# ---- block 1 ----
Figure 1. Where the registers sit (block 1).
Scale bar: 20 um.
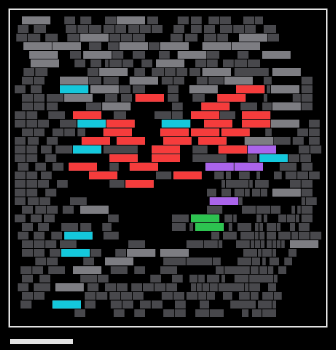

--- src/rtl/cordic_pkg.sv ---
// Shared constants, tag type and FSM encoding for the CORDIC request scheduler.
package cordic_pkg;

  localparam int unsigned DefW   = 7;
  // Widest requester id (NREQ <= 8); narrower configs zero-extend into it.
  localparam int unsigned IdMaxW = 3;

  function automatic int unsigned idw(input int unsigned nreq);
    return (nreq <= 2) ? 1 : $clog2(nreq);
  endfunction

  typedef struct packed {
    logic              valid;
    logic [IdMaxW-1:0] id;
  } tag_t;

  typedef enum logic [1:0] {
    StRun,
    StDrain,
    StHold
  } sched_state_e;

endpackage

--- src/rtl/rr_arbiter.sv ---
// Combinational round-robin arbiter: first set request at or above the pointer, wrapping.
module rr_arbiter
  import cordic_pkg::*;
#(
  parameter int unsigned NREQ = 4,
  parameter int unsigned IdW  = idw(NREQ)
) (
  input  logic [NREQ-1:0] i_req,
  input  logic [IdW-1:0]  i_ptr,
  output logic [NREQ-1:0] o_gnt,
  output logic [IdW-1:0]  o_id
);

  logic [IdW:0]   w_sum;
  logic [IdW-1:0] w_idx;
  logic           w_found;

  always_comb begin
    o_gnt   = '0;
    o_id    = '0;
    w_found = 1'b0;
    w_sum   = '0;
    w_idx   = '0;
    for (int k = 0; k < int'(NREQ); k++) begin
      w_sum = {1'b0, i_ptr} + (IdW + 1)'(k);
      if (w_sum >= (IdW + 1)'(NREQ)) begin
        w_sum = w_sum - (IdW + 1)'(NREQ);
      end
      w_idx = w_sum[IdW-1:0];
      if (!w_found && i_req[w_idx]) begin
        w_found      = 1'b1;
        o_gnt[w_idx] = 1'b1;
        o_id         = w_idx;
      end
    end
  end

endmodule

--- src/rtl/cordic_sched.sv ---
// Round-robin front end sharing one pipelined CORDIC vectoring core among NREQ requesters,
// with an id tag pipe to route results back and a flush/drain handshake.
module cordic_sched
  import cordic_pkg::*;
#(
  parameter int unsigned W    = DefW,
  parameter int unsigned NREQ = 4,
  parameter int unsigned LAT  = 8
) (
  input  logic                  clk,
  input  logic                  reset,
  input  logic [NREQ-1:0]       req_valid,
  output logic [NREQ-1:0]       req_ready,
  input  logic [NREQ*(W+1)-1:0] req_x,
  input  logic [NREQ*(W+1)-1:0] req_y,
  output logic [W:0]            cor_x,
  output logic [W:0]            cor_y,
  input  logic [W:0]            cor_r,
  input  logic [W:0]            cor_phi,
  input  logic [W:0]            cor_eps,
  output logic [NREQ-1:0]       rsp_valid,
  output logic [W:0]            rsp_r,
  output logic [W:0]            rsp_phi,
  output logic [W:0]            rsp_eps,
  input  logic                  flush,
  output logic                  flush_done,
  output logic                  busy
);

  localparam int unsigned IdW  = idw(NREQ);
  localparam int unsigned CntW = $clog2(LAT + 3);

  sched_state_e    r_state, w_state_next;
  logic [IdW-1:0]  r_ptr;
  logic [W:0]      r_cor_x, r_cor_y;
  tag_t            r_tag [LAT+1];
  logic [NREQ-1:0] r_rsp_valid;
  logic [W:0]      r_rsp_r, r_rsp_phi, r_rsp_eps;
  logic [CntW-1:0] r_cnt, w_cnt_next;

  logic [NREQ-1:0] w_gnt;
  logic [IdW-1:0]  w_gid;
  logic            w_grant_en;
  logic            w_hs;
  logic            w_rsp_any;
  logic [W:0]      w_sel_x, w_sel_y;

  rr_arbiter #(
    .NREQ (NREQ),
    .IdW  (IdW)
  ) u_arb (
    .i_req (req_valid),
    .i_ptr (r_ptr),
    .o_gnt (w_gnt),
    .o_id  (w_gid)
  );

  // Grants are suppressed in the very cycle flush is first seen.
  assign w_grant_en = (r_state == StRun) && !flush;
  assign req_ready  = w_grant_en ? w_gnt : '0;
  assign w_hs       = w_grant_en && (|w_gnt);
  assign w_rsp_any  = |r_rsp_valid;
  assign w_sel_x    = req_x[int'(w_gid) * int'(W + 1) +: W + 1];
  assign w_sel_y    = req_y[int'(w_gid) * int'(W + 1) +: W + 1];

  always_comb begin
    w_state_next = r_state;
    flush_done   = 1'b0;
    case (r_state)
      StRun: begin
        if (flush) begin
          w_state_next = StDrain;
        end
      end
      StDrain: begin
        if (r_cnt == '0) begin
          flush_done   = 1'b1;
          w_state_next = StHold;
        end
      end
      StHold: begin
        if (!flush) begin
          w_state_next = StRun;
        end
      end
      default: w_state_next = StRun;
    endcase
  end

  // A job stays counted up to and including its rsp_valid cycle.
  always_comb begin
    w_cnt_next = r_cnt;
    case ({w_hs, w_rsp_any})
      2'b10:   w_cnt_next = r_cnt + CntW'(1);
      2'b01:   w_cnt_next = r_cnt - CntW'(1);
      default: w_cnt_next = r_cnt;
    endcase
  end

  always_ff @(posedge clk or negedge reset) begin
    if (!reset) begin
      r_state <= StRun;
      r_ptr   <= '0;
      r_cnt   <= '0;
      r_cor_x <= '0;
      r_cor_y <= '0;
    end else begin
      r_state <= w_state_next;
      r_cnt   <= w_cnt_next;
      if (w_hs) begin
        r_ptr   <= (w_gid == IdW'(NREQ - 1)) ? '0 : w_gid + 1'b1;
        r_cor_x <= w_sel_x;
        r_cor_y <= w_sel_y;
      end
    end
  end

  always_ff @(posedge clk or negedge reset) begin
    if (!reset) begin
      for (int k = 0; k <= int'(LAT); k++) begin
        r_tag[k] <= '0;
      end
    end else begin
      r_tag[0] <= '{valid: w_hs, id: IdMaxW'(w_gid)};
      for (int k = 1; k <= int'(LAT); k++) begin
        r_tag[k] <= r_tag[k-1];
      end
    end
  end

  always_ff @(posedge clk or negedge reset) begin
    if (!reset) begin
      r_rsp_valid <= '0;
      r_rsp_r     <= '0;
      r_rsp_phi   <= '0;
      r_rsp_eps   <= '0;
    end else if (r_tag[LAT].valid) begin
      r_rsp_valid <= NREQ'(1) << r_tag[LAT].id;
      r_rsp_r     <= cor_r;
      r_rsp_phi   <= cor_phi;
      r_rsp_eps   <= cor_eps;
    end else begin
      r_rsp_valid <= '0;
    end
  end

  assign cor_x     = r_cor_x;
  assign cor_y     = r_cor_y;
  assign rsp_valid = r_rsp_valid;
  assign rsp_r     = r_rsp_r;
  assign rsp_phi   = r_rsp_phi;
  assign rsp_eps   = r_rsp_eps;
  assign busy      = (r_cnt != '0);

endmodule

--- config.mk ---
export PLATFORM = sky130hd
export DESIGN_NAME = cordic_sched
export DESIGN_NICKNAME = d
export VERILOG_FILES = /design/src/rtl/cordic_pkg.sv /design/src/rtl/rr_arbiter.sv /design/src/rtl/cordic_sched.sv
export SDC_FILE = /design/constraint.sdc
export NUM_CORES = 1
export LEC_CHECK = 0
export CORE_UTILIZATION = 40
export CTS_CLUSTER_DIAMETER = 120
export DETAILED_ROUTE_END_ITERATION = 10
export PLACE_DENSITY = 0.77
export REMOVE_ABC_BUFFERS = 1
export SLEW_MARGIN = 20
export SYNTH_ARGS = -nofsm -noshare
export SYNTH_HDL_FRONTEND = slang
export SYNTH_SLANG_ARGS = --single-unit
--- constraint.sdc ---
create_clock -name clk -period 4.3 [get_ports clk]
set_input_delay 0.86 -clock clk [delete_from_list [all_inputs] [get_ports clk]]
set_output_delay 0.86 -clock clk [all_outputs]
set_load 0.01 [all_outputs]
# ---- block 2 ----
==> config.mk <==
export PLATFORM = sky130hd
export DESIGN_NAME = seq_scan_ctrl
export DESIGN_NICKNAME = d
export VERILOG_FILES = /design/src/rtl/seq_scan_pkg.sv /design/src/rtl/seq_match_core.sv /design/src/rtl/seq_scan_ctrl.sv
export SDC_FILE = /design/constraint.sdc
export NUM_CORES = 1
export LEC_CHECK = 0
export CAP_MARGIN = 20
export CORE_MARGIN = 2
export CORE_UTILIZATION = 30
export CTS_CLUSTER_SIZE = 8
export DETAILED_ROUTE_END_ITERATION = 7
export PLACE_DENSITY_LB_ADDON = 0.05
export REMOVE_ABC_BUFFERS = 1
export SETUP_SLACK_MARGIN = 0.4
export SKIP_CTS_REPAIR_TIMING = 1
export SKIP_LAST_GASP = 1
export SYNTH_ARGS = -nofsm -noshare
export SYNTH_HDL_FRONTEND = slang
export SYNTH_SLANG_ARGS = --single-unit
export TNS_END_PERCENT = 100
==> constraint.sdc <==
create_clock -name clk -period 3 [get_ports clk]
set_input_delay 0.45 -clock clk [delete_from_list [all_inputs] [get_ports clk]]
set_output_delay 0.45 -clock clk [all_outputs]
set_load 0.02 [all_outputs]
==> src/rtl/seq_scan_pkg.sv <==
// Shared types and default pattern settings for the sequenced serial pattern scanner.
package seq_scan_pkg;

  localparam int STATE_W = 2;

  typedef enum logic [STATE_W-1:0] {
    IDLE  = 2'd0,
    SHIFT = 2'd1,
    DONE  = 2'd2
  } state_e;

  localparam int             DEF_PAT_LEN = 3;
  localparam logic [7:0]     DEF_PATTERN = 8'b0000_0010;

endpackage

==> src/rtl/seq_match_core.sv <==
// Bit-serial pattern matcher: history shift register, saturating fill counter, comparator.
// SEQ_SCAN_OVERLAP_EN keeps history after a match so overlapping occurrences count.
module seq_match_core
  import seq_scan_pkg::*;
#(
  parameter int                 PAT_LEN = DEF_PAT_LEN,
  parameter logic [PAT_LEN-1:0] PATTERN = PAT_LEN'(DEF_PATTERN)
) (
  input  logic clk,
  input  logic reset_n,
  input  logic bit_in,
  input  logic bit_en,
  input  logic clear,
  output logic match
);

  localparam int FILL_W = $clog2(PAT_LEN + 1);

  logic [PAT_LEN-1:0] hist_q, hist_d, hist_new;
  logic [FILL_W-1:0]  fill_q, fill_d, fill_new;

  always_comb begin
    hist_new = {hist_q[PAT_LEN-2:0], bit_in};
    fill_new = (fill_q == FILL_W'(PAT_LEN)) ? fill_q : fill_q + FILL_W'(1);
    match    = bit_en && (fill_new == FILL_W'(PAT_LEN)) && (hist_new == PATTERN);

    hist_d = hist_q;
    fill_d = fill_q;
    if (clear) begin
      hist_d = '0;
      fill_d = '0;
    end else if (bit_en) begin
`ifdef SEQ_SCAN_OVERLAP_EN
      hist_d = hist_new;
      fill_d = fill_new;
`else
      // A match consumes its bits; the next search starts from an empty history.
      hist_d = match ? '0 : hist_new;
      fill_d = match ? '0 : fill_new;
`endif
    end
  end

  always_ff @(posedge clk) begin
    if (!reset_n) begin
      hist_q <= '0;
      fill_q <= '0;
    end else begin
      hist_q <= hist_d;
      fill_q <= fill_d;
    end
  end

endmodule

==> src/rtl/seq_scan_ctrl.sv <==
// Word-to-serial sequencer: shifts each accepted word MSB-first through seq_match_core
// and reports match count, found flag and first-match index. Overlap mode: SEQ_SCAN_OVERLAP_EN.
module seq_scan_ctrl
  import seq_scan_pkg::*;
#(
  parameter int                 WORD_W  = 16,
  parameter int                 PAT_LEN = DEF_PAT_LEN,
  parameter logic [PAT_LEN-1:0] PATTERN = PAT_LEN'(DEF_PATTERN),
  parameter int                 CNT_W   = $clog2(WORD_W + 1),
  parameter int                 IDX_W   = $clog2(WORD_W)
) (
  input  logic              clk,
  input  logic              reset_n,
  input  logic              in_valid,
  output logic              in_ready,
  input  logic [WORD_W-1:0] in_word,
  input  logic              abort,
  output logic              out_valid,
  input  logic              out_ready,
  output logic [CNT_W-1:0]  out_count,
  output logic              out_found,
  output logic [IDX_W-1:0]  out_first_idx,
  output logic              busy
);

  localparam logic [IDX_W-1:0] LAST_IDX = IDX_W'(WORD_W - 1);

  state_e             state_q, state_d;
  logic [WORD_W-1:0]  word_q, word_d;
  logic [IDX_W-1:0]   bit_idx_q, bit_idx_d;
  logic [CNT_W-1:0]   count_q, count_d;
  logic [IDX_W-1:0]   first_idx_q, first_idx_d;
  logic               found_q, found_d;
  logic               valid_q, valid_d;
  logic               clear, bit_en, match;

  assign bit_en = (state_q == SHIFT);

  seq_match_core #(
    .PAT_LEN (PAT_LEN),
    .PATTERN (PATTERN)
  ) u_match (
    .clk     (clk),
    .reset_n (reset_n),
    .bit_in  (word_q[WORD_W-1]),
    .bit_en  (bit_en),
    .clear   (clear),
    .match   (match)
  );

  always_comb begin
    state_d     = state_q;
    word_d      = word_q;
    bit_idx_d   = bit_idx_q;
    count_d     = count_q;
    first_idx_d = first_idx_q;
    found_d     = found_q;
    valid_d     = valid_q;
    clear       = 1'b0;

    unique case (state_q)
      IDLE: begin
        if (in_valid) begin
          word_d      = in_word;
          bit_idx_d   = '0;
          count_d     = '0;
          first_idx_d = '0;
          found_d     = 1'b0;
          clear       = 1'b1;
          state_d     = SHIFT;
        end
      end
      SHIFT: begin
        word_d    = word_q << 1;
        bit_idx_d = bit_idx_q + IDX_W'(1);
        if (match) begin
          count_d = count_q + CNT_W'(1);
          found_d = 1'b1;
          if (count_q == '0) first_idx_d = bit_idx_q;
        end
        if (abort)                      state_d = IDLE;
        else if (bit_idx_q == LAST_IDX) state_d = DONE;
      end
      DONE: begin
        // The result becomes visible one cycle after entering DONE.
        if (abort || (valid_q && out_ready)) begin
          valid_d = 1'b0;
          state_d = IDLE;
        end else begin
          valid_d = 1'b1;
        end
      end
      default: begin
        valid_d = 1'b0;
        state_d = IDLE;
      end
    endcase
  end

  always_ff @(posedge clk) begin
    if (!reset_n) begin
      state_q     <= IDLE;
      word_q      <= '0;
      bit_idx_q   <= '0;
      count_q     <= '0;
      first_idx_q <= '0;
      found_q     <= 1'b0;
      valid_q     <= 1'b0;
    end else begin
      state_q     <= state_d;
      word_q      <= word_d;
      bit_idx_q   <= bit_idx_d;
      count_q     <= count_d;
      first_idx_q <= first_idx_d;
      found_q     <= found_d;
      valid_q     <= valid_d;
    end
  end

  assign in_ready      = (state_q == IDLE);
  assign busy          = (state_q != IDLE);
  assign out_valid     = valid_q;
  assign out_count     = count_q;
  assign out_found     = found_q;
  assign out_first_idx = first_idx_q;

endmodule


## Gallery

Cells by drive strength.
Scale bar: 20 um.
image #1
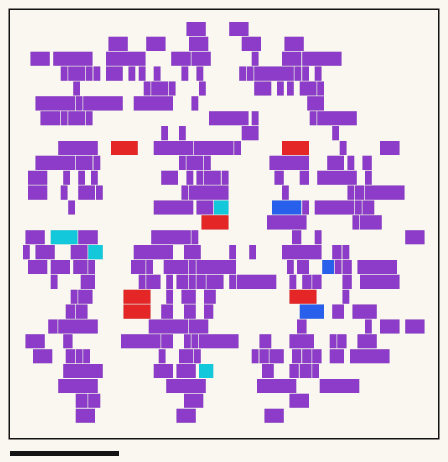
image #2
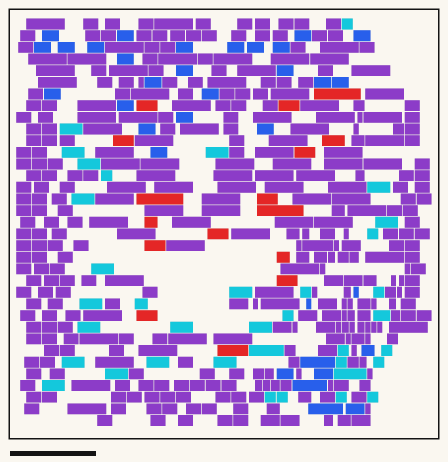
The one with the largest die is image #2.
The one with the most cells is image #2.
For block 1, see image #2.
For block 2, see image #1.

Key to image #1:
x1 and smaller: drawn in purple, cells 221, most used nand2_1. x3 and x4: drawn in cyan, cells 4, most used buf_4. x6 and larger: drawn in red, cells 6, most used clkbuf_8. x2: drawn in blue, cells 3.

Figure 2. Layout detail (block 2).
Window x 44 to 74, y 5 to 35 um. Cells in gray, sequential cells in the stronger gray; small squares are vias.
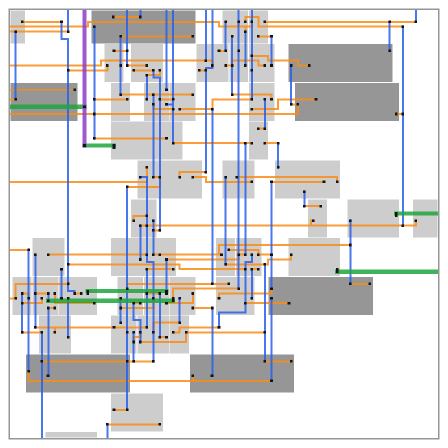
M1: drawn in orange. M3: drawn in green. M4: drawn in purple. M2: drawn in blue.
Most frequent: nand2_1 (7), dfxtp_1 (7). Sequential cells in the window: 7. Netlist names of flops here include out_count (5). 44 logic cells have their middle in the window.

==> flow_metrics.py, block 2 <==
# Physical implementation metrics
metrics = {
    "status": {
        "status": "finished, final reports clean",
    },
    "logic_synthesis": {
        "common_cells": "nand2_1, dfxtp_1, nor2_1",
        "ys_cells": 203,
        "edf_count": 0,
        "yosys.stat.seqShare": 0.447,
        "synth_cell_types": 35,
        "mux_share": 0,
        "top_cell": "nand2_1",
        "syn_area_um2": 1660,
        "ys_async_sr_fraction": 0,
        "ys_area_um2": 1660,
    },
    "grt": {
        "use_met2": 0.210,
        "use_met3": 0.0368,
        "grt_pass1_vias": 1362,
        "grt-ovfl-total": 0,
    },
    "cells_and_area": {
        "flop_area_um2": 741,
        "num-nonclk-buffers": 36,
        "sh_seq_area": 0.351,
        "logic_gates": 144,
        "nets": 258,
        "comb_area_um2": 801,
        "comb_share": 0.380,
        "area_growth_pct": 27.4,
        "final_cell_mix": "nand2_1, dfxtp_1, clkdlybuf4s50_1",
        "instances_no_fill": 306,
        "lay_top_count": "nand2_1",
    },
    "power_and_ir_drop": {
        "p_total_mw": 1.00,
        "p_per_area_nw_per_um2": 475,
    },
    "clock_network": {
        "htreeDepth": 2,
        "numCtsBuffers": 5,
        "clk_pin_slew_ps": 70,
        "cts_tree": "built",
    },
    "min_path": {
        "hp-class": "reg2reg",
        "hold_end": "out_found",
    },
    "final_timing": {
        "layout_min_cycle_time_ps": 2040,
        "hold_violations": 0,
        "timing.slew.headroom": 0.515,
        "period_used_share": 0.681,
        "rsz0062_at_grt": "no",
        "finalSetupViolCount": 0,
        "drv_slew": 0,
    },
    "critical_path": {
        "path_cells": "nor2_1, clkdlybuf4s50_1",
        "cp.depth": 2,
        "cp.required_ps": 2550,
        "crit_buf_inv": 1,
        "cp.arrival_ps": 1590,
        "cp-endpoint": "in_ready",
        "start_kind": "register",
        "rr_worst_depth": 3,
        "startpoint": "state_q[1]",
        "end_kind": "output pin",
    },
    "detailed_routing": {
        "wl_um": 3750,
        "met3_wirelength_um": 168,
        "vias_per_cell": 4.83,
    },
    "placed_design": {
        "post-place-ws_ps": 1050,
        "dp.cells": 299,
    },
    "die": {
        "fp.dieW_um": 78.3,
        "rows": 27,
    },
}
[block 2: power by group]
group | switching, mW | total [mW] | internal, mW
clock | 0.168 | 0.350 | 0.182
combinational | 0.0665 | 0.123 | 0.0565
sequential | 0.0144 | 0.529 | 0.515
[block 2: flip-flops by register name (all words and copies together), names as in the netlist]
signal and cells:
state_q 2, out_found 1, word_q 16, out_count 5, out_first_idx 4, u_match.hist_q 2, u_match.fill_q 2, bit_idx_q 4
out_valid 1
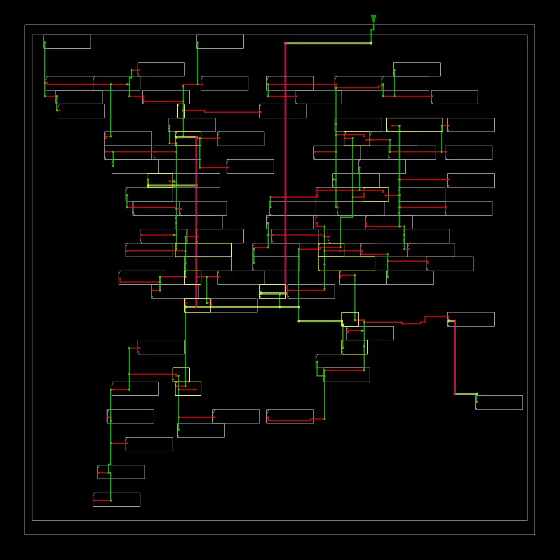
Figure 3: block 1, clock routing.
Post-Route Skew: 12.7 ps
worst skew pair latency: 340 ps
# clk buffers: 10

About Figure 1:
r_cnt: drawn in purple, flops 4. r_tag: drawn in red, flops 27. cor_y: drawn in cyan, flops 8. r_ptr: drawn in green, flops 2.
Seq power: 1.26 mW
register area: 1980 um2
final core utilization: 0.620
Seq area share: 0.345

==> flow_metrics.py, block 1 <==
# Physical implementation metrics
metrics = {
    "status": {
        "status": "finished, final reports clean",
    },
    "final_timing": {
        "whs_ps": 344,
        "period_used_share": 0.964,
    },
    "logic_synthesis": {
        "simple_gate_area_frac": 0.0634,
        "ff_type": "dfrtp_1",
        "synth_cell_types": 40,
        "yosys.stat.seqShare": 0.516,
        "synth_flops": 79,
    },
    "clock_network": {
        "htreeDepth": 3,
        "clk_path_buf_depth": 2,
    },
    "cells_and_area": {
        "drive_above_1_share": 0.194,
        "comb_area_um2": 1740,
    },
    "power_and_ir_drop": {
        "p_per_area_nw_per_um2": 765,
        "p_clk_frac": 0.151,
        "p_total_mw": 4.38,
    },
    "grt": {
        "grt_pass1_vias": 2853,
    },
    "die": {
        "fp_util": 0.414,
    },
}
block 1: worst reg2reg max path: stages (launching register included):
cell	delay, ps
dfrtp_1	370
inv_2	80
ha_1	470
and3b_1	260
a211oi_2	320
nor4_4	90
a221oi_1	380
nor2_1	130
buf_4	150
or4_4	420
inv_2	60
ha_1	190
ha_1	240
a21o_1	170
a21oi_1	160
xnor2_1	140
nor2_1	70
xor2_1	140
block 1: metal layers:
metal / vias up / wire [um] / global-route usage
met3: 7 / 372 / 0.0292
met1: 1368 / 3350 / 0.208
met4: 0 / 96 / 0.0735
met5: - / 0 / 0
li1: 1312 / - / -
met2: 88 / 4250 / 0.298

# ---- block 3 ----
Figure 4. Clock routing (block 3).
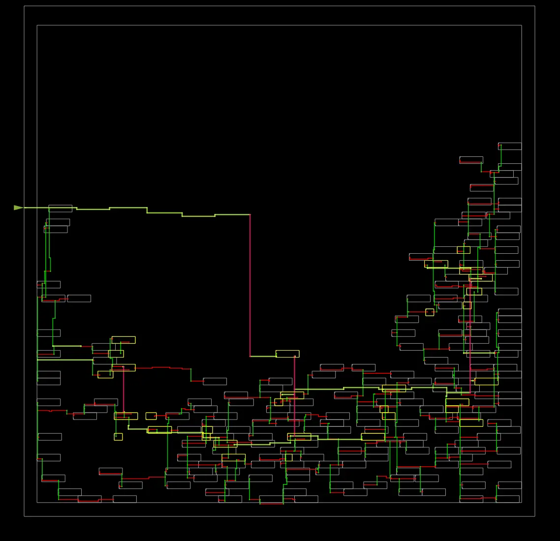

### config.mk
export PLATFORM = sky130hd
export DESIGN_NAME = filtro_iir2_sec
export DESIGN_NICKNAME = d
export VERILOG_FILES = /design/src/rtl/filtro_iir2_sec.sv
export SDC_FILE = /design/constraint.sdc
export NUM_CORES = 1
export LEC_CHECK = 0
export CAP_MARGIN = 20
export CORE_MARGIN = 5
export CORE_UTILIZATION = 55
export DETAILED_ROUTE_END_ITERATION = 8
export DONT_BUFFER_PORTS = 1
export MAX_ROUTING_LAYER = met4
export PLACE_DENSITY_LB_ADDON = 0.25
export SLEW_MARGIN = 20
export SYNTH_ARGS = -nofsm -noshare
export SYNTH_HDL_FRONTEND = slang
export SYNTH_SLANG_ARGS = --single-unit
### constraint.sdc
create_clock -name clk -period 12.1 [get_ports clk]
set_clock_uncertainty 0.2 [all_clocks]
set_input_delay 1.815 -clock clk [delete_from_list [all_inputs] [get_ports clk]]
set_output_delay 1.815 -clock clk [all_outputs]
set_load 0.01 [all_outputs]
### src/rtl/filtro_iir2_sec.sv
// Direct-form-II biquad section, one shared multiplier, one accumulator.
// Define FILTRO_SATURACION_EN to clamp instead of wrap on overflow.
module filtro_iir2_sec #(
    parameter int N    = 16,
    parameter int FRAC = 14
) (
    input  logic         clk,
    input  logic         reset,
    input  logic         clear,
    input  logic [N-1:0] UK,
    input  logic         in_valid,
    output logic         in_ready,
    input  logic [N-1:0] A1,
    input  logic [N-1:0] A2,
    input  logic [N-1:0] B0,
    input  logic [N-1:0] B1,
    input  logic [N-1:0] B2,
    output logic [N-1:0] YK,
    output logic         out_valid,
    output logic         sat_flag
);

    localparam int AW = 2 * N + 2;
    localparam int PW = 2 * N;

    typedef enum logic [2:0] {
        IDLE, MAC_A1, MAC_A2, NORM_F,
        MAC_B0, MAC_B1, MAC_B2, NORM_Y
    } state_t;

    state_t state, state_nx;

    logic [N-1:0] a1_s, a2_s, b0_s, b1_s, b2_s;
    logic [N-1:0] f0, f1, f2;
    logic [N-1:0] yk_r;
    logic signed [AW-1:0] acc;

    logic [N-1:0] mul_c, mul_f;
    logic signed [PW-1:0] op_c, op_f, prod;
    logic signed [AW-1:0] prod_ext, uk_acc, shifted;
    logic ovf;
    logic [N-1:0] norm;
    logic accept;

    assign in_ready = (state == IDLE) && !clear;
    assign accept   = in_valid && in_ready;
    assign YK       = yk_r;

    // Operand select for the shared multiplier.
    always_comb begin
        mul_c = '0;
        mul_f = '0;
        unique case (state)
            MAC_A1: begin mul_c = a1_s; mul_f = f1; end
            MAC_A2: begin mul_c = a2_s; mul_f = f2; end
            MAC_B0: begin mul_c = b0_s; mul_f = f0; end
            MAC_B1: begin mul_c = b1_s; mul_f = f1; end
            MAC_B2: begin mul_c = b2_s; mul_f = f2; end
            default: begin mul_c = '0; mul_f = '0; end
        endcase
    end

    assign op_c     = $signed({{N{mul_c[N-1]}}, mul_c});
    assign op_f     = $signed({{N{mul_f[N-1]}}, mul_f});
    assign prod     = op_c * op_f;
    assign prod_ext = $signed({{(AW-PW){prod[PW-1]}}, prod});
    assign uk_acc   = $signed({{(AW-N){UK[N-1]}}, UK}) <<< FRAC;
    assign shifted  = acc >>> FRAC;

    // Out of range when the bits above the N-bit sign are not all equal.
    assign ovf = !((&shifted[AW-1:N-1]) || !(|shifted[AW-1:N-1]));

`ifdef FILTRO_SATURACION_EN
    assign norm = !ovf ? shifted[N-1:0] :
                  shifted[AW-1] ? {1'b1, {(N-1){1'b0}}} :
                                  {1'b0, {(N-1){1'b1}}};
`else
    assign norm = shifted[N-1:0];
`endif

    // State register.
    always_ff @(posedge clk or negedge reset) begin
        if (!reset) state <= IDLE;
        else        state <= state_nx;
    end

    // Fixed eight-step sequence; clear aborts back to IDLE.
    always_comb begin
        state_nx = state;
        if (clear) begin
            state_nx = IDLE;
        end else begin
            unique case (state)
                IDLE:    if (in_valid) state_nx = MAC_A1;
                MAC_A1:  state_nx = MAC_A2;
                MAC_A2:  state_nx = NORM_F;
                NORM_F:  state_nx = MAC_B0;
                MAC_B0:  state_nx = MAC_B1;
                MAC_B1:  state_nx = MAC_B2;
                MAC_B2:  state_nx = NORM_Y;
                NORM_Y:  state_nx = IDLE;
                default: state_nx = IDLE;
            endcase
        end
    end

    // Shadow registers, accumulator, filter history and outputs.
    always_ff @(posedge clk or negedge reset) begin
        if (!reset) begin
            a1_s      <= '0;
            a2_s      <= '0;
            b0_s      <= '0;
            b1_s      <= '0;
            b2_s      <= '0;
            f0        <= '0;
            f1        <= '0;
            f2        <= '0;
            acc       <= '0;
            yk_r      <= '0;
            out_valid <= 1'b0;
            sat_flag  <= 1'b0;
        end else if (clear) begin
            f0        <= '0;
            f1        <= '0;
            f2        <= '0;
            acc       <= '0;
            yk_r      <= '0;
            out_valid <= 1'b0;
            sat_flag  <= 1'b0;
        end else begin
            out_valid <= 1'b0;
            unique case (state)
                IDLE: begin
                    if (accept) begin
                        a1_s <= A1;
                        a2_s <= A2;
                        b0_s <= B0;
                        b1_s <= B1;
                        b2_s <= B2;
                        acc  <= uk_acc;
                    end
                end
                MAC_A1, MAC_A2: acc <= acc - prod_ext;
                NORM_F: begin
                    f0  <= norm;
                    acc <= '0;
                    if (ovf) sat_flag <= 1'b1;
                end
                MAC_B0, MAC_B1, MAC_B2: acc <= acc + prod_ext;
                NORM_Y: begin
                    yk_r      <= norm;
                    f2        <= f1;
                    f1        <= f0;
                    out_valid <= 1'b1;
                    if (ovf) sat_flag <= 1'b1;
                end
                default: acc <= acc;
            endcase
        end
    end

endmodule

# ---- block 4 ----
[src/rtl/da_bit_serial_mac.sv]
// Bit-serial distributed-arithmetic MAC for one DCT coefficient row.
// Serialises four samples MSB-first into an odd-symmetric Z0 ROM and shift-accumulates the returned words.
module da_bit_serial_mac #(
   parameter  int DATA_W = 16,
   parameter  int ROM_W  = 16,
   localparam int ACC_W  = ROM_W + DATA_W + 1
) (
   input  logic              clk,
   input  logic              rst,
   input  logic              in_valid,
   output logic              in_ready,
   input  logic [DATA_W-1:0] x0,
   input  logic [DATA_W-1:0] x1,
   input  logic [DATA_W-1:0] x2,
   input  logic [DATA_W-1:0] x3,
   output logic [2:0]        rom_addr,
   output logic              rom_cs,
   input  logic [ROM_W-1:0]  rom_data,
   output logic              out_valid,
   input  logic              out_ready,
   output logic [ACC_W-1:0]  y
);

   localparam int              CNT_W    = (DATA_W > 1) ? $clog2(DATA_W) : 1;
   localparam logic [CNT_W-1:0] CNT_LAST = CNT_W'(DATA_W - 1);

   typedef enum logic [1:0] {
      IDLE = 2'd0,
      RUN  = 2'd1,
      DONE = 2'd2
   } state_t;

   state_t                    state;
   state_t                    state_next;
   logic [DATA_W-1:0]         sr [4];
   logic [CNT_W-1:0]          cnt;
   logic signed [ACC_W-1:0]   acc;
   logic signed [ACC_W-1:0]   acc_next;
   logic signed [ACC_W-1:0]   rom_sext;
   logic signed [ACC_W-1:0]   term;
   logic                      b0;
   logic [2:0]                b_rest;

   assign b0     = sr[0][DATA_W-1];
   assign b_rest = {sr[1][DATA_W-1], sr[2][DATA_W-1], sr[3][DATA_W-1]};

   // Only the b0=0 half is stored; the b0=1 half is the negated word at the complemented address.
   assign rom_sext = {{(ACC_W - ROM_W){rom_data[ROM_W-1]}}, rom_data};
   assign term     = b0 ? -rom_sext : rom_sext;

   // The first serial bit is the sign bit and carries negative weight.
   assign acc_next = (cnt == CNT_LAST) ? -term : ((acc <<< 1) + term);

   always_comb begin
      // NOTE: every output of this block is defaulted first so no path leaves one unassigned and infers a latch.
      state_next = state;
      in_ready   = 1'b0;
      out_valid  = 1'b0;
      rom_cs     = 1'b0;
      rom_addr   = 3'b000;
      unique case (state)
         IDLE: begin
            in_ready = 1'b1;
            if (in_valid) begin
               state_next = RUN;
            end
         end
         RUN: begin
            rom_cs   = 1'b1;
            rom_addr = b0 ? ~b_rest : b_rest;
            if (cnt == '0) begin
               state_next = DONE;
            end
         end
         DONE: begin
            out_valid = 1'b1;
            if (out_ready) begin
               state_next = IDLE;
            end
         end
         default: state_next = IDLE;
      endcase
   end

   always_ff @(posedge clk or posedge rst) begin
      // NOTE: state is updated with non-blocking assignments so every register samples pre-edge values.
      if (rst) begin
         state <= IDLE;
         cnt   <= '0;
         acc   <= '0;
         y     <= '0;
         for (int k = 0; k < 4; k++) begin
            sr[k] <= '0;
         end
      end else begin
         state <= state_next;
         unique case (state)
            IDLE: begin
               if (in_valid) begin
                  sr[0] <= x0;
                  sr[1] <= x1;
                  sr[2] <= x2;
                  sr[3] <= x3;
                  acc   <= '0;
                  cnt   <= CNT_LAST;
               end
            end
            RUN: begin
               for (int k = 0; k < 4; k++) begin
                  sr[k] <= sr[k] << 1;
               end
               acc <= acc_next;
               cnt <= cnt - 1'b1;
               if (cnt == '0) begin
                  y <= acc_next;
               end
            end
            default: ;
         endcase
      end
   end

endmodule

[config.mk]
export PLATFORM = sky130hd
export DESIGN_NAME = da_bit_serial_mac
export DESIGN_NICKNAME = d
export VERILOG_FILES = /design/src/rtl/da_bit_serial_mac.sv
export SDC_FILE = /design/constraint.sdc
export NUM_CORES = 1
export LEC_CHECK = 0
export CELL_PAD_IN_SITES_DETAIL_PLACEMENT = 0
export CELL_PAD_IN_SITES_GLOBAL_PLACEMENT = 2
export CORE_MARGIN = 2
export CORE_UTILIZATION = 36
export DETAILED_ROUTE_END_ITERATION = 10
export PLACE_DENSITY_LB_ADDON = 0.1
export SYNTH_ARGS = -nofsm -noshare
export SYNTH_HDL_FRONTEND = slang
export SYNTH_SLANG_ARGS = --single-unit
[constraint.sdc]
create_clock -name clk -period 6.6 [get_ports clk]
set_clock_uncertainty 0.1 [all_clocks]
set_input_delay 0.99 -clock clk [delete_from_list [all_inputs] [get_ports clk]]
set_output_delay 0.99 -clock clk [all_outputs]
set_load 0.03 [all_outputs]
Figure 5. Layout detail (block 4).
Window x 104 to 134, y 25 to 55 um. Cells in gray, sequential cells in the stronger gray; small squares are vias.
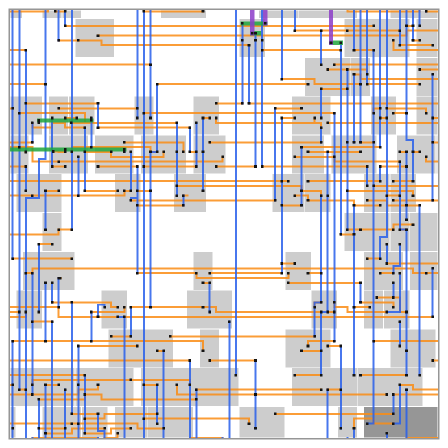
M4: drawn in purple. M1: drawn in orange. M3: drawn in green. M2: drawn in blue.
Sequential cells in the window: 1. 59 logic cells have their middle in the window. Most frequent: a21oi_1 (8), nand2_1 (6), o21ai_0 (5). Netlist names of flops here include acc (1).

==> flow_metrics.py, block 4 <==
# Physical implementation metrics
metrics = {
    "status": {
        "status": "finished, final reports clean",
    },
    "cells_and_area": {
        "n_antenna_cell": 0,
        "nets": 1204,
        "final_cell_mix": "o21ai_0, dfrtp_1, nand2_1",
        "final-clk-cell-share": 0.0546,
        "lay_top_count": "o21ai_0",
        "instances_no_fill": 1408,
        "nNonClkInverters": 32,
    },
    "grt": {
        "grt_usage": 0.211,
        "grtUsageMet1": 0.278,
    },
    "detailed_routing": {
        "dr.pass1.iters": 5,
        "wire_per_inst_um": 18.5,
    },
    "die": {
        "fp_util": 0.368,
        "rows": 56,
    },
    "critical_path": {
        "path_delay_family": "simple AND/OR/NAND/NOR gates",
        "cp.required_ps": 6810,
        "cp.depth": 18,
        "cp-endpoint": "y[27]",
        "rr_worst_depth": 13,
        "r2r_end": "y[27]",
        "startpoint": "rom_data[0]",
        "end_kind": "register",
        "cp.arrival_ps": 5920,
    },
    "flow_run": {
        "warning_count": 34,
    },
    "logic_synthesis": {
        "syn_area_um2": 8660,
        "syn_inst": 983,
        "yosysWarnings": 0,
        "ys_async_sr_fraction": 1.00,
        "ys_cells": 983,
    },
    "clock_network": {
        "clk_pin_slew_ps": 70,
        "cts_tree": "built",
        "cts_root_buffer": "clkbuf_16",
        "cts_post_setup_buffers_inserted": 0,
    },
    "min_path": {
        "hold_end": "y[17]",
        "hold_depth": 2,
    },
    "power_and_ir_drop": {
        "p_total_mw": 6.08,
        "p_leak_nw": 4.42,
    },
    "final_timing": {
        "rsz0062_at_grt": "no",
        "layout_min_cycle_time_ps": 5710,
        "timing.slew.headroom": 0.388,
        "finalSetupViolCount": 0,
        "hold_violations": 0,
    },
    "placed_design": {
        "gp_congestion": 0.854,
        "hpwl_um": 18000,
    },
}
block 4: power breakdown:
group          switching [mW]  leakage, nW  internal (mW)
sequential              0.234         1.69           1.21
clock                   0.436        0.274          0.536
combinational            2.19         2.45           1.47
total                    2.86         4.42           3.21
block 4: tightest hold or removal path: stages, from the launching register on:
cell	delay, ps
dfrtp_1	340
nand2_1	40
o21ai_0	60
block 4: registers in the layout (all words and copies together), names as in the netlist:
name,cells
sr,60
b_rest,3
acc,32
cnt,4
b0,1
y,33
state,2
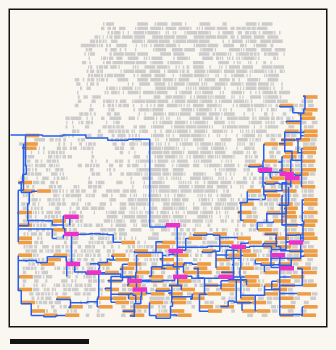
Figure 6: block 3, clock wires, drivers and flops.
Scale bar: 50 um.
clock wires: drawn in blue, length 2450 um. flip-flops: drawn in orange, count 183. clock-net drivers: drawn in magenta, count 17.
There are 18 routed clock nets.

About Figure 4:
worst skew pair latency: 440 ps
CTS buffer count: 17
Clk. pwr: 0.565 mW
# clk buffers: 20
clk sinks: 183

==> flow_metrics.py, block 3 <==
# Physical implementation metrics
metrics = {
    "logic_synthesis": {
        "syn_inst": 2095,
        "logic_family": "adder cells",
        "common_cells": "inv_1, fa_1, nor2_1",
        "top_cell": "inv_1",
        "synthXorXnorAreaFrac": 0.0385,
        "synth_area_per_cell_um2": 9.55,
    },
    "critical_path": {
        "cpMostUsedCell": "fa_1",
        "slowest_stage": "nor2b_4",
        "startpoint": "state[1]",
        "cp_max_fo": 41,
        "r2r_setup_slack_ps": 760,
        "cp.required_ps": 12220,
        "r2r_end": "acc[33]",
    },
    "die": {
        "fp.dieW_um": 201,
    },
    "detailed_routing": {
        "drc": 0,
    },
    "clock_network": {
        "ctsResizeCount": 0,
        "ctsHoldBuffers": 0,
        "cts_tree": "built",
        "cts_post_setup_buffers_inserted": 0,
    },
    "min_path": {
        "worstHoldStart": "acc[2]",
        "hold_end": "acc[2]",
        "hold_depth": 2,
    },
    "power_and_ir_drop": {
        "p_comb_frac": 0.222,
    },
    "cells_and_area": {
        "nets": 2545,
        "comb_share": 0.658,
        "flop_area_um2": 4580,
    },
    "final_timing": {
        "period_used_share": 0.937,
        "worst_slack_ps": 757,
    },
    "status": {
        "status": "finished, final reports clean",
    },
}
==> block 3: layer usage <==
| layer | global-route usage | up-vias | share of wire |
|---|---|---|---|
| li1 | - | 6889 | - |
| met4 | 0.0885 | 0 | 0.034 |
| met3 | 0.0415 | 101 | 0.060 |
| met5 | - | - | 0 |
| met1 | 0.381 | 7626 | 0.44 |
| met2 | 0.439 | 540 | 0.47 |
==> block 3: flip-flops by register name, indices dropped and copies added, names as in the netlist <==
register	flops
YK	16
a1_s	16
a2_s	16
acc	34
b0_s	16
b1_s	16
b2_s	16
f0	16
f1	16
f2	16
out_valid	1
sat_flag	1
state	3

# ---- block 5 ----
<file path="config.mk">
export PLATFORM = sky130hd
export DESIGN_NAME = mux_serializer_flat
export DESIGN_NICKNAME = d
export VERILOG_FILES = /design/src/rtl/mux_serializer_if.sv /design/src/rtl/mux_serializer.sv /design/src/flat_wrapper.sv
export SDC_FILE = /design/constraint.sdc
export NUM_CORES = 1
export LEC_CHECK = 0
export CORE_UTILIZATION = 40
export DETAILED_ROUTE_END_ITERATION = 8
export HOLD_SLACK_MARGIN = 0.1
export PLACE_DENSITY = 0.7
export SLEW_MARGIN = 40
export SYNTH_ARGS = -nofsm -noshare
export SYNTH_HDL_FRONTEND = slang
export SYNTH_SLANG_ARGS = --single-unit
export TNS_END_PERCENT = 20
</file>
<file path="constraint.sdc">
create_clock -name clk -period 1.6 [get_ports clk]
set_input_delay 0.32 -clock clk [delete_from_list [all_inputs] [get_ports clk]]
set_output_delay 0.32 -clock clk [all_outputs]
set_load 0.005 [all_outputs]
</file>
<file path="src/rtl/mux_serializer_if.sv">
// Load/serial handshake bundle between the serializer and its neighbours.
// The master side is the serializer: it consumes din/load_valid/ser_ready
// and drives the serial stream, the mux select index and status flags.
interface mux_serializer_if #(
    parameter int WIDTH = 8
);
    localparam int CW = $clog2(WIDTH);

    logic [WIDTH-1:0] din;
    logic             load_valid;
    logic             load_ready;
    logic             ser_out;
    logic             ser_valid;
    logic             ser_ready;
    logic [CW-1:0]    sel_out;
    logic             busy;
    logic             done;

    modport master (
        input  din,
        input  load_valid,
        input  ser_ready,
        output load_ready,
        output ser_out,
        output ser_valid,
        output sel_out,
        output busy,
        output done
    );

    modport slave (
        output din,
        output load_valid,
        output ser_ready,
        input  load_ready,
        input  ser_out,
        input  ser_valid,
        input  sel_out,
        input  busy,
        input  done
    );
endinterface

</file>
<file path="src/rtl/mux_serializer.sv">
// Parallel-to-serial stage feeding a 2:1 mux tree. A word is captured on the
// load handshake, then one bit per accepted beat is presented on ser_out
// while sel_out carries the bit index used as the downstream mux select.
// A single FIN cycle pulses done before the block returns to IDLE.
module mux_serializer #(
    parameter int WIDTH     = 8,
    parameter bit MSB_FIRST = 1'b0
) (
    input  logic              clk,
    input  logic              rst,
    input  logic              clr,
    mux_serializer_if.master  bus
);
    localparam int CW = $clog2(WIDTH);
    // Index of the final beat; cnt never moves past this value.
    localparam logic [CW-1:0] LAST = CW'(WIDTH - 1);

    typedef enum logic [1:0] {
        IDLE = 2'd0,
        SEND = 2'd1,
        FIN  = 2'd2
    } state_t;

    state_t           state_q, state_d;
    logic [WIDTH-1:0] hold_q,  hold_d;
    logic [CW-1:0]    cnt_q,   cnt_d;
    logic [CW-1:0]    sel;

    // State, captured word and beat counter registers.
    always_ff @(posedge clk or posedge rst) begin
        if (rst) begin
            // NOTE: the word holding register is a handful of flops, not a
            // memory, so it is reset like everything else; this keeps ser_out
            // deterministic even before the first load.
            state_q <= IDLE;
            hold_q  <= '0;
            cnt_q   <= '0;
        end else begin
            // NOTE: non-blocking assignments here so every register samples
            // the pre-edge values computed by the combinational block.
            state_q <= state_d;
            hold_q  <= hold_d;
            cnt_q   <= cnt_d;
        end
    end

    // Next-state logic: load in IDLE, step per accepted beat in SEND,
    // single-cycle FIN, with clr overriding everything.
    always_comb begin
        // NOTE: defaults first so every path assigns every variable and no
        // latch is inferred.
        state_d = state_q;
        hold_d  = hold_q;
        cnt_d   = cnt_q;

        if (clr) begin
            // Abort: the held word is kept but never driven out again.
            state_d = IDLE;
            cnt_d   = '0;
        end else begin
            unique case (state_q)
                IDLE: begin
                    // load_ready is 1 throughout IDLE, so valid alone is the
                    // handshake.
                    if (bus.load_valid) begin
                        hold_d  = bus.din;
                        cnt_d   = '0;
                        state_d = SEND;
                    end
                end
                SEND: begin
                    // ser_valid is 1 throughout SEND; a beat completes when
                    // the downstream takes it.
                    if (bus.ser_ready) begin
                        if (cnt_q == LAST) begin
                            cnt_d   = '0;
                            state_d = FIN;
                        end else begin
                            cnt_d = cnt_q + CW'(1);
                        end
                    end
                end
                FIN: begin
                    state_d = IDLE;
                end
                default: begin
                    state_d = IDLE;
                    cnt_d   = '0;
                end
            endcase
        end
    end

    // Bit index presented to the mux tree; the counter always runs upward
    // and the direction is folded in here.
    assign sel = MSB_FIRST ? (LAST - cnt_q) : cnt_q;

    // All outputs decode registered state only, so no input reaches an
    // output combinationally.
    assign bus.load_ready = (state_q == IDLE);
    assign bus.ser_valid  = (state_q == SEND);
    assign bus.busy       = (state_q == SEND);
    assign bus.done       = (state_q == FIN);
    assign bus.sel_out    = sel;
    assign bus.ser_out    = (state_q == SEND) ? hold_q[sel] : 1'b0;

endmodule

</file>
<file path="src/flat_wrapper.sv">
// flat-port wrapper written by rule: the top's interface ports become plain ports
module mux_serializer_flat 
#(
    parameter int WIDTH     = 8,
    parameter bit MSB_FIRST = 1'b0
)
  (clk, rst, clr, bus_din, bus_load_valid, bus_ser_ready, bus_load_ready, bus_ser_out, bus_ser_valid, bus_sel_out, bus_busy, bus_done);
  mux_serializer_if #(.WIDTH(WIDTH)) bus_i ();
  input  logic clk;
  input  logic rst;
  input  logic clr;
  input wire logic [$bits(bus_i.din)-1:0] bus_din;
  input wire logic [$bits(bus_i.load_valid)-1:0] bus_load_valid;
  input wire logic [$bits(bus_i.ser_ready)-1:0] bus_ser_ready;
  output wire logic [$bits(bus_i.load_ready)-1:0] bus_load_ready;
  output wire logic [$bits(bus_i.ser_out)-1:0] bus_ser_out;
  output wire logic [$bits(bus_i.ser_valid)-1:0] bus_ser_valid;
  output wire logic [$bits(bus_i.sel_out)-1:0] bus_sel_out;
  output wire logic [$bits(bus_i.busy)-1:0] bus_busy;
  output wire logic [$bits(bus_i.done)-1:0] bus_done;
  assign bus_i.din = bus_din;
  assign bus_i.load_valid = bus_load_valid;
  assign bus_i.ser_ready = bus_ser_ready;
  assign bus_load_ready = bus_i.load_ready;
  assign bus_ser_out = bus_i.ser_out;
  assign bus_ser_valid = bus_i.ser_valid;
  assign bus_sel_out = bus_i.sel_out;
  assign bus_busy = bus_i.busy;
  assign bus_done = bus_i.done;
  mux_serializer #(.WIDTH(WIDTH), .MSB_FIRST(MSB_FIRST)) u_core (.clk(clk), .rst(rst), .clr(clr), .bus(bus_i));
endmodule
</file>
# ---- block 6 ----
==> config.mk <==
export PLATFORM = sky130hd
export DESIGN_NAME = tma_serial_add_ctrl
export DESIGN_NICKNAME = d
export VERILOG_FILES = /design/src/rtl/tma_serial_add_ctrl.sv
export SDC_FILE = /design/constraint.sdc
export NUM_CORES = 1
export LEC_CHECK = 0
export CORE_ASPECT_RATIO = 1.2
export CORE_UTILIZATION = 40
export CTS_BUF_LIST = sky130_fd_sc_hd__clkbuf_16
export CTS_CLUSTER_SIZE = 8
export DETAILED_ROUTE_END_ITERATION = 7
export GPL_ROUTABILITY_DRIVEN = 0
export HOLD_SLACK_MARGIN = 0.12
export PLACE_DENSITY_LB_ADDON = 0.25
export SLEW_MARGIN = 25
export SYNTH_ARGS = -nofsm -noshare
export SYNTH_HDL_FRONTEND = slang
export SYNTH_SLANG_ARGS = --single-unit
==> constraint.sdc <==
create_clock -name clk -period 1.8 [get_ports clk]
set_input_delay 0.54 -clock clk [delete_from_list [all_inputs] [get_ports clk]]
set_output_delay 0.54 -clock clk [all_outputs]
set_load 0.005 [all_outputs]
==> src/rtl/tma_serial_add_ctrl.sv <==
// Digit-serial adder sequencer: walks WIDTH-bit operands through one shared 2-bit adder slice,
// LSB digit first, holding each digit SETTLE cycles and chaining the slice carry in a register.
module tma_serial_add_ctrl #(
    parameter int WIDTH  = 8,
    parameter int SETTLE = 1
) (
    input  logic             clk,
    input  logic             rst_n,
    input  logic             start,
    input  logic [WIDTH-1:0] a,
    input  logic [WIDTH-1:0] b,
    input  logic             cin,
    output logic             busy,
    output logic             done,
    output logic [WIDTH-1:0] sum,
    output logic             cout,
    output logic [1:0]       slice_a,
    output logic [1:0]       slice_b,
    output logic             slice_ci,
    input  logic [1:0]       slice_s,
    input  logic             slice_co
);

    localparam int NDIG = WIDTH / 2;
    localparam int IDXW = (NDIG > 1) ? $clog2(NDIG) : 1;
    localparam int CNTW = (SETTLE > 1) ? $clog2(SETTLE) : 1;
    localparam logic [IDXW-1:0] IDX_LAST = IDXW'(NDIG - 1);
    localparam logic [CNTW-1:0] CNT_LAST = CNTW'(SETTLE - 1);

    generate
        if ((WIDTH < 2) || ((WIDTH % 2) != 0)) begin : g_bad_width
            $error("tma_serial_add_ctrl: WIDTH must be even and >= 2");
        end
        if (SETTLE < 1) begin : g_bad_settle
            $error("tma_serial_add_ctrl: SETTLE must be >= 1");
        end
    endgenerate

    typedef enum logic [1:0] {
        S_IDLE,
        S_RUN,
        S_DONE
    } state_t;

    state_t           state_q, state_d;
    logic [WIDTH-1:0] a_q, a_d;
    logic [WIDTH-1:0] b_q, b_d;
    logic [WIDTH-1:0] sum_q, sum_d;
    logic             cout_q, cout_d;
    logic             carry_q, carry_d;
    logic [IDXW-1:0]  idx_q, idx_d;
    logic [CNTW-1:0]  cnt_q, cnt_d;
    logic [1:0]       slice_a_q, slice_a_d;
    logic [1:0]       slice_b_q, slice_b_d;
    logic             slice_ci_q, slice_ci_d;

    logic [1:0] a_dig [NDIG];
    logic [1:0] b_dig [NDIG];

    generate
        for (genvar gi = 0; gi < NDIG; gi++) begin : g_dig
            assign a_dig[gi] = a_q[2*gi +: 2];
            assign b_dig[gi] = b_q[2*gi +: 2];
        end
    endgenerate

    always_comb begin
        state_d    = state_q;
        a_d        = a_q;
        b_d        = b_q;
        sum_d      = sum_q;
        cout_d     = cout_q;
        carry_d    = carry_q;
        idx_d      = idx_q;
        cnt_d      = cnt_q;
        slice_a_d  = slice_a_q;
        slice_b_d  = slice_b_q;
        slice_ci_d = slice_ci_q;

        case (state_q)
            S_IDLE: begin
                slice_a_d  = 2'b00;
                slice_b_d  = 2'b00;
                slice_ci_d = 1'b0;
                if (start) begin
                    a_d        = a;
                    b_d        = b;
                    carry_d    = cin;
                    sum_d      = '0;
                    cout_d     = 1'b0;
                    idx_d      = '0;
                    cnt_d      = '0;
                    // Digit 0 is loaded on the accept edge so the slice sees it for the full first RUN cycle.
                    slice_a_d  = a[1:0];
                    slice_b_d  = b[1:0];
                    slice_ci_d = cin;
                    state_d    = S_RUN;
                end
            end

            S_RUN: begin
                if (cnt_q != CNT_LAST) begin
                    cnt_d = cnt_q + CNTW'(1);
                end else begin
                    sum_d[{idx_q, 1'b0} +: 2] = slice_s;
                    carry_d = slice_co;
                    if (idx_q == IDX_LAST) begin
                        cout_d  = slice_co;
                        state_d = S_DONE;
                    end else begin
                        idx_d      = idx_q + IDXW'(1);
                        cnt_d      = '0;
                        slice_a_d  = a_dig[idx_d];
                        slice_b_d  = b_dig[idx_d];
                        slice_ci_d = slice_co;
                    end
                end
            end

            S_DONE: begin
                slice_a_d  = 2'b00;
                slice_b_d  = 2'b00;
                slice_ci_d = 1'b0;
                state_d    = S_IDLE;
            end

            default: begin
                state_d = S_IDLE;
            end
        endcase
    end

    always_ff @(posedge clk) begin
        if (!rst_n) begin
            state_q    <= S_IDLE;
            a_q        <= '0;
            b_q        <= '0;
            sum_q      <= '0;
            cout_q     <= 1'b0;
            carry_q    <= 1'b0;
            idx_q      <= '0;
            cnt_q      <= '0;
            slice_a_q  <= 2'b00;
            slice_b_q  <= 2'b00;
            slice_ci_q <= 1'b0;
        end else begin
            state_q    <= state_d;
            a_q        <= a_d;
            b_q        <= b_d;
            sum_q      <= sum_d;
            cout_q     <= cout_d;
            carry_q    <= carry_d;
            idx_q      <= idx_d;
            cnt_q      <= cnt_d;
            slice_a_q  <= slice_a_d;
            slice_b_q  <= slice_b_d;
            slice_ci_q <= slice_ci_d;
        end
    end

    assign busy     = (state_q != S_IDLE);
    assign done     = (state_q == S_DONE);
    assign sum      = sum_q;
    assign cout     = cout_q;
    assign slice_a  = slice_a_q;
    assign slice_b  = slice_b_q;
    assign slice_ci = slice_ci_q;

endmodule

# ---- block 7 ----
## src/rtl/seg7_scan_ctrl.sv

```systemverilog
// Four-digit common-anode 7-segment scan controller with inter-digit blanking
// and frame-synchronous shadow loading through a req/ack handshake.
module seg7_scan_ctrl #(
  parameter int DIGIT_CYCLES = 100000,
  parameter int BLANK_CYCLES = 1000,
  parameter int CNT_W = $clog2(((DIGIT_CYCLES > BLANK_CYCLES) ? DIGIT_CYCLES : BLANK_CYCLES) + 1)
) (
  input  logic        clk,
  input  logic        rst,
  input  logic [27:0] char_in,
  input  logic [3:0]  dp_in,
  input  logic [3:0]  digit_en,
  input  logic        upd_req,
  output logic        upd_ack,
  output logic        frame_start,
  output logic [6:0]  seg,
  output logic        dp,
  output logic [3:0]  an
);

  typedef enum logic {ST_BLANK = 1'b0, ST_DRIVE = 1'b1} state_t;

  localparam logic [CNT_W-1:0] LP_DIGIT_LAST = CNT_W'(DIGIT_CYCLES - 1);
  localparam logic [CNT_W-1:0] LP_BLANK_LAST = CNT_W'(BLANK_CYCLES - 1);

  state_t            r_state, w_state_nxt;
  logic [1:0]        r_idx, w_idx_nxt;
  logic [CNT_W-1:0]  r_cnt, w_cnt_nxt;
  logic [27:0]       r_char, w_char_nxt;
  logic [3:0]        r_dp_sh, w_dp_nxt;
  logic [3:0]        r_en, w_en_nxt;
  logic              w_boundary, w_load;
  logic [6:0]        w_seg_nxt;
  logic              w_dp_out_nxt;
  logic [3:0]        w_an_nxt;

  function automatic logic [6:0] sel_char(input logic [27:0] chars, input logic [1:0] idx);
    case (idx)
      2'd0:    sel_char = chars[6:0];
      2'd1:    sel_char = chars[13:7];
      2'd2:    sel_char = chars[20:14];
      default: sel_char = chars[27:21];
    endcase
  endfunction

  // Next-state: BLANK/DRIVE sequencing, cycle counter and digit index.
  always_comb begin
    w_state_nxt = r_state;
    w_idx_nxt   = r_idx;
    w_cnt_nxt   = r_cnt + CNT_W'(1);
    w_boundary  = 1'b0;
    case (r_state)
      ST_BLANK: begin
        if (r_cnt == LP_BLANK_LAST) begin
          w_state_nxt = ST_DRIVE;
          w_cnt_nxt   = '0;
        end else begin
          w_state_nxt = ST_BLANK;
        end
      end
      ST_DRIVE: begin
        if (r_cnt == LP_DIGIT_LAST) begin
          w_state_nxt = ST_BLANK;
          w_cnt_nxt   = '0;
          w_idx_nxt   = r_idx + 2'd1;
          w_boundary  = (r_idx == 2'd3);
        end else begin
          w_state_nxt = ST_DRIVE;
        end
      end
      default: begin
        w_state_nxt = ST_BLANK;
        w_cnt_nxt   = '0;
        w_idx_nxt   = 2'd0;
      end
    endcase
  end

  // Shadow contents change only on a frame boundary with a pending request.
  always_comb begin
    w_load     = w_boundary & upd_req;
    w_char_nxt = r_char;
    w_dp_nxt   = r_dp_sh;
    w_en_nxt   = r_en;
    if (w_load) begin
      w_char_nxt = char_in;
      w_dp_nxt   = dp_in;
      w_en_nxt   = digit_en;
    end else begin
      w_char_nxt = r_char;
    end
  end

  // Output values for the upcoming cycle, derived from next state so outputs stay registered.
  always_comb begin
    w_seg_nxt    = 7'b1111111;
    w_dp_out_nxt = 1'b1;
    w_an_nxt     = 4'b1111;
    if (w_state_nxt == ST_DRIVE) begin
      w_seg_nxt = sel_char(w_char_nxt, w_idx_nxt);
      if (w_en_nxt[w_idx_nxt]) begin
        w_an_nxt     = ~(4'b0001 << w_idx_nxt);
        w_dp_out_nxt = w_dp_nxt[w_idx_nxt];
      end else begin
        w_an_nxt     = 4'b1111;
        w_dp_out_nxt = 1'b1;
      end
    end else begin
      w_seg_nxt = 7'b1111111;
    end
  end

  // State, shadow and output registers.
  always_ff @(posedge clk or negedge rst) begin
    if (!rst) begin
      r_state     <= ST_BLANK;
      r_idx       <= 2'd0;
      r_cnt       <= '0;
      r_char      <= {4{7'b1111111}};
      r_dp_sh     <= 4'b1111;
      r_en        <= 4'b0000;
      seg         <= 7'b1111111;
      dp          <= 1'b1;
      an          <= 4'b1111;
      upd_ack     <= 1'b0;
      frame_start <= 1'b0;
    end else begin
      r_state     <= w_state_nxt;
      r_idx       <= w_idx_nxt;
      r_cnt       <= w_cnt_nxt;
      r_char      <= w_char_nxt;
      r_dp_sh     <= w_dp_nxt;
      r_en        <= w_en_nxt;
      seg         <= w_seg_nxt;
      dp          <= w_dp_out_nxt;
      an          <= w_an_nxt;
      upd_ack     <= w_load;
      frame_start <= w_boundary;
    end
  end

endmodule
```

## config.mk

```make
export PLATFORM = sky130hd
export DESIGN_NAME = seg7_scan_ctrl
export DESIGN_NICKNAME = d
export VERILOG_FILES = /design/src/rtl/seg7_scan_ctrl.sv
export SDC_FILE = /design/constraint.sdc
export NUM_CORES = 1
export LEC_CHECK = 0
export ABC_AREA = 1
export CAP_MARGIN = 20
export CORE_ASPECT_RATIO = 0.9
export CORE_MARGIN = 1
export CORE_UTILIZATION = 58
export DETAILED_ROUTE_END_ITERATION = 8
export GPL_TIMING_DRIVEN = 1
export PLACE_DENSITY = 0.85
export REMOVE_ABC_BUFFERS = 1
export SETUP_SLACK_MARGIN = 0.15
export SLEW_MARGIN = 20
export SYNTH_ARGS = -nofsm -noshare
export SYNTH_HDL_FRONTEND = slang
export SYNTH_SLANG_ARGS = --single-unit
```

## constraint.sdc

```tcl
create_clock -name clk -period 4.2 [get_ports clk]
set_input_delay 0.63 -clock clk [delete_from_list [all_inputs] [get_ports clk]]
set_output_delay 0.63 -clock clk [all_outputs]
set_load 0.02 [all_outputs]
```

# ---- block 8 ----
### src/rtl/tube_write_arbiter.sv
// Round-robin arbiter sharing the slow tube write port between two requesters.
// Each granted write is held on the port for HOLD_CYCLES clocks; a shadow keeps the displayed value.
module tube_write_arbiter #(
    parameter int unsigned HOLD_CYCLES = 2501
) (
    input  logic        clk,
    input  logic        reset,
    input  logic        req0,
    input  logic [2:0]  addr0,
    input  logic [31:0] din0,
    output logic        done0,
    input  logic        req1,
    input  logic [2:0]  addr1,
    input  logic [31:0] din1,
    output logic        done1,
    output logic        err,
    output logic        busy,
    output logic        tube_we,
    output logic [2:0]  tube_addr,
    output logic [31:0] tube_din,
    output logic [35:0] shadow
);

    typedef enum logic [1:0] {
        ST_IDLE = 2'd0,
        ST_HOLD = 2'd1,
        ST_DONE = 2'd2
    } state_t;

    localparam logic [15:0] HOLD_LAST = 16'(HOLD_CYCLES - 1);

    function automatic logic addr_legal(input logic [2:0] a);
        return (a == 3'b000) || (a == 3'b001);
    endfunction

    state_t      state_r, state_s;
    logic [15:0] cnt_r, cnt_s;
    logic        win_r, win_s;
    logic        rr_ptr_r, rr_ptr_s;
    logic [2:0]  addr_r, addr_s;
    logic [31:0] data_r, data_s;
    logic        ill_r, ill_s;
    logic [35:0] shadow_s;

    // Next-state, grant selection and shadow update
    always_comb begin
        state_s  = state_r;
        cnt_s    = cnt_r;
        win_s    = win_r;
        rr_ptr_s = rr_ptr_r;
        addr_s   = addr_r;
        data_s   = data_r;
        ill_s    = ill_r;
        shadow_s = shadow;
        case (state_r)
            ST_IDLE: begin
                if (req0 || req1) begin
                    if (req0 && req1) begin
                        win_s = rr_ptr_r;
                    end else begin
                        win_s = req1;
                    end
                    addr_s = win_s ? addr1 : addr0;
                    data_s = win_s ? din1 : din0;
                    if (addr_legal(addr_s)) begin
                        state_s = ST_HOLD;
                        cnt_s   = HOLD_LAST;
                        ill_s   = 1'b0;
                    end else begin
                        state_s = ST_DONE;
                        cnt_s   = 16'd0;
                        ill_s   = 1'b1;
                    end
                end else begin
                    state_s = ST_IDLE;
                end
            end
            ST_HOLD: begin
                if (cnt_r == 16'd0) begin
                    state_s = ST_DONE;
                    // Shadow is committed on entry to DONE so it is visible with the done pulse
                    if (addr_r == 3'b000) begin
                        shadow_s[31:0] = data_r;
                    end else begin
                        shadow_s[35:32] = data_r[3:0];
                    end
                end else begin
                    cnt_s = cnt_r - 16'd1;
                end
            end
            ST_DONE: begin
                state_s  = ST_IDLE;
                rr_ptr_s = ~win_r;
            end
            default: begin
                state_s = ST_IDLE;
            end
        endcase
    end

    // State and registered outputs, all derived from the next state
    always_ff @(posedge clk) begin
        if (reset) begin
            state_r   <= ST_IDLE;
            cnt_r     <= 16'd0;
            win_r     <= 1'b0;
            rr_ptr_r  <= 1'b0;
            addr_r    <= 3'd0;
            data_r    <= 32'd0;
            ill_r     <= 1'b0;
            shadow    <= 36'd0;
            done0     <= 1'b0;
            done1     <= 1'b0;
            err       <= 1'b0;
            busy      <= 1'b0;
            tube_we   <= 1'b0;
            tube_addr <= 3'd0;
            tube_din  <= 32'd0;
        end else begin
            state_r   <= state_s;
            cnt_r     <= cnt_s;
            win_r     <= win_s;
            rr_ptr_r  <= rr_ptr_s;
            addr_r    <= addr_s;
            data_r    <= data_s;
            ill_r     <= ill_s;
            shadow    <= shadow_s;
            done0     <= (state_s == ST_DONE) && !win_s;
            done1     <= (state_s == ST_DONE) && win_s;
            err       <= (state_s == ST_DONE) && ill_s;
            busy      <= (state_s != ST_IDLE);
            tube_we   <= (state_s == ST_HOLD);
            tube_addr <= (state_s == ST_HOLD) ? addr_s : 3'd0;
            tube_din  <= (state_s == ST_HOLD) ? data_s : 32'd0;
        end
    end

endmodule

### config.mk
export PLATFORM = sky130hd
export DESIGN_NAME = tube_write_arbiter
export DESIGN_NICKNAME = d
export VERILOG_FILES = /design/src/rtl/tube_write_arbiter.sv
export SDC_FILE = /design/constraint.sdc
export NUM_CORES = 1
export LEC_CHECK = 0
export CAP_MARGIN = 15
export CORE_MARGIN = 3
export CORE_UTILIZATION = 44
export CTS_BUF_LIST = sky130_fd_sc_hd__clkbuf_4
export DETAILED_ROUTE_END_ITERATION = 6
export GPL_TIMING_DRIVEN = 0
export PLACE_DENSITY = 0.88
export RECOVER_POWER = 100
export SLEW_MARGIN = 20
export SYNTH_ARGS = -nofsm -noshare
export SYNTH_HDL_FRONTEND = slang
export SYNTH_SLANG_ARGS = --single-unit
### constraint.sdc
create_clock -name clk -period 1.7 [get_ports clk]
set_clock_uncertainty 0.1 [all_clocks]
set_input_delay 0.34 -clock clk [delete_from_list [all_inputs] [get_ports clk]]
set_output_delay 0.34 -clock clk [all_outputs]
set_load 0.02 [all_outputs]
Figure 7. Clock routing (block 7).
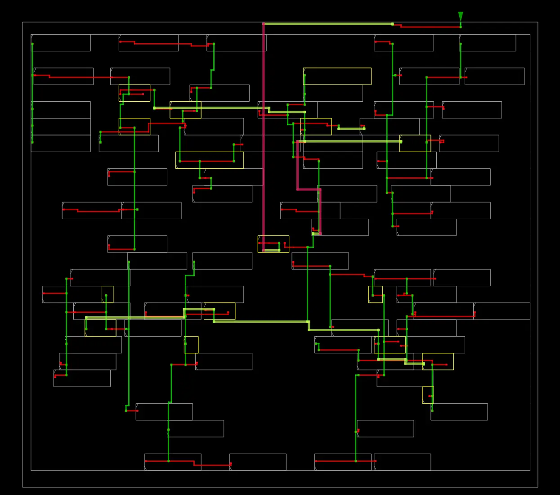
worst skew pair latency: 350 ps
Clk. pwr: 0.604 mW
# clk buffers: 10
clk sinks: 70

==> flow_metrics.py, block 7 <==
# Physical implementation metrics
metrics = {
    "cells_and_area": {
        "lay_top_count": "nand2_1",
        "nFillCells": 408,
        "flop_area_um2": 1810,
        "drive_above_1_share": 0.201,
        "nets": 528,
        "n_antenna_cell": 0,
    },
    "power_and_ir_drop": {
        "vdd_ir_drop_max_v": 0.000250,
        "p_sw_frac": 0.207,
        "p_comb_mw": 0.0520,
        "p_clk_frac": 0.453,
        "seq_power_mw": 0.676,
        "p_per_area_nw_per_um2": 314,
    },
    "clock_network": {
        "clk_path_buf_depth": 2,
        "ctsHoldBuffers": 0,
        "numCtsBuffers": 9,
        "ctsResizeCount": 0,
        "cts_post_setup_buffers_inserted": 0,
        "htreeDepth": 3,
    },
    "logic_synthesis": {
        "yosysTopAreaCell": "dfstp_2",
        "edf_count": 0,
        "top_cells_by_area": "dfstp_2, dfrtp_1, nand2_1",
        "syn_inst": 432,
        "yosysWarnings": 0,
        "ff_type": "dfstp_2",
        "ys_area_um2": 3480,
        "ys_async_sr_fraction": 1.00,
    },
    "final_timing": {
        "drv_slew": 0,
        "period_used_share": 0.551,
        "finalSetupViolCount": 0,
        "timing.slew.headroom": 0.392,
        "rsz0062_at_grt": "no",
        "clock_skew_ps": 8.92,
        "hold_violations": 0,
    },
    "die": {
        "die-area_um2": 6310,
        "core_um2": 5730,
        "fp.dieW_um": 83.6,
    },
    "detailed_routing": {
        "wire_per_inst_um": 13.8,
        "vias_per_cell": 5.31,
        "vias": 2983,
        "dr.first_iter.drc_count": 257,
    },
    "grt": {
        "grt_max_degree": 44,
        "use_met2": 0.440,
        "grtUsageMet1": 0.338,
        "antenna_found_initial": 0,
        "busiest_layer": "met2",
        "grt_usage": 0.264,
        "grt_pass1_vias": 2863,
    },
    "critical_path": {
        "cp.required_ps": 4480,
        "cp-endpoint": "seg[2]",
        "path_cells": "clkdlybuf4s50_1, nand4_2, buf_4, nand2_1, nand2_1, nand2_1, nand2_1, nor2_1, nor2_1",
        "start_kind": "input pin",
        "criticalPathCategory": "in2reg",
        "path_delay_family": "buffers and inverters",
    },
    "status": {
        "status": "finished, final reports clean",
    },
    "flow_run": {
        "warning_count": 25,
    },
    "placed_design": {
        "port-buffer-count": 52,
    },
}
[block 7: sequential cells by signal, summed over array words and instances, names as in the netlist]
register and cells:
seg 7, an 4, r_state 1, r_char 28, r_idx 2, dp 1
r_dp_sh 4, r_cnt 17, upd_ack 1, r_en 4, frame_start 1
[block 7: layout make-up]
class,count,share of cell area
flip-flops and latches,70,0.425
repair buffers,54,0.125
well taps,70,0.0206
inverters,49,0.0433
multi-input cells,303,0.334
clock inverters,6,0.0194
clock buffers,10,0.0324
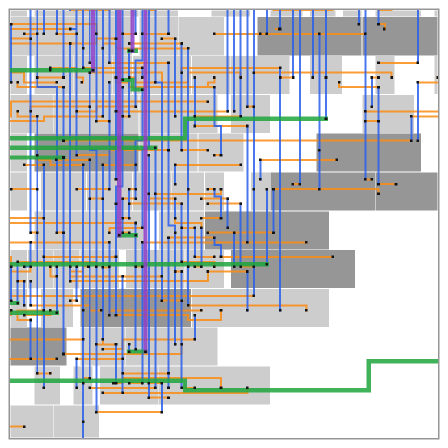
Figure 8: block 8, layout detail.
Window x 71 to 101, y 14 to 44 um. Cells in gray, sequential cells in the stronger gray; small squares are vias.
M4: drawn in purple. M1: drawn in orange. M3: drawn in green. M2: drawn in blue.
Netlist names of flops here include cnt_r (4), data_r (2). 55 logic cells have their middle in the window. Sequential cells in the window: 10.

==> flow_metrics.py, block 8 <==
# Physical implementation metrics
metrics = {
    "critical_path": {
        "r2r-start": "cnt_r[3]",
        "path_cells": "or4_4, nor2_4, buf_6, nand3_4, clkbuf_8, nand2_2, a21oi_2",
        "path_delay_family": "simple AND/OR/NAND/NOR gates",
        "crit_path_max_incr_delay_ps": 580,
    },
    "clock_network": {
        "ctsHoldBuffers": 0,
        "cts_post_setup_buffers_inserted": 32,
    },
    "die": {
        "fp.dieW_um": 115,
        "rows": 38,
        "fp_util": 0.464,
    },
    "final_timing": {
        "worst_slack_ps": -336,
        "finalSetupViolCount": 102,
    },
    "detailed_routing": {
        "dr.first_iter.drc_count": 313,
        "wl_um": 18000,
        "ant_nets": 0,
        "route.met2.wl_um": 9600,
        "met3_wirelength_um": 1320,
    },
    "cells_and_area": {
        "final_cell_mix": "dfxtp_1, clkdlybuf4s50_1, nand2_1",
        "nets": 868,
        "clkbuf_count": 18,
    },
    "logic_synthesis": {
        "synth_flops": 132,
        "ys_area_um2": 5180,
        "synth_area_per_cell_um2": 9.02,
        "synthXorXnorAreaFrac": 0.0101,
        "yosysWarnings": 0,
        "top_cell_area_share": 0.510,
    },
    "grt": {
        "antenna_found_initial": 1,
        "grt_pass1_wl_um": 26600,
    },
    "min_path": {
        "hold_depth": 3,
        "worstHoldStart": "req0",
    },
    "placed_design": {
        "gp_congestion": 0.896,
        "port-buffer-count": 148,
    },
    "status": {
        "violations": "negative setup slack",
        "status": "complete, but fails checks",
    },
    "flow_run": {
        "cap_violations": 0,
    },
    "power_and_ir_drop": {
        "p_comb_mw": 2.92,
        "p_per_area_nw_per_um2": 1020,
    },
}
## block 8: worst max-delay path by stage
stage                   end  slack, ps  depth (start not counted)
3_3_place_gp   tube_addr[2]       -950                          6
5_1_grt            cnt_r[1]       -370                          8
2_1_floorplan     cnt_r[12]       -100                          4
3_5_place_dp   tube_addr[2]       -940                          6
4_1_cts          shadow[14]       -230                          9
6_report         shadow[19]       -340                          7
## block 8: state kept, by name, summed over array words and instances (netlist names)
signal and flops:
shadow 36, win_r 1, tube_we 1, done0 1
busy 1, data_r 32, tube_din 32, rr_ptr_r 1
cnt_r 16, done1 1, addr_r 3, err 1
ill_r 1, state_r 2, tube_addr 3
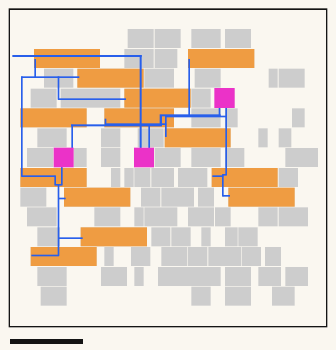
Figure 9: block 5, clock wires, drivers and flops.
Scale bar: 10 um.
clock-net drivers: drawn in magenta, count 3. flip-flops: drawn in orange, count 13. clock wires: drawn in blue, length 174 um.
There are 4 routed clock nets.

==> flow_metrics.py, block 5 <==
# Physical implementation metrics
metrics = {
    "status": {
        "status": "complete, but fails checks",
        "violations": "design-rule violations, negative setup slack",
    },
    "placed_design": {
        "dp.cells": 99,
    },
    "die": {
        "fp_util": 0.439,
        "nWellTaps": 16,
    },
    "final_timing": {
        "worst_slack_ps": -219,
        "whs_ps": 350,
        "finalSetupViolCount": 1,
        "fin_tns_setup_ps": -219,
        "drv_slew": 0,
        "timing.slew.headroom": 0.682,
        "period_used_share": 1.14,
    },
    "detailed_routing": {
        "drc": 6,
        "dr.max_layer_used": "met4",
    },
    "grt": {
        "grt_max_degree": 14,
    },
    "logic_synthesis": {
        "yosysWarnings": 0,
    },
    "power_and_ir_drop": {
        "vdd_ir_drop_max_v": 0.000677,
    },
    "cells_and_area": {
        "comb_share": 0.329,
        "buffer_area_frac": 0.281,
    },
    "critical_path": {
        "r2r-start": "u_core.bus.sel_out[0]",
    },
}
## block 5: state kept, by name, summed over array words and instances, names as in the netlist
name	count
u_core.bus.sel_out	3
u_core.hold_q	8
u_core.state_q	2
## block 5: repair_timing
item,CTS,global route
endpoints found under the setup margin,8,3
setup buffers,0,0
pin swaps,2,1
resized,20,1
## block 5: report_power, final
part           internal [mW]  switching (mW)  leakage, nW
Sequential             0.372          0.0260        0.160
Combinational          0.116          0.0579        0.308
Clock                 0.0928           0.112       0.0177
Total                  0.581           0.196        0.486
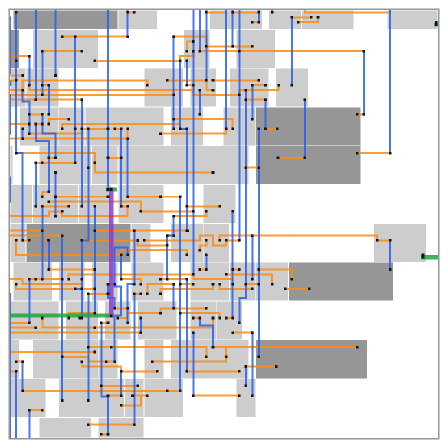
Figure 10: block 6, layout detail.
Window x 32 to 62, y 4 to 34 um. Cells in gray, sequential cells in the stronger gray; small squares are vias.
M1: drawn in orange. M3: drawn in green. M2: drawn in blue. M4: drawn in purple.
Netlist names of flops here include state_q (2). Sequential cells in the window: 5. Most frequent: buf_4 (5). 53 logic cells have their middle in the window.

==> flow_metrics.py, block 6 <==
# Physical implementation metrics
metrics = {
    "cells_and_area": {
        "instances_no_fill": 308,
        "final_cell_mix": "nand2_1, clkdlybuf4s50_1, dfxtp_1",
        "nets": 283,
        "area_growth_pct": 34.5,
        "finalCoreUtilization": 0.564,
    },
    "logic_synthesis": {
        "ys_cells": 206,
        "edf_count": 0,
        "floorplan.nets": 238,
        "yosys.stat.seqShare": 0.378,
        "mux_share": 0.0806,
        "synth_cell_types": 37,
        "synth_flops": 34,
        "ys_async_sr_fraction": 0,
        "top_cell": "nand2_1",
        "syn_area_um2": 1800,
        "synthXorXnorAreaFrac": 0,
    },
    "final_timing": {
        "worst_slack_ps": 89.8,
        "max_freq_ghz": 0.585,
        "period_used_share": 0.950,
        "timing.slew.headroom": 0.810,
        "finalSetupViolCount": 0,
        "worst_pin_slew_ps": 283,
        "layout_min_cycle_time_ps": 1710,
    },
    "detailed_routing": {
        "met3_wirelength_um": 132,
        "drc": 0,
        "ant_nets": 0,
        "wl_um": 3820,
        "dr.pass1.iters": 4,
        "vias": 1533,
    },
    "power_and_ir_drop": {
        "maxPowerGroup": "sequential cells",
        "seq_power_mw": 0.823,
        "p_leak_nw": 0.911,
        "p_sw_frac": 0.249,
        "p_total_mw": 2.00,
        "internal_power_mw": 1.51,
    },
    "clock_network": {
        "ctsResizeCount": 3,
        "cts_root_buffer": "clkbuf_16",
    },
    "die": {
        "fp.dieW_um": 63.3,
        "rows": 26,
        "core_um2": 4290,
    },
    "placed_design": {
        "dp.cells": 300,
        "hpwl_um": 2750,
        "port-buffer-count": 38,
    },
    "grt": {
        "antenna_found_initial": 0,
        "grt_max_degree": 35,
        "use_met3": 0.0539,
        "grt-ovfl-total": 0,
        "use_met2": 0.338,
        "busiest_layer": "met2",
    },
    "critical_path": {
        "r2r_setup_slack_ps": 190,
        "cp-endpoint": "busy",
        "r2r-start": "idx_q[0]",
        "cp.required_ps": 1260,
        "rr_worst_depth": 7,
        "startpoint": "state_q[1]",
        "r2r_end": "slice_b[0]",
        "cp_max_fo": 3,
        "end_kind": "output pin",
        "cp.arrival_ps": 1170,
    },
    "status": {
        "status": "finished, final reports clean",
    },
}
-- block 6: sequential cells by signal, summed over array words and instances (netlist names) --
register	cells
a_q	8
b_q	8
sum	8
idx_q	2
slice_a	2
slice_b	2
state_q	2
cout	1
slice_ci	1
-- block 6: layout make-up --
cell class	instances	area, um2
Fill cell	414	1870
Multi-Input combinational cell	154	1020
Sequential cell	34	682
Timing Repair Buffer	50	493
Clock buffer	5	125
Tap cell	56	70.1
Inverter	6	22.5
Clock inverter	3	12.5

==> screenshots <==
Cells by drive strength.
Plate I
Scale bar: 20 um.
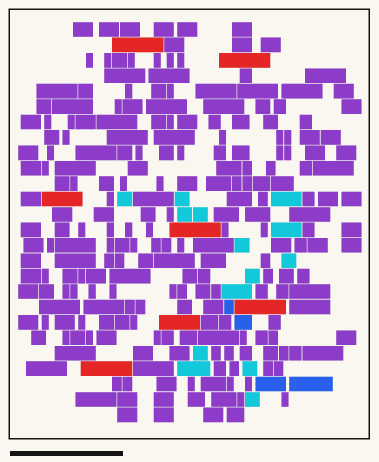
Plate II
Scale bar: 20 um.
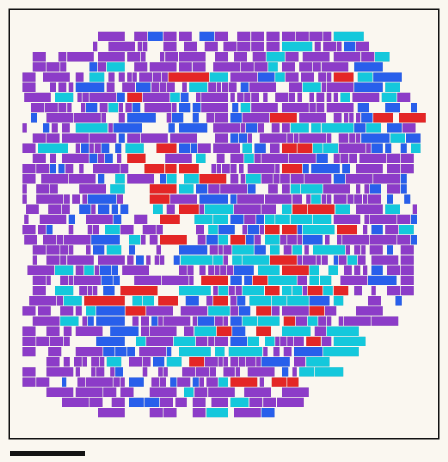
Plate III
Scale bar: 10 um.
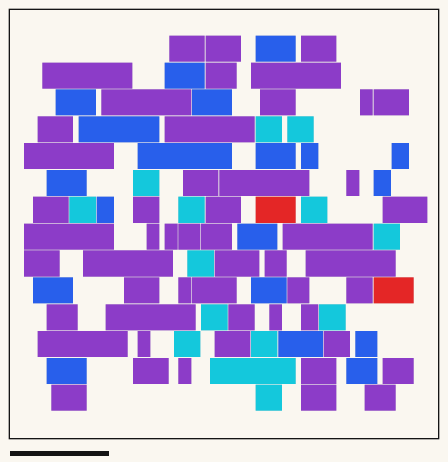
Plate IV
Scale bar: 20 um.
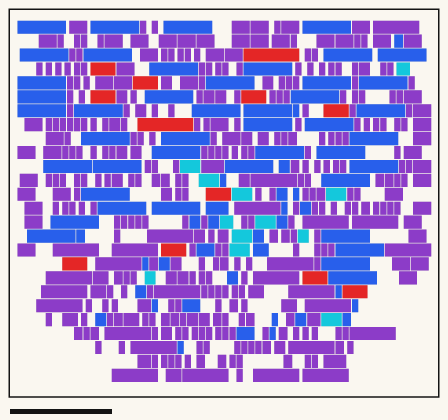
| from | picture |
|---|---|
| block 6 | Plate I |
| block 7 | Plate IV |
| block 5 | Plate III |
| block 8 | Plate II |
- most cells: Plate II


# ---- block 9 ----
Figure 11. Where the registers sit (block 9).
Scale bar: 100 um.
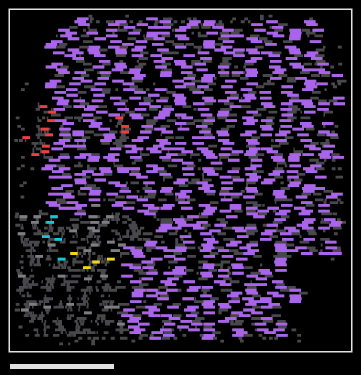

File: src/rtl/replay_buffer.sv
// Replay buffer storage: holds sequence-tagged TLP words, purges on ACK, replays oldest-first on NAK/timeout.
// Optional replay counter with retrain pulse is enabled by defining REPLAY_NUM_EN.
module replay_buffer #(
    parameter int unsigned DATA_W = 32,
    parameter int unsigned DEPTH  = 16,
    parameter int unsigned SEQ_W  = 12
) (
    input  logic                     clk,
    input  logic                     rst,
    input  logic                     we,
    input  logic [DATA_W-1:0]        din,
    input  logic [1:0]               acknak,
    input  logic [SEQ_W-1:0]         ack_seq,
    input  logic                     to,
    input  logic                     dout_ready,
    output logic                     busy_n,
    output logic [DATA_W-1:0]        dout,
    output logic [SEQ_W-1:0]         dout_seq,
    output logic                     dout_valid,
    output logic                     full,
    output logic                     empty,
    output logic [$clog2(DEPTH):0]   count,
    output logic [SEQ_W-1:0]         wr_seq,
`ifdef REPLAY_NUM_EN
    output logic                     retrain,
`endif
    output logic                     err
);

    localparam int unsigned PW = $clog2(DEPTH);
    localparam int unsigned CW = PW + 1;

    typedef enum logic {IDLE, REPLAY} state_t;

    typedef struct packed {
        logic [DATA_W-1:0] data;
        logic [SEQ_W-1:0]  seq;
    } entry_t;

    entry_t           mem [DEPTH];
    entry_t           rd_entry;
    state_t           state, state_nxt;
    logic [PW-1:0]    rd_ptr, wr_ptr, rp_ptr;
    logic [PW-1:0]    rd_ptr_nxt, wr_ptr_nxt, rp_ptr_nxt;
    logic [CW-1:0]    count_nxt, rp_cnt, rp_cnt_nxt, purge_amt;
    logic [SEQ_W-1:0] oldest_seq, oldest_seq_nxt, wr_seq_nxt, ack_n;
    logic             err_nxt, wr_ok;
    logic             is_ack, is_nak, purge_ok, purge_do, replay_start;

    assign full         = (count == CW'(DEPTH));
    assign empty        = (count == '0);
    assign is_ack       = (acknak == 2'b01);
    assign is_nak       = (acknak == 2'b10);
    assign ack_n        = ack_seq - oldest_seq + SEQ_W'(1);
    assign purge_ok     = (ack_n != '0) && (ack_n <= SEQ_W'(count));
    assign purge_do     = (state == IDLE) && (is_ack || is_nak) && purge_ok;
    assign purge_amt    = purge_do ? CW'(ack_n) : '0;
    assign replay_start = (state == IDLE) && (is_nak || to);

    // Replay output reads straight from storage; writes are blocked in REPLAY so it stays stable.
    assign rd_entry   = mem[rp_ptr];
    assign busy_n     = (state == REPLAY);
    assign dout_valid = busy_n && (rp_cnt != '0);
    assign dout       = dout_valid ? rd_entry.data : '0;
    assign dout_seq   = dout_valid ? rd_entry.seq  : '0;

    always_comb begin
        state_nxt      = state;
        rd_ptr_nxt     = rd_ptr;
        wr_ptr_nxt     = wr_ptr;
        rp_ptr_nxt     = rp_ptr;
        rp_cnt_nxt     = rp_cnt;
        count_nxt      = count;
        oldest_seq_nxt = oldest_seq;
        wr_seq_nxt     = wr_seq;
        err_nxt        = err;
        wr_ok          = 1'b0;
        case (state)
            IDLE: begin
                wr_ok = we && !full;
                if (we && full) err_nxt = 1'b1;
                count_nxt = count + CW'(wr_ok) - purge_amt;
                if (wr_ok) begin
                    wr_ptr_nxt = wr_ptr + PW'(1);
                    wr_seq_nxt = wr_seq + SEQ_W'(1);
                end
                if (purge_do) begin
                    rd_ptr_nxt     = rd_ptr + PW'(ack_n);
                    oldest_seq_nxt = oldest_seq + ack_n;
                end
                // A counter rather than pointer compare, so a full buffer still replays all entries.
                if (replay_start) begin
                    state_nxt  = REPLAY;
                    rp_ptr_nxt = rd_ptr_nxt;
                    rp_cnt_nxt = count_nxt;
                end
            end
            REPLAY: begin
                if (we) err_nxt = 1'b1;
                if (rp_cnt == '0) begin
                    state_nxt = IDLE;
                end else if (dout_ready) begin
                    rp_ptr_nxt = rp_ptr + PW'(1);
                    rp_cnt_nxt = rp_cnt - CW'(1);
                    if (rp_cnt == CW'(1)) state_nxt = IDLE;
                end
            end
            default: state_nxt = IDLE;
        endcase
    end

    always_ff @(posedge clk) begin
        if (rst) begin
            state      <= IDLE;
            rd_ptr     <= '0;
            wr_ptr     <= '0;
            rp_ptr     <= '0;
            rp_cnt     <= '0;
            count      <= '0;
            oldest_seq <= '0;
            wr_seq     <= '0;
            err        <= 1'b0;
        end else begin
            state      <= state_nxt;
            rd_ptr     <= rd_ptr_nxt;
            wr_ptr     <= wr_ptr_nxt;
            rp_ptr     <= rp_ptr_nxt;
            rp_cnt     <= rp_cnt_nxt;
            count      <= count_nxt;
            oldest_seq <= oldest_seq_nxt;
            wr_seq     <= wr_seq_nxt;
            err        <= err_nxt;
        end
    end

    always_ff @(posedge clk) begin
        if (!rst && wr_ok) mem[wr_ptr] <= '{data: din, seq: wr_seq};
    end

`ifdef REPLAY_NUM_EN
    logic [1:0] replay_num, replay_num_nxt, rn_base;
    logic       retrain_nxt;

    // A successful purge clears the count before a same-cycle NAK replay is counted.
    always_comb begin
        rn_base        = purge_do ? 2'd0 : replay_num;
        replay_num_nxt = rn_base;
        retrain_nxt    = 1'b0;
        if (replay_start) begin
            replay_num_nxt = rn_base + 2'd1;
            retrain_nxt    = (rn_base == 2'd3);
        end
    end

    always_ff @(posedge clk) begin
        if (rst) begin
            replay_num <= '0;
            retrain    <= 1'b0;
        end else begin
            replay_num <= replay_num_nxt;
            retrain    <= retrain_nxt;
        end
    end
`endif

endmodule
File: config.mk
export PLATFORM = sky130hd
export DESIGN_NAME = replay_buffer
export DESIGN_NICKNAME = d
export VERILOG_FILES = /design/src/rtl/replay_buffer.sv
export SDC_FILE = /design/constraint.sdc
export NUM_CORES = 1
export LEC_CHECK = 0
export ABC_CLOCK_PERIOD_IN_PS = 12800
export CAP_MARGIN = 15
export CORE_MARGIN = 4
export CORE_UTILIZATION = 30
export CTS_CLUSTER_DIAMETER = 40
export CTS_CLUSTER_SIZE = 30
export DETAILED_ROUTE_END_ITERATION = 12
export GPL_ROUTABILITY_DRIVEN = 0
export PLACE_DENSITY_LB_ADDON = 0.05
export SLEW_MARGIN = 10
export SYNTH_ARGS = -nofsm -noshare
export SYNTH_HDL_FRONTEND = slang
export SYNTH_SLANG_ARGS = --single-unit
File: constraint.sdc
create_clock -name clk -period 12.8 [get_ports clk]
set_input_delay 2.56 -clock clk [delete_from_list [all_inputs] [get_ports clk]]
set_output_delay 2.56 -clock clk [all_outputs]
set_load 0.03 [all_outputs]
# ---- block 10 ----
$ cat src/rtl/instrumented_adder_sequencer_if.sv
// Request/result and adder-control bundle between the host registers, the
// measurement sequencer and the wrapped instrumented adder.
interface instrumented_adder_sequencer_if #(
    parameter int WIDTH = 32,
    parameter int SEL_W = 5,
    parameter int WIN_W = 16,
    parameter int CNT_W = 32,
    parameter int ACC_W = 40
);
    logic             start;
    logic             abort;
    logic [WIDTH-1:0] req_a;
    logic [WIDTH-1:0] req_b;
    logic [SEL_W-1:0] req_ring_bit;
    logic [SEL_W-1:0] req_ext_bit;
    logic [SEL_W-1:0] req_s_bit;
    logic [WIN_W-1:0] req_window;
    logic [7:0]       req_repeats;
    logic             busy;
    logic             done;
    logic             aborted;
    logic             overflow;
    logic [ACC_W-1:0] result_sum;
    logic [CNT_W-1:0] result_last;
    logic [WIDTH-1:0] a_input;
    logic [WIDTH-1:0] b_input;
    logic [WIDTH-1:0] a_input_ring_bit_b;
    logic [WIDTH-1:0] a_input_ext_bit_b;
    logic [WIDTH-1:0] s_output_bit_b;
    logic             ring_en;
    logic             counter_en;
    logic             counter_rst;
    logic [CNT_W-1:0] ring_count;

    modport master (
        output start, abort, req_a, req_b, req_ring_bit, req_ext_bit, req_s_bit,
               req_window, req_repeats, ring_count,
        input  busy, done, aborted, overflow, result_sum, result_last, a_input, b_input,
               a_input_ring_bit_b, a_input_ext_bit_b, s_output_bit_b,
               ring_en, counter_en, counter_rst
    );

    modport slave (
        input  start, abort, req_a, req_b, req_ring_bit, req_ext_bit, req_s_bit,
               req_window, req_repeats, ring_count,
        output busy, done, aborted, overflow, result_sum, result_last, a_input, b_input,
               a_input_ring_bit_b, a_input_ext_bit_b, s_output_bit_b,
               ring_en, counter_en, counter_rst
    );
endinterface

$ cat src/rtl/instrumented_adder_sequencer.sv
// Sequences one ring-oscillator measurement request through LOAD/ARM/RUN/SETTLE/CAPTURE
// for the requested number of repeats and accumulates the captured ring counts.
module instrumented_adder_sequencer #(
    parameter int WIDTH         = 32,
    parameter int SEL_W         = 5,
    parameter int WIN_W         = 16,
    parameter int CNT_W         = 32,
    parameter int ACC_W         = 40,
    parameter int SETTLE_CYCLES = 4
) (
    input  logic                         wb_clk_i,
    input  logic                         wb_rst_i,
    instrumented_adder_sequencer_if.slave bus
);
    typedef enum logic [2:0] {
        S_IDLE, S_LOAD, S_ARM, S_RUN, S_SETTLE, S_CAPTURE, S_DONE
    } state_t;

    state_t           state_reg, state_next;
    logic [WIN_W-1:0] timer_reg, timer_next;
    logic [7:0]       remaining_reg, remaining_next;

    logic [WIDTH-1:0] a_reg, b_reg;
    logic [SEL_W-1:0] ring_bit_reg, ext_bit_reg, s_bit_reg;
    logic [WIN_W-1:0] window_reg;

    logic             busy_reg, done_reg, aborted_reg, overflow_reg;
    logic             ring_en_reg, counter_en_reg, counter_rst_reg;
    logic [ACC_W-1:0] result_sum_reg;
    logic [CNT_W-1:0] result_last_reg;
    logic [WIDTH-1:0] a_input_reg, b_input_reg;
    logic [WIDTH-1:0] ring_sel_reg, ext_sel_reg, s_sel_reg;

    logic             accept, capture;
    logic [SEL_W-1:0] ring_idx, ext_idx, s_idx;
    logic [WIDTH-1:0] ring_sel, ext_sel, s_sel;
    logic [ACC_W:0]   sum_ext;

    assign accept  = (state_reg == S_IDLE) && bus.start;
    assign capture = (state_reg == S_CAPTURE) && !bus.abort;

    // The first LOAD follows the accepting edge directly, so it takes the request fields
    // straight from the bus; later iterations reuse the registered copies.
    assign ring_idx = accept ? bus.req_ring_bit : ring_bit_reg;
    assign ext_idx  = accept ? bus.req_ext_bit  : ext_bit_reg;
    assign s_idx    = accept ? bus.req_s_bit    : s_bit_reg;

    // Active-low one-hot decode; an index beyond the bus matches no bit and selects nothing.
    genvar gi;
    generate
        for (gi = 0; gi < WIDTH; gi++) begin : g_sel
            assign ring_sel[gi] = (ring_idx != SEL_W'(gi));
            assign ext_sel[gi]  = (ext_idx  != SEL_W'(gi));
            assign s_sel[gi]    = (s_idx    != SEL_W'(gi));
        end
    endgenerate

    assign sum_ext = {1'b0, result_sum_reg} + {{(ACC_W + 1 - CNT_W){1'b0}}, bus.ring_count};

    always_ff @(posedge wb_clk_i) begin
        if (wb_rst_i) begin
            state_reg     <= S_IDLE;
            timer_reg     <= '0;
            remaining_reg <= '0;
        end else begin
            state_reg     <= state_next;
            timer_reg     <= timer_next;
            remaining_reg <= remaining_next;
        end
    end

    always_comb begin
        state_next     = state_reg;
        timer_next     = timer_reg;
        remaining_next = remaining_reg;
        case (state_reg)
            S_IDLE: begin
                if (bus.start) begin
                    state_next     = S_LOAD;
                    remaining_next = (bus.req_repeats == 8'd0) ? 8'd1 : bus.req_repeats;
                end
            end
            S_LOAD: state_next = S_ARM;
            S_ARM: begin
                state_next = S_RUN;
                timer_next = window_reg - WIN_W'(1);
            end
            S_RUN: begin
                if (timer_reg == '0) begin
                    state_next = S_SETTLE;
                    timer_next = WIN_W'(SETTLE_CYCLES - 1);
                end else begin
                    timer_next = timer_reg - WIN_W'(1);
                end
            end
            S_SETTLE: begin
                if (timer_reg == '0) state_next = S_CAPTURE;
                else                 timer_next = timer_reg - WIN_W'(1);
            end
            S_CAPTURE: begin
                remaining_next = remaining_reg - 8'd1;
                state_next     = (remaining_reg == 8'd1) ? S_DONE : S_LOAD;
            end
            S_DONE:  state_next = S_IDLE;
            default: state_next = S_IDLE;
        endcase
        if (bus.abort && (state_reg != S_IDLE)) state_next = S_IDLE;
    end

    // Outputs are decoded from the next state so each one is registered yet lines up
    // with the cycle its state is occupied.
    always_ff @(posedge wb_clk_i) begin
        if (wb_rst_i) begin
            a_reg           <= '0;
            b_reg           <= '0;
            ring_bit_reg    <= '0;
            ext_bit_reg     <= '0;
            s_bit_reg       <= '0;
            window_reg      <= '0;
            busy_reg        <= 1'b0;
            done_reg        <= 1'b0;
            aborted_reg     <= 1'b0;
            overflow_reg    <= 1'b0;
            ring_en_reg     <= 1'b0;
            counter_en_reg  <= 1'b0;
            counter_rst_reg <= 1'b0;
            result_sum_reg  <= '0;
            result_last_reg <= '0;
            a_input_reg     <= '0;
            b_input_reg     <= '0;
            ring_sel_reg    <= '1;
            ext_sel_reg     <= '1;
            s_sel_reg       <= '1;
        end else begin
            if (accept) begin
                a_reg           <= bus.req_a;
                b_reg           <= bus.req_b;
                ring_bit_reg    <= bus.req_ring_bit;
                ext_bit_reg     <= bus.req_ext_bit;
                s_bit_reg       <= bus.req_s_bit;
                window_reg      <= (bus.req_window == '0) ? WIN_W'(1) : bus.req_window;
                result_sum_reg  <= '0;
                result_last_reg <= '0;
                overflow_reg    <= 1'b0;
            end
            if (capture) begin
                result_last_reg <= bus.ring_count;
                result_sum_reg  <= sum_ext[ACC_W-1:0];
                if (sum_ext[ACC_W]) overflow_reg <= 1'b1;
            end
            if (state_next == S_LOAD) begin
                a_input_reg  <= accept ? bus.req_a : a_reg;
                b_input_reg  <= accept ? bus.req_b : b_reg;
                ring_sel_reg <= ring_sel;
                ext_sel_reg  <= ext_sel;
                s_sel_reg    <= s_sel;
            end
            busy_reg        <= (state_next != S_IDLE);
            done_reg        <= (state_next == S_DONE);
            aborted_reg     <= bus.abort && (state_reg != S_IDLE);
            ring_en_reg     <= (state_next == S_RUN);
            counter_en_reg  <= (state_next == S_RUN);
            counter_rst_reg <= (state_next == S_LOAD);
        end
    end

    assign bus.busy               = busy_reg;
    assign bus.done               = done_reg;
    assign bus.aborted            = aborted_reg;
    assign bus.overflow           = overflow_reg;
    assign bus.result_sum         = result_sum_reg;
    assign bus.result_last        = result_last_reg;
    assign bus.a_input            = a_input_reg;
    assign bus.b_input            = b_input_reg;
    assign bus.a_input_ring_bit_b = ring_sel_reg;
    assign bus.a_input_ext_bit_b  = ext_sel_reg;
    assign bus.s_output_bit_b     = s_sel_reg;
    assign bus.ring_en            = ring_en_reg;
    assign bus.counter_en         = counter_en_reg;
    assign bus.counter_rst        = counter_rst_reg;
endmodule

$ cat src/flat_wrapper.sv
// flat-port wrapper written by rule: the top's interface ports become plain ports
module instrumented_adder_sequencer_flat 
#(
    parameter int WIDTH         = 32,
    parameter int SEL_W         = 5,
    parameter int WIN_W         = 16,
    parameter int CNT_W         = 32,
    parameter int ACC_W         = 40,
    parameter int SETTLE_CYCLES = 4
)
  (wb_clk_i, wb_rst_i, bus_start, bus_abort, bus_req_a, bus_req_b, bus_req_ring_bit, bus_req_ext_bit, bus_req_s_bit, bus_req_window, bus_req_repeats, bus_ring_count, bus_busy, bus_done, bus_aborted, bus_overflow, bus_result_sum, bus_result_last, bus_a_input, bus_b_input, bus_a_input_ring_bit_b, bus_a_input_ext_bit_b, bus_s_output_bit_b, bus_ring_en, bus_counter_en, bus_counter_rst);
  instrumented_adder_sequencer_if #(.WIDTH(WIDTH), .SEL_W(SEL_W), .WIN_W(WIN_W), .CNT_W(CNT_W), .ACC_W(ACC_W)) bus_i ();
  input  logic wb_clk_i;
  input  logic wb_rst_i;
  input wire logic [$bits(bus_i.start)-1:0] bus_start;
  input wire logic [$bits(bus_i.abort)-1:0] bus_abort;
  input wire logic [$bits(bus_i.req_a)-1:0] bus_req_a;
  input wire logic [$bits(bus_i.req_b)-1:0] bus_req_b;
  input wire logic [$bits(bus_i.req_ring_bit)-1:0] bus_req_ring_bit;
  input wire logic [$bits(bus_i.req_ext_bit)-1:0] bus_req_ext_bit;
  input wire logic [$bits(bus_i.req_s_bit)-1:0] bus_req_s_bit;
  input wire logic [$bits(bus_i.req_window)-1:0] bus_req_window;
  input wire logic [$bits(bus_i.req_repeats)-1:0] bus_req_repeats;
  input wire logic [$bits(bus_i.ring_count)-1:0] bus_ring_count;
  output wire logic [$bits(bus_i.busy)-1:0] bus_busy;
  output wire logic [$bits(bus_i.done)-1:0] bus_done;
  output wire logic [$bits(bus_i.aborted)-1:0] bus_aborted;
  output wire logic [$bits(bus_i.overflow)-1:0] bus_overflow;
  output wire logic [$bits(bus_i.result_sum)-1:0] bus_result_sum;
  output wire logic [$bits(bus_i.result_last)-1:0] bus_result_last;
  output wire logic [$bits(bus_i.a_input)-1:0] bus_a_input;
  output wire logic [$bits(bus_i.b_input)-1:0] bus_b_input;
  output wire logic [$bits(bus_i.a_input_ring_bit_b)-1:0] bus_a_input_ring_bit_b;
  output wire logic [$bits(bus_i.a_input_ext_bit_b)-1:0] bus_a_input_ext_bit_b;
  output wire logic [$bits(bus_i.s_output_bit_b)-1:0] bus_s_output_bit_b;
  output wire logic [$bits(bus_i.ring_en)-1:0] bus_ring_en;
  output wire logic [$bits(bus_i.counter_en)-1:0] bus_counter_en;
  output wire logic [$bits(bus_i.counter_rst)-1:0] bus_counter_rst;
  assign bus_i.start = bus_start;
  assign bus_i.abort = bus_abort;
  assign bus_i.req_a = bus_req_a;
  assign bus_i.req_b = bus_req_b;
  assign bus_i.req_ring_bit = bus_req_ring_bit;
  assign bus_i.req_ext_bit = bus_req_ext_bit;
  assign bus_i.req_s_bit = bus_req_s_bit;
  assign bus_i.req_window = bus_req_window;
  assign bus_i.req_repeats = bus_req_repeats;
  assign bus_i.ring_count = bus_ring_count;
  assign bus_busy = bus_i.busy;
  assign bus_done = bus_i.done;
  assign bus_aborted = bus_i.aborted;
  assign bus_overflow = bus_i.overflow;
  assign bus_result_sum = bus_i.result_sum;
  assign bus_result_last = bus_i.result_last;
  assign bus_a_input = bus_i.a_input;
  assign bus_b_input = bus_i.b_input;
  assign bus_a_input_ring_bit_b = bus_i.a_input_ring_bit_b;
  assign bus_a_input_ext_bit_b = bus_i.a_input_ext_bit_b;
  assign bus_s_output_bit_b = bus_i.s_output_bit_b;
  assign bus_ring_en = bus_i.ring_en;
  assign bus_counter_en = bus_i.counter_en;
  assign bus_counter_rst = bus_i.counter_rst;
  instrumented_adder_sequencer #(.WIDTH(WIDTH), .SEL_W(SEL_W), .WIN_W(WIN_W), .CNT_W(CNT_W), .ACC_W(ACC_W), .SETTLE_CYCLES(SETTLE_CYCLES)) u_core (.wb_clk_i(wb_clk_i), .wb_rst_i(wb_rst_i), .bus(bus_i));
endmodule
$ cat config.mk
export PLATFORM = sky130hd
export DESIGN_NAME = instrumented_adder_sequencer_flat
export DESIGN_NICKNAME = d
export VERILOG_FILES = /design/src/rtl/instrumented_adder_sequencer_if.sv /design/src/rtl/instrumented_adder_sequencer.sv /design/src/flat_wrapper.sv
export SDC_FILE = /design/constraint.sdc
export NUM_CORES = 1
export LEC_CHECK = 0
export CAP_MARGIN = 20
export CORE_ASPECT_RATIO = 0.75
export CORE_UTILIZATION = 45
export DETAILED_ROUTE_END_ITERATION = 8
export HOLD_SLACK_MARGIN = 0.02
export PLACE_DENSITY = 0.88
export SYNTH_ARGS = -nofsm -noshare
export SYNTH_HDL_FRONTEND = slang
export SYNTH_SLANG_ARGS = --single-unit
$ cat constraint.sdc
create_clock -name wb_clk_i -period 3.3 [get_ports wb_clk_i]
set_clock_uncertainty 0.15 [all_clocks]
set_input_delay 0.33 -clock wb_clk_i [delete_from_list [all_inputs] [get_ports wb_clk_i]]
set_output_delay 0.33 -clock wb_clk_i [all_outputs]
set_load 0.05 [all_outputs]
# ---- block 11 ----
[config.mk]
export PLATFORM = sky130hd
export DESIGN_NAME = sram_pattern_tester_flat
export DESIGN_NICKNAME = d
export VERILOG_FILES = /design/src/rtl/sram_pkg.sv /design/src/rtl/sram_pattern_tester_if.sv /design/src/rtl/sram_pattern_tester.sv /design/src/flat_wrapper.sv
export SDC_FILE = /design/constraint.sdc
export NUM_CORES = 1
export LEC_CHECK = 0
export CORE_MARGIN = 2
export CORE_UTILIZATION = 30
export CTS_CLUSTER_DIAMETER = 80
export DETAILED_ROUTE_END_ITERATION = 10
export HOLD_SLACK_MARGIN = 0.05
export SLEW_MARGIN = 25
export SYNTH_ARGS = -nofsm -noshare
export SYNTH_HDL_FRONTEND = slang
export SYNTH_SLANG_ARGS = --single-unit
[constraint.sdc]
create_clock -name i_clk -period 2.88 [get_ports i_clk]
set_input_delay 0.432 -clock i_clk [delete_from_list [all_inputs] [get_ports i_clk]]
set_output_delay 0.432 -clock i_clk [all_outputs]
set_load 0.005 [all_outputs]
[src/rtl/sram_pkg.sv]
// Shared SRAM bring-up definitions: geometry, tester state encoding and the address-derived pattern.
package sram_pkg;

  localparam int SRAM_ADDR_BITS = 20;
  localparam int SRAM_DATA_BITS = 8;

  typedef enum logic [2:0] {
    S_IDLE    = 3'd0,
    S_WR      = 3'd1,
    S_RD_REQ  = 3'd2,
    S_RD_WAIT = 3'd3,
    S_DONE    = 3'd4,
    S_FAIL    = 3'd5
  } state_e;

  // Folding all address bytes together makes address-line shorts and opens show up as data errors.
  function automatic logic [SRAM_DATA_BITS-1:0] pat(input logic [SRAM_ADDR_BITS-1:0] a,
                                                    input logic                      p);
    return a[7:0] ^ a[15:8] ^ {4'h0, a[19:16]} ^ (p ? 8'hFF : 8'h00);
  endfunction

endpackage

[src/rtl/sram_pattern_tester_if.sv]
// Request/response port between the pattern tester (master) and the SRAM controller (slave).
interface sram_pattern_tester_if #(
  parameter int ADDR_BITS = 20,
  parameter int DATA_BITS = 8
);

  logic                 o_req;
  logic                 o_we;
  logic [ADDR_BITS-1:0] o_addr;
  logic [DATA_BITS-1:0] o_wdata;
  logic                 i_ready;
  logic                 i_rvalid;
  logic [DATA_BITS-1:0] i_rdata;

  modport master (
    output o_req, o_we, o_addr, o_wdata,
    input  i_ready, i_rvalid, i_rdata
  );

  modport slave (
    input  o_req, o_we, o_addr, o_wdata,
    output i_ready, i_rvalid, i_rdata
  );

endinterface

[src/rtl/sram_pattern_tester.sv]
// SRAM self-test: writes pat(addr), reads back and compares, then repeats with inverted data.
// Request outputs are registered; a stalled request holds until accepted, one read outstanding max.
module sram_pattern_tester
  import sram_pkg::*;
#(
  parameter int          ADDR_BITS = SRAM_ADDR_BITS,
  parameter int          DATA_BITS = SRAM_DATA_BITS,
  parameter int unsigned LAST_ADDR = 2**20 - 1,
  parameter int          CBITS     = 26
) (
  input  logic                  i_clk,
  input  logic                  i_rst_n,
  input  logic                  i_start,
  sram_pattern_tester_if.master mem_if,
  output logic                  o_busy,
  output logic                  o_done,
  output logic                  o_fail,
  output logic [ADDR_BITS-1:0]  o_err_addr,
  output logic [DATA_BITS-1:0]  o_err_exp,
  output logic [DATA_BITS-1:0]  o_err_got,
  output logic                  o_led
);

  localparam logic [ADDR_BITS-1:0] LAST = ADDR_BITS'(LAST_ADDR);

  state_e               state_q, state_d;
  logic [ADDR_BITS-1:0] addr_q, addr_d;
  logic                 pass_q, pass_d;
  logic                 req_q, req_d;
  logic                 we_q, we_d;
  logic [DATA_BITS-1:0] wdata_q, wdata_d;
  logic                 done_q, done_d;
  logic                 fail_q, fail_d;
  logic [ADDR_BITS-1:0] err_addr_q, err_addr_d;
  logic [DATA_BITS-1:0] err_exp_q, err_exp_d;
  logic [DATA_BITS-1:0] err_got_q, err_got_d;
  logic [CBITS-1:0]     cnt_q;
  logic                 accept;
  logic [DATA_BITS-1:0] exp_byte;

  always_ff @(posedge i_clk or negedge i_rst_n) begin
    if (!i_rst_n) begin
      state_q    <= S_IDLE;
      addr_q     <= '0;
      pass_q     <= 1'b0;
      req_q      <= 1'b0;
      we_q       <= 1'b0;
      wdata_q    <= '0;
      done_q     <= 1'b0;
      fail_q     <= 1'b0;
      err_addr_q <= '0;
      err_exp_q  <= '0;
      err_got_q  <= '0;
      cnt_q      <= '0;
    end else begin
      state_q    <= state_d;
      addr_q     <= addr_d;
      pass_q     <= pass_d;
      req_q      <= req_d;
      we_q       <= we_d;
      wdata_q    <= wdata_d;
      done_q     <= done_d;
      fail_q     <= fail_d;
      err_addr_q <= err_addr_d;
      err_exp_q  <= err_exp_d;
      err_got_q  <= err_got_d;
      cnt_q      <= cnt_q + CBITS'(1);
    end
  end

  always_comb begin
    state_d    = state_q;
    addr_d     = addr_q;
    pass_d     = pass_q;
    done_d     = done_q;
    fail_d     = fail_q;
    err_addr_d = err_addr_q;
    err_exp_d  = err_exp_q;
    err_got_d  = err_got_q;
    accept     = req_q && mem_if.i_ready;
    exp_byte   = DATA_BITS'(pat(SRAM_ADDR_BITS'(addr_q), pass_q));

    case (state_q)
      S_IDLE, S_DONE, S_FAIL: begin
        if (i_start) begin
          state_d    = S_WR;
          addr_d     = '0;
          pass_d     = 1'b0;
          done_d     = 1'b0;
          fail_d     = 1'b0;
          err_addr_d = '0;
          err_exp_d  = '0;
          err_got_d  = '0;
        end
      end
      S_WR: begin
        if (accept) begin
          if (addr_q == LAST) begin
            addr_d  = '0;
            state_d = S_RD_REQ;
          end else begin
            addr_d = addr_q + ADDR_BITS'(1);
          end
        end
      end
      S_RD_REQ: begin
        if (accept) state_d = S_RD_WAIT;
      end
      S_RD_WAIT: begin
        if (mem_if.i_rvalid) begin
          if (mem_if.i_rdata != exp_byte) begin
            state_d    = S_FAIL;
            fail_d     = 1'b1;
            err_addr_d = addr_q;
            err_exp_d  = exp_byte;
            err_got_d  = mem_if.i_rdata;
          end else if (addr_q != LAST) begin
            addr_d  = addr_q + ADDR_BITS'(1);
            state_d = S_RD_REQ;
          end else if (!pass_q) begin
            pass_d  = 1'b1;
            addr_d  = '0;
            state_d = S_WR;
          end else begin
            state_d = S_DONE;
            done_d  = 1'b1;
          end
        end
      end
      default: state_d = S_IDLE;
    endcase

    // Request fields come from next-state so they hold steady for as long as the state waits.
    req_d   = (state_d == S_WR) || (state_d == S_RD_REQ);
    we_d    = (state_d == S_WR);
    wdata_d = we_d ? DATA_BITS'(pat(SRAM_ADDR_BITS'(addr_d), pass_d)) : '0;
  end

  assign mem_if.o_req   = req_q;
  assign mem_if.o_we    = we_q;
  assign mem_if.o_addr  = addr_q;
  assign mem_if.o_wdata = wdata_q;

  assign o_busy     = (state_q == S_WR) || (state_q == S_RD_REQ) || (state_q == S_RD_WAIT);
  assign o_done     = done_q;
  assign o_fail     = fail_q;
  assign o_err_addr = err_addr_q;
  assign o_err_exp  = err_exp_q;
  assign o_err_got  = err_got_q;

  always_comb begin
    o_led = 1'b0;
    if (o_busy)                 o_led = cnt_q[CBITS-1];
    else if (state_q == S_DONE) o_led = 1'b1;
    else if (state_q == S_FAIL) o_led = cnt_q[CBITS-4];
  end

endmodule

[src/flat_wrapper.sv]
// flat-port wrapper written by rule: the top's interface ports become plain ports
module sram_pattern_tester_flat import sram_pkg::*;
#(
  parameter int          ADDR_BITS = SRAM_ADDR_BITS,
  parameter int          DATA_BITS = SRAM_DATA_BITS,
  parameter int unsigned LAST_ADDR = 2**20 - 1,
  parameter int          CBITS     = 26
)
  (i_clk, i_rst_n, i_start, o_busy, o_done, o_fail, o_err_addr, o_err_exp, o_err_got, o_led, mem_if_o_req, mem_if_o_we, mem_if_o_addr, mem_if_o_wdata, mem_if_i_ready, mem_if_i_rvalid, mem_if_i_rdata);
  sram_pattern_tester_if #(.ADDR_BITS(ADDR_BITS), .DATA_BITS(DATA_BITS)) mem_if_i ();
  input  logic i_clk;
  input  logic i_rst_n;
  input  logic i_start;
  output logic o_busy;
  output logic o_done;
  output logic o_fail;
  output logic [ADDR_BITS-1:0] o_err_addr;
  output logic [DATA_BITS-1:0] o_err_exp;
  output logic [DATA_BITS-1:0] o_err_got;
  output logic o_led;
  output wire logic [$bits(mem_if_i.o_req)-1:0] mem_if_o_req;
  output wire logic [$bits(mem_if_i.o_we)-1:0] mem_if_o_we;
  output wire logic [$bits(mem_if_i.o_addr)-1:0] mem_if_o_addr;
  output wire logic [$bits(mem_if_i.o_wdata)-1:0] mem_if_o_wdata;
  input wire logic [$bits(mem_if_i.i_ready)-1:0] mem_if_i_ready;
  input wire logic [$bits(mem_if_i.i_rvalid)-1:0] mem_if_i_rvalid;
  input wire logic [$bits(mem_if_i.i_rdata)-1:0] mem_if_i_rdata;
  assign mem_if_o_req = mem_if_i.o_req;
  assign mem_if_o_we = mem_if_i.o_we;
  assign mem_if_o_addr = mem_if_i.o_addr;
  assign mem_if_o_wdata = mem_if_i.o_wdata;
  assign mem_if_i.i_ready = mem_if_i_ready;
  assign mem_if_i.i_rvalid = mem_if_i_rvalid;
  assign mem_if_i.i_rdata = mem_if_i_rdata;
  sram_pattern_tester #(.ADDR_BITS(ADDR_BITS), .DATA_BITS(DATA_BITS), .LAST_ADDR(LAST_ADDR), .CBITS(CBITS)) u_core (.i_clk(i_clk), .i_rst_n(i_rst_n), .i_start(i_start), .mem_if(mem_if_i), .o_busy(o_busy), .o_done(o_done), .o_fail(o_fail), .o_err_addr(o_err_addr), .o_err_exp(o_err_exp), .o_err_got(o_err_got), .o_led(o_led));
endmodule
Figure 12. Cells by drive strength (block 9).
Scale bar: 100 um.
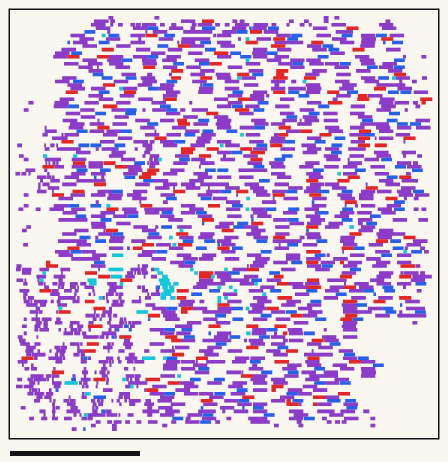
x3 and x4: drawn in cyan, cells 72, most used buf_4. x2: drawn in blue, cells 250, most used mux4_2. x1 and smaller: drawn in purple, cells 1359, most used edfxtp_1. x6 and larger: drawn in red, cells 175, most used clkbuf_16.

About Figure 11:
mem: drawn in purple, flops 704, where all over the die. rd_ptr: drawn in yellow, flops 4, where bottom left. wr_seq: drawn in red, flops 12. rp_cnt: drawn in cyan, flops 5.
Another 31 sequential cells are not colored.

==> flow_metrics.py, block 9 <==
# Physical implementation metrics
metrics = {
    "cells_and_area": {
        "n_antenna_cell": 3,
        "lay_top_count": "edfxtp_1",
        "comb_share": 0.215,
    },
    "grt": {
        "use_met3": 0.0314,
        "use_met2": 0.256,
    },
    "final_timing": {
        "clock_skew_ps": 32.7,
        "rsz0062_at_grt": "no",
        "worst_pin_slew_ps": 1080,
    },
    "logic_synthesis": {
        "top_cells_by_area": "edfxtp_1, mux4_2, dfxtp_1",
        "common_cells": "edfxtp_1, mux4_2, ha_1",
        "logic_family": "multiplexers",
        "aoi_share": 0.0252,
    },
    "critical_path": {
        "cp_max_fo": 14,
    },
    "status": {
        "status": "finished, final reports clean",
    },
    "power_and_ir_drop": {
        "p_per_area_nw_per_um2": 185,
    },
    "detailed_routing": {
        "met3_wirelength_um": 3190,
    },
    "clock_network": {
        "clk_latency_ps": 730,
    },
    "die": {
        "core_um2": 102000,
    },
}
-- block 9: stage by stage --
step	hold WS, ps	cells
global route	507	3224
floorplan	461	1537
global placement	459	2975
detailed placement	470	2975
finish	489	3227
CTS	484	3224
-- block 9: worst paths after layout --
| path | startpoint | to | slack (ps) | depth (start not counted) |
|---|---|---|---|---|
| worst max-delay path | ack_seq[1] | rp_cnt[4] | 4810 | 26 |
| worst min register to register | err | err | 490 | 2 |
| worst min-delay path | err | err | 490 | 2 |
| worst max register to register | oldest_seq[1] | rp_cnt[4] | 6790 | 24 |
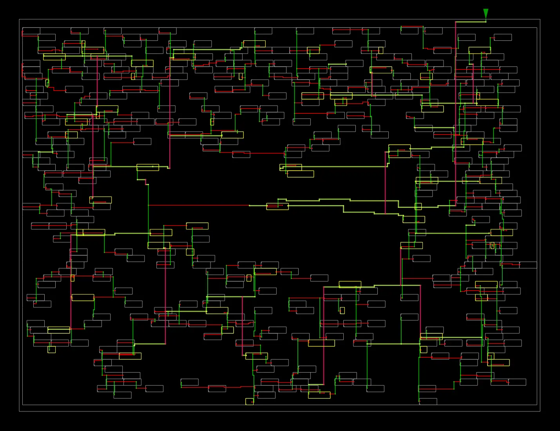
Figure 13: block 10, clock routing.
CTS buffer count: 38
clk sinks: 360

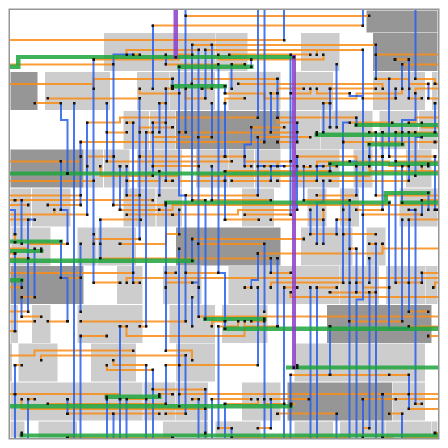
Figure 14: block 10, layout detail.
Window x 148 to 178, y 26 to 56 um. Cells in gray, sequential cells in the stronger gray; small squares are vias.
M1: drawn in orange. M3: drawn in green. M4: drawn in purple. M2: drawn in blue.
Most frequent: dfxtp_1 (8), a21oi_1 (5). Netlist names of flops here include u_core.bus.result_sum (7), u_core.ring_bit_reg (1). Sequential cells in the window: 8. 65 logic cells have their middle in the window.

==> flow_metrics.py, block 10 <==
# Physical implementation metrics
metrics = {
    "status": {
        "status": "finished, final reports clean",
    },
    "logic_synthesis": {
        "synth_cell_types": 69,
        "floorplan.nets": 2082,
        "yosysWarnings": 0,
        "top_cells_by_area": "dfxtp_1, nand2_1, a31oi_1",
        "simple_gate_area_frac": 0.234,
        "edf_count": 0,
    },
    "grt": {
        "antenna_found_initial": 0,
    },
    "cells_and_area": {
        "largest_cell_class": "combinational gates",
        "numSequentialCells": 360,
        "finalCoreUtilization": 0.639,
        "logic_gates": 1386,
        "lay_top_count": "clkdlybuf4s50_1",
    },
    "die": {
        "nWellTaps": 450,
        "die_h_um": 164,
    },
    "final_timing": {
        "drv_slew": 0,
        "worst_slack_ps": 101,
    },
    "power_and_ir_drop": {
        "vdd_ir_drop_max_v": 0.000601,
    },
    "critical_path": {
        "cp.depth": 11,
        "cp_max_fo": 4,
    },
    "clock_network": {
        "cts_tree": "built",
    },
    "placed_design": {
        "port-buffer-count": 377,
        "gp_congestion": 0.923,
    },
    "detailed_routing": {
        "wl_um": 49400,
    },
}
==> block 10: where the power goes <==
| part | switching [mW] | internal [mW] |
|---|---|---|
| clock | 1.80 | 2.57 |
| sequential | 0.266 | 4.77 |
| combinational | 3.10 | 1.59 |
| total | 5.17 | 8.94 |
==> block 10: what timing repair did <==
| item | in CTS | in global routing |
|---|---|---|
| setup endpoints to repair | 3 | 79 |
| buffers inserted | 0 | 2 |
| hold buffers | 0 | 0 |
| gates resized | 3 | 13 |
| pin swaps | 3 | 5 |
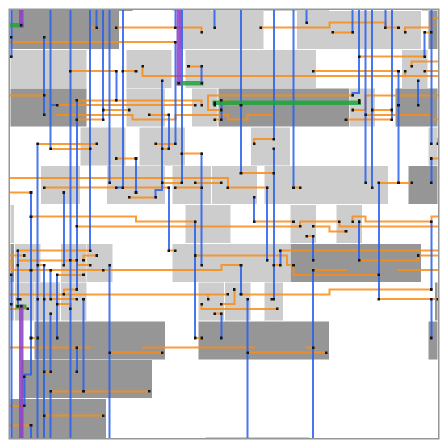
Figure 15: block 11, layout detail.
Window x 88 to 118, y 19 to 49 um. Cells in gray, sequential cells in the stronger gray; small squares are vias.
M2: drawn in blue. M1: drawn in orange. M3: drawn in green. M4: drawn in purple.
38 logic cells have their middle in the window. Sequential cells in the window: 8. Most frequent: dfrtp_1 (7), nand3_1 (6), o21ai_0 (6). Netlist names of flops here include u_core.o_err_exp (3), u_core.o_err_got (3).

==> flow_metrics.py, block 11 <==
# Physical implementation metrics
metrics = {
    "flow_run": {
        "warning_count": 28,
    },
    "grt": {
        "grt_max_degree": 74,
        "antenna_found_initial": 0,
        "grt-ovfl-total": 0,
    },
    "detailed_routing": {
        "dr.first_iter.drc_count": 412,
        "ant_nets": 0,
    },
    "final_timing": {
        "whs_ps": 60.6,
        "layout_min_cycle_time_ps": 2830,
        "drv_slew": 0,
    },
    "status": {
        "status": "finished, final reports clean",
    },
    "critical_path": {
        "r2r_end": "u_core.mem_if.o_wdata[0]",
        "cp_max_fo": 6,
        "rr_worst_depth": 11,
        "path_cells": "buf_6, xnor2_4, xnor3_2, nor4_4, buf_6, and3_4, a21oi_2, or3_1, o21ai_2, xnor3_1, nor2_1",
        "cp.arrival_ps": 3110,
        "end_kind": "register",
        "cpMostUsedCell": "buf_6",
        "crit_buf_inv": 2,
    },
    "clock_network": {
        "clock-sinks": 98,
        "ctsResizeCount": 8,
        "ctsHoldBuffers": 0,
        "clk_latency_ps": 350,
    },
    "logic_synthesis": {
        "ys_area_um2": 5320,
        "yosys.stat.seqShare": 0.461,
        "synth_cell_types": 59,
        "synth_flops": 98,
    },
    "die": {
        "fp.dieW_um": 137,
        "rows": 48,
        "pin_count": 83,
    },
    "power_and_ir_drop": {
        "p_leak_nw": 3.39,
    },
    "cells_and_area": {
        "nNonClkInverters": 35,
        "drive_above_1_share": 0.221,
        "area_growth_pct": 43.1,
    },
    "placed_design": {
        "port-buffer-count": 82,
    },
}
-- block 11: cell families (layout without fill, tap and decap cells) --
family / count (synthesis) / count (layout) / synth area share
compound gates: 128 / 128 / 0.146
xor+xnor: 66 / 66 / 0.143
fa+ha+maj: 2 / 2 / 0.00470
buf+inv: 66 / 238 / 0.0491
flops: 98 / 98 / 0.461
mux: 3 / 3 / 0.00564
simple gates: 199 / 199 / 0.191
-- block 11: metal layers --
metal  vias up  wire length [um]  global-route usage
met5         -                 0                   0
li1       2296                 -                   -
met2       181              8040               0.285
met4         0               381              0.0750
met3        25              1170              0.0276
met1      2347              8040               0.273


## Gallery

Cells by drive strength.
Scale bar: 50 um.
picture 1
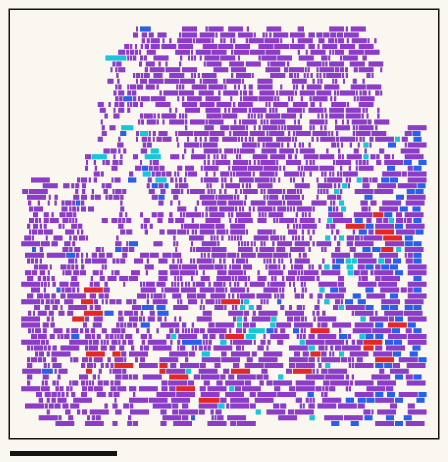
picture 2
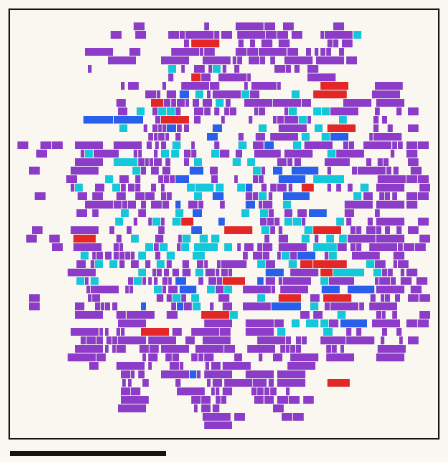
picture 3
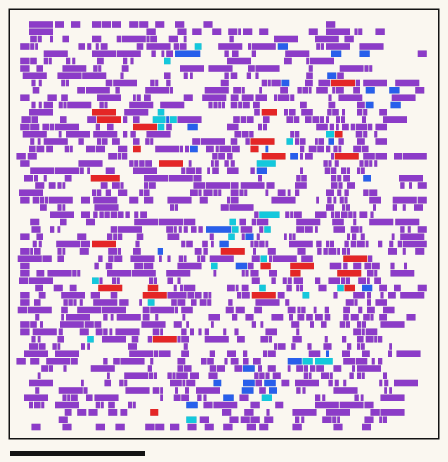
picture 4
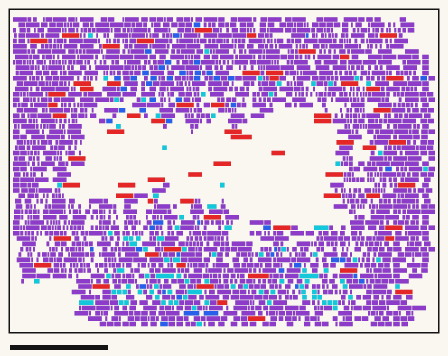
Picture 1 comes from block 3.
Picture 3 comes from block 4.
Picture 2 comes from block 11.
Picture 4 comes from block 10.


==> layout pictures side by side <==
Layout detail.
(a)
Window x 60 to 90, y 10 to 40 um. Cells in gray, sequential cells in the stronger gray; small squares are vias.
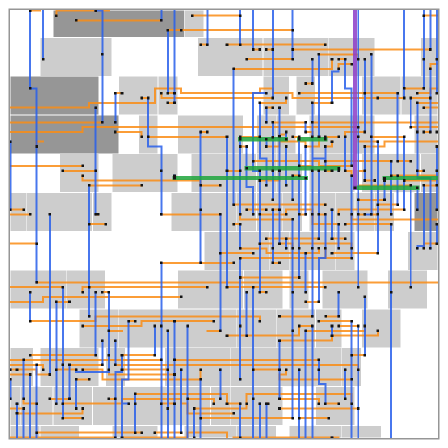
(b)
Window x 136 to 166, y 35 to 65 um. Cells in gray, sequential cells in the stronger gray; small squares are vias.
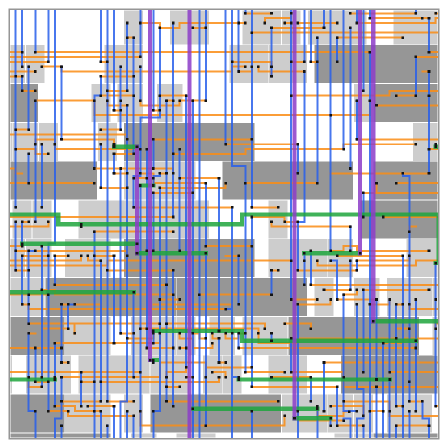
(c)
Window x 48 to 78, y 4 to 34 um. Cells in gray, sequential cells in the stronger gray; small squares are vias.
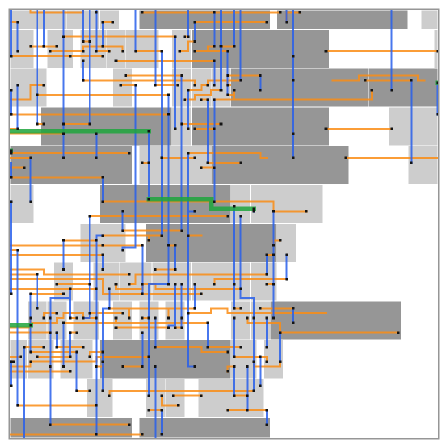
(d)
Window x 231 to 261, y 67 to 97 um. Cells in gray, sequential cells in the stronger gray; small squares are vias.
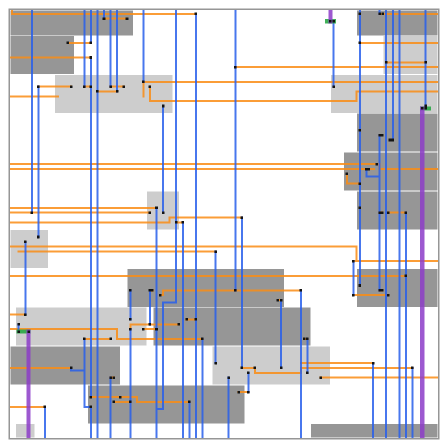
(c) comes from block 7.
(b) comes from block 3.
(a) comes from block 1.
(d) comes from block 9.

No activity file was given, so power comes from the tool's default toggle rates.
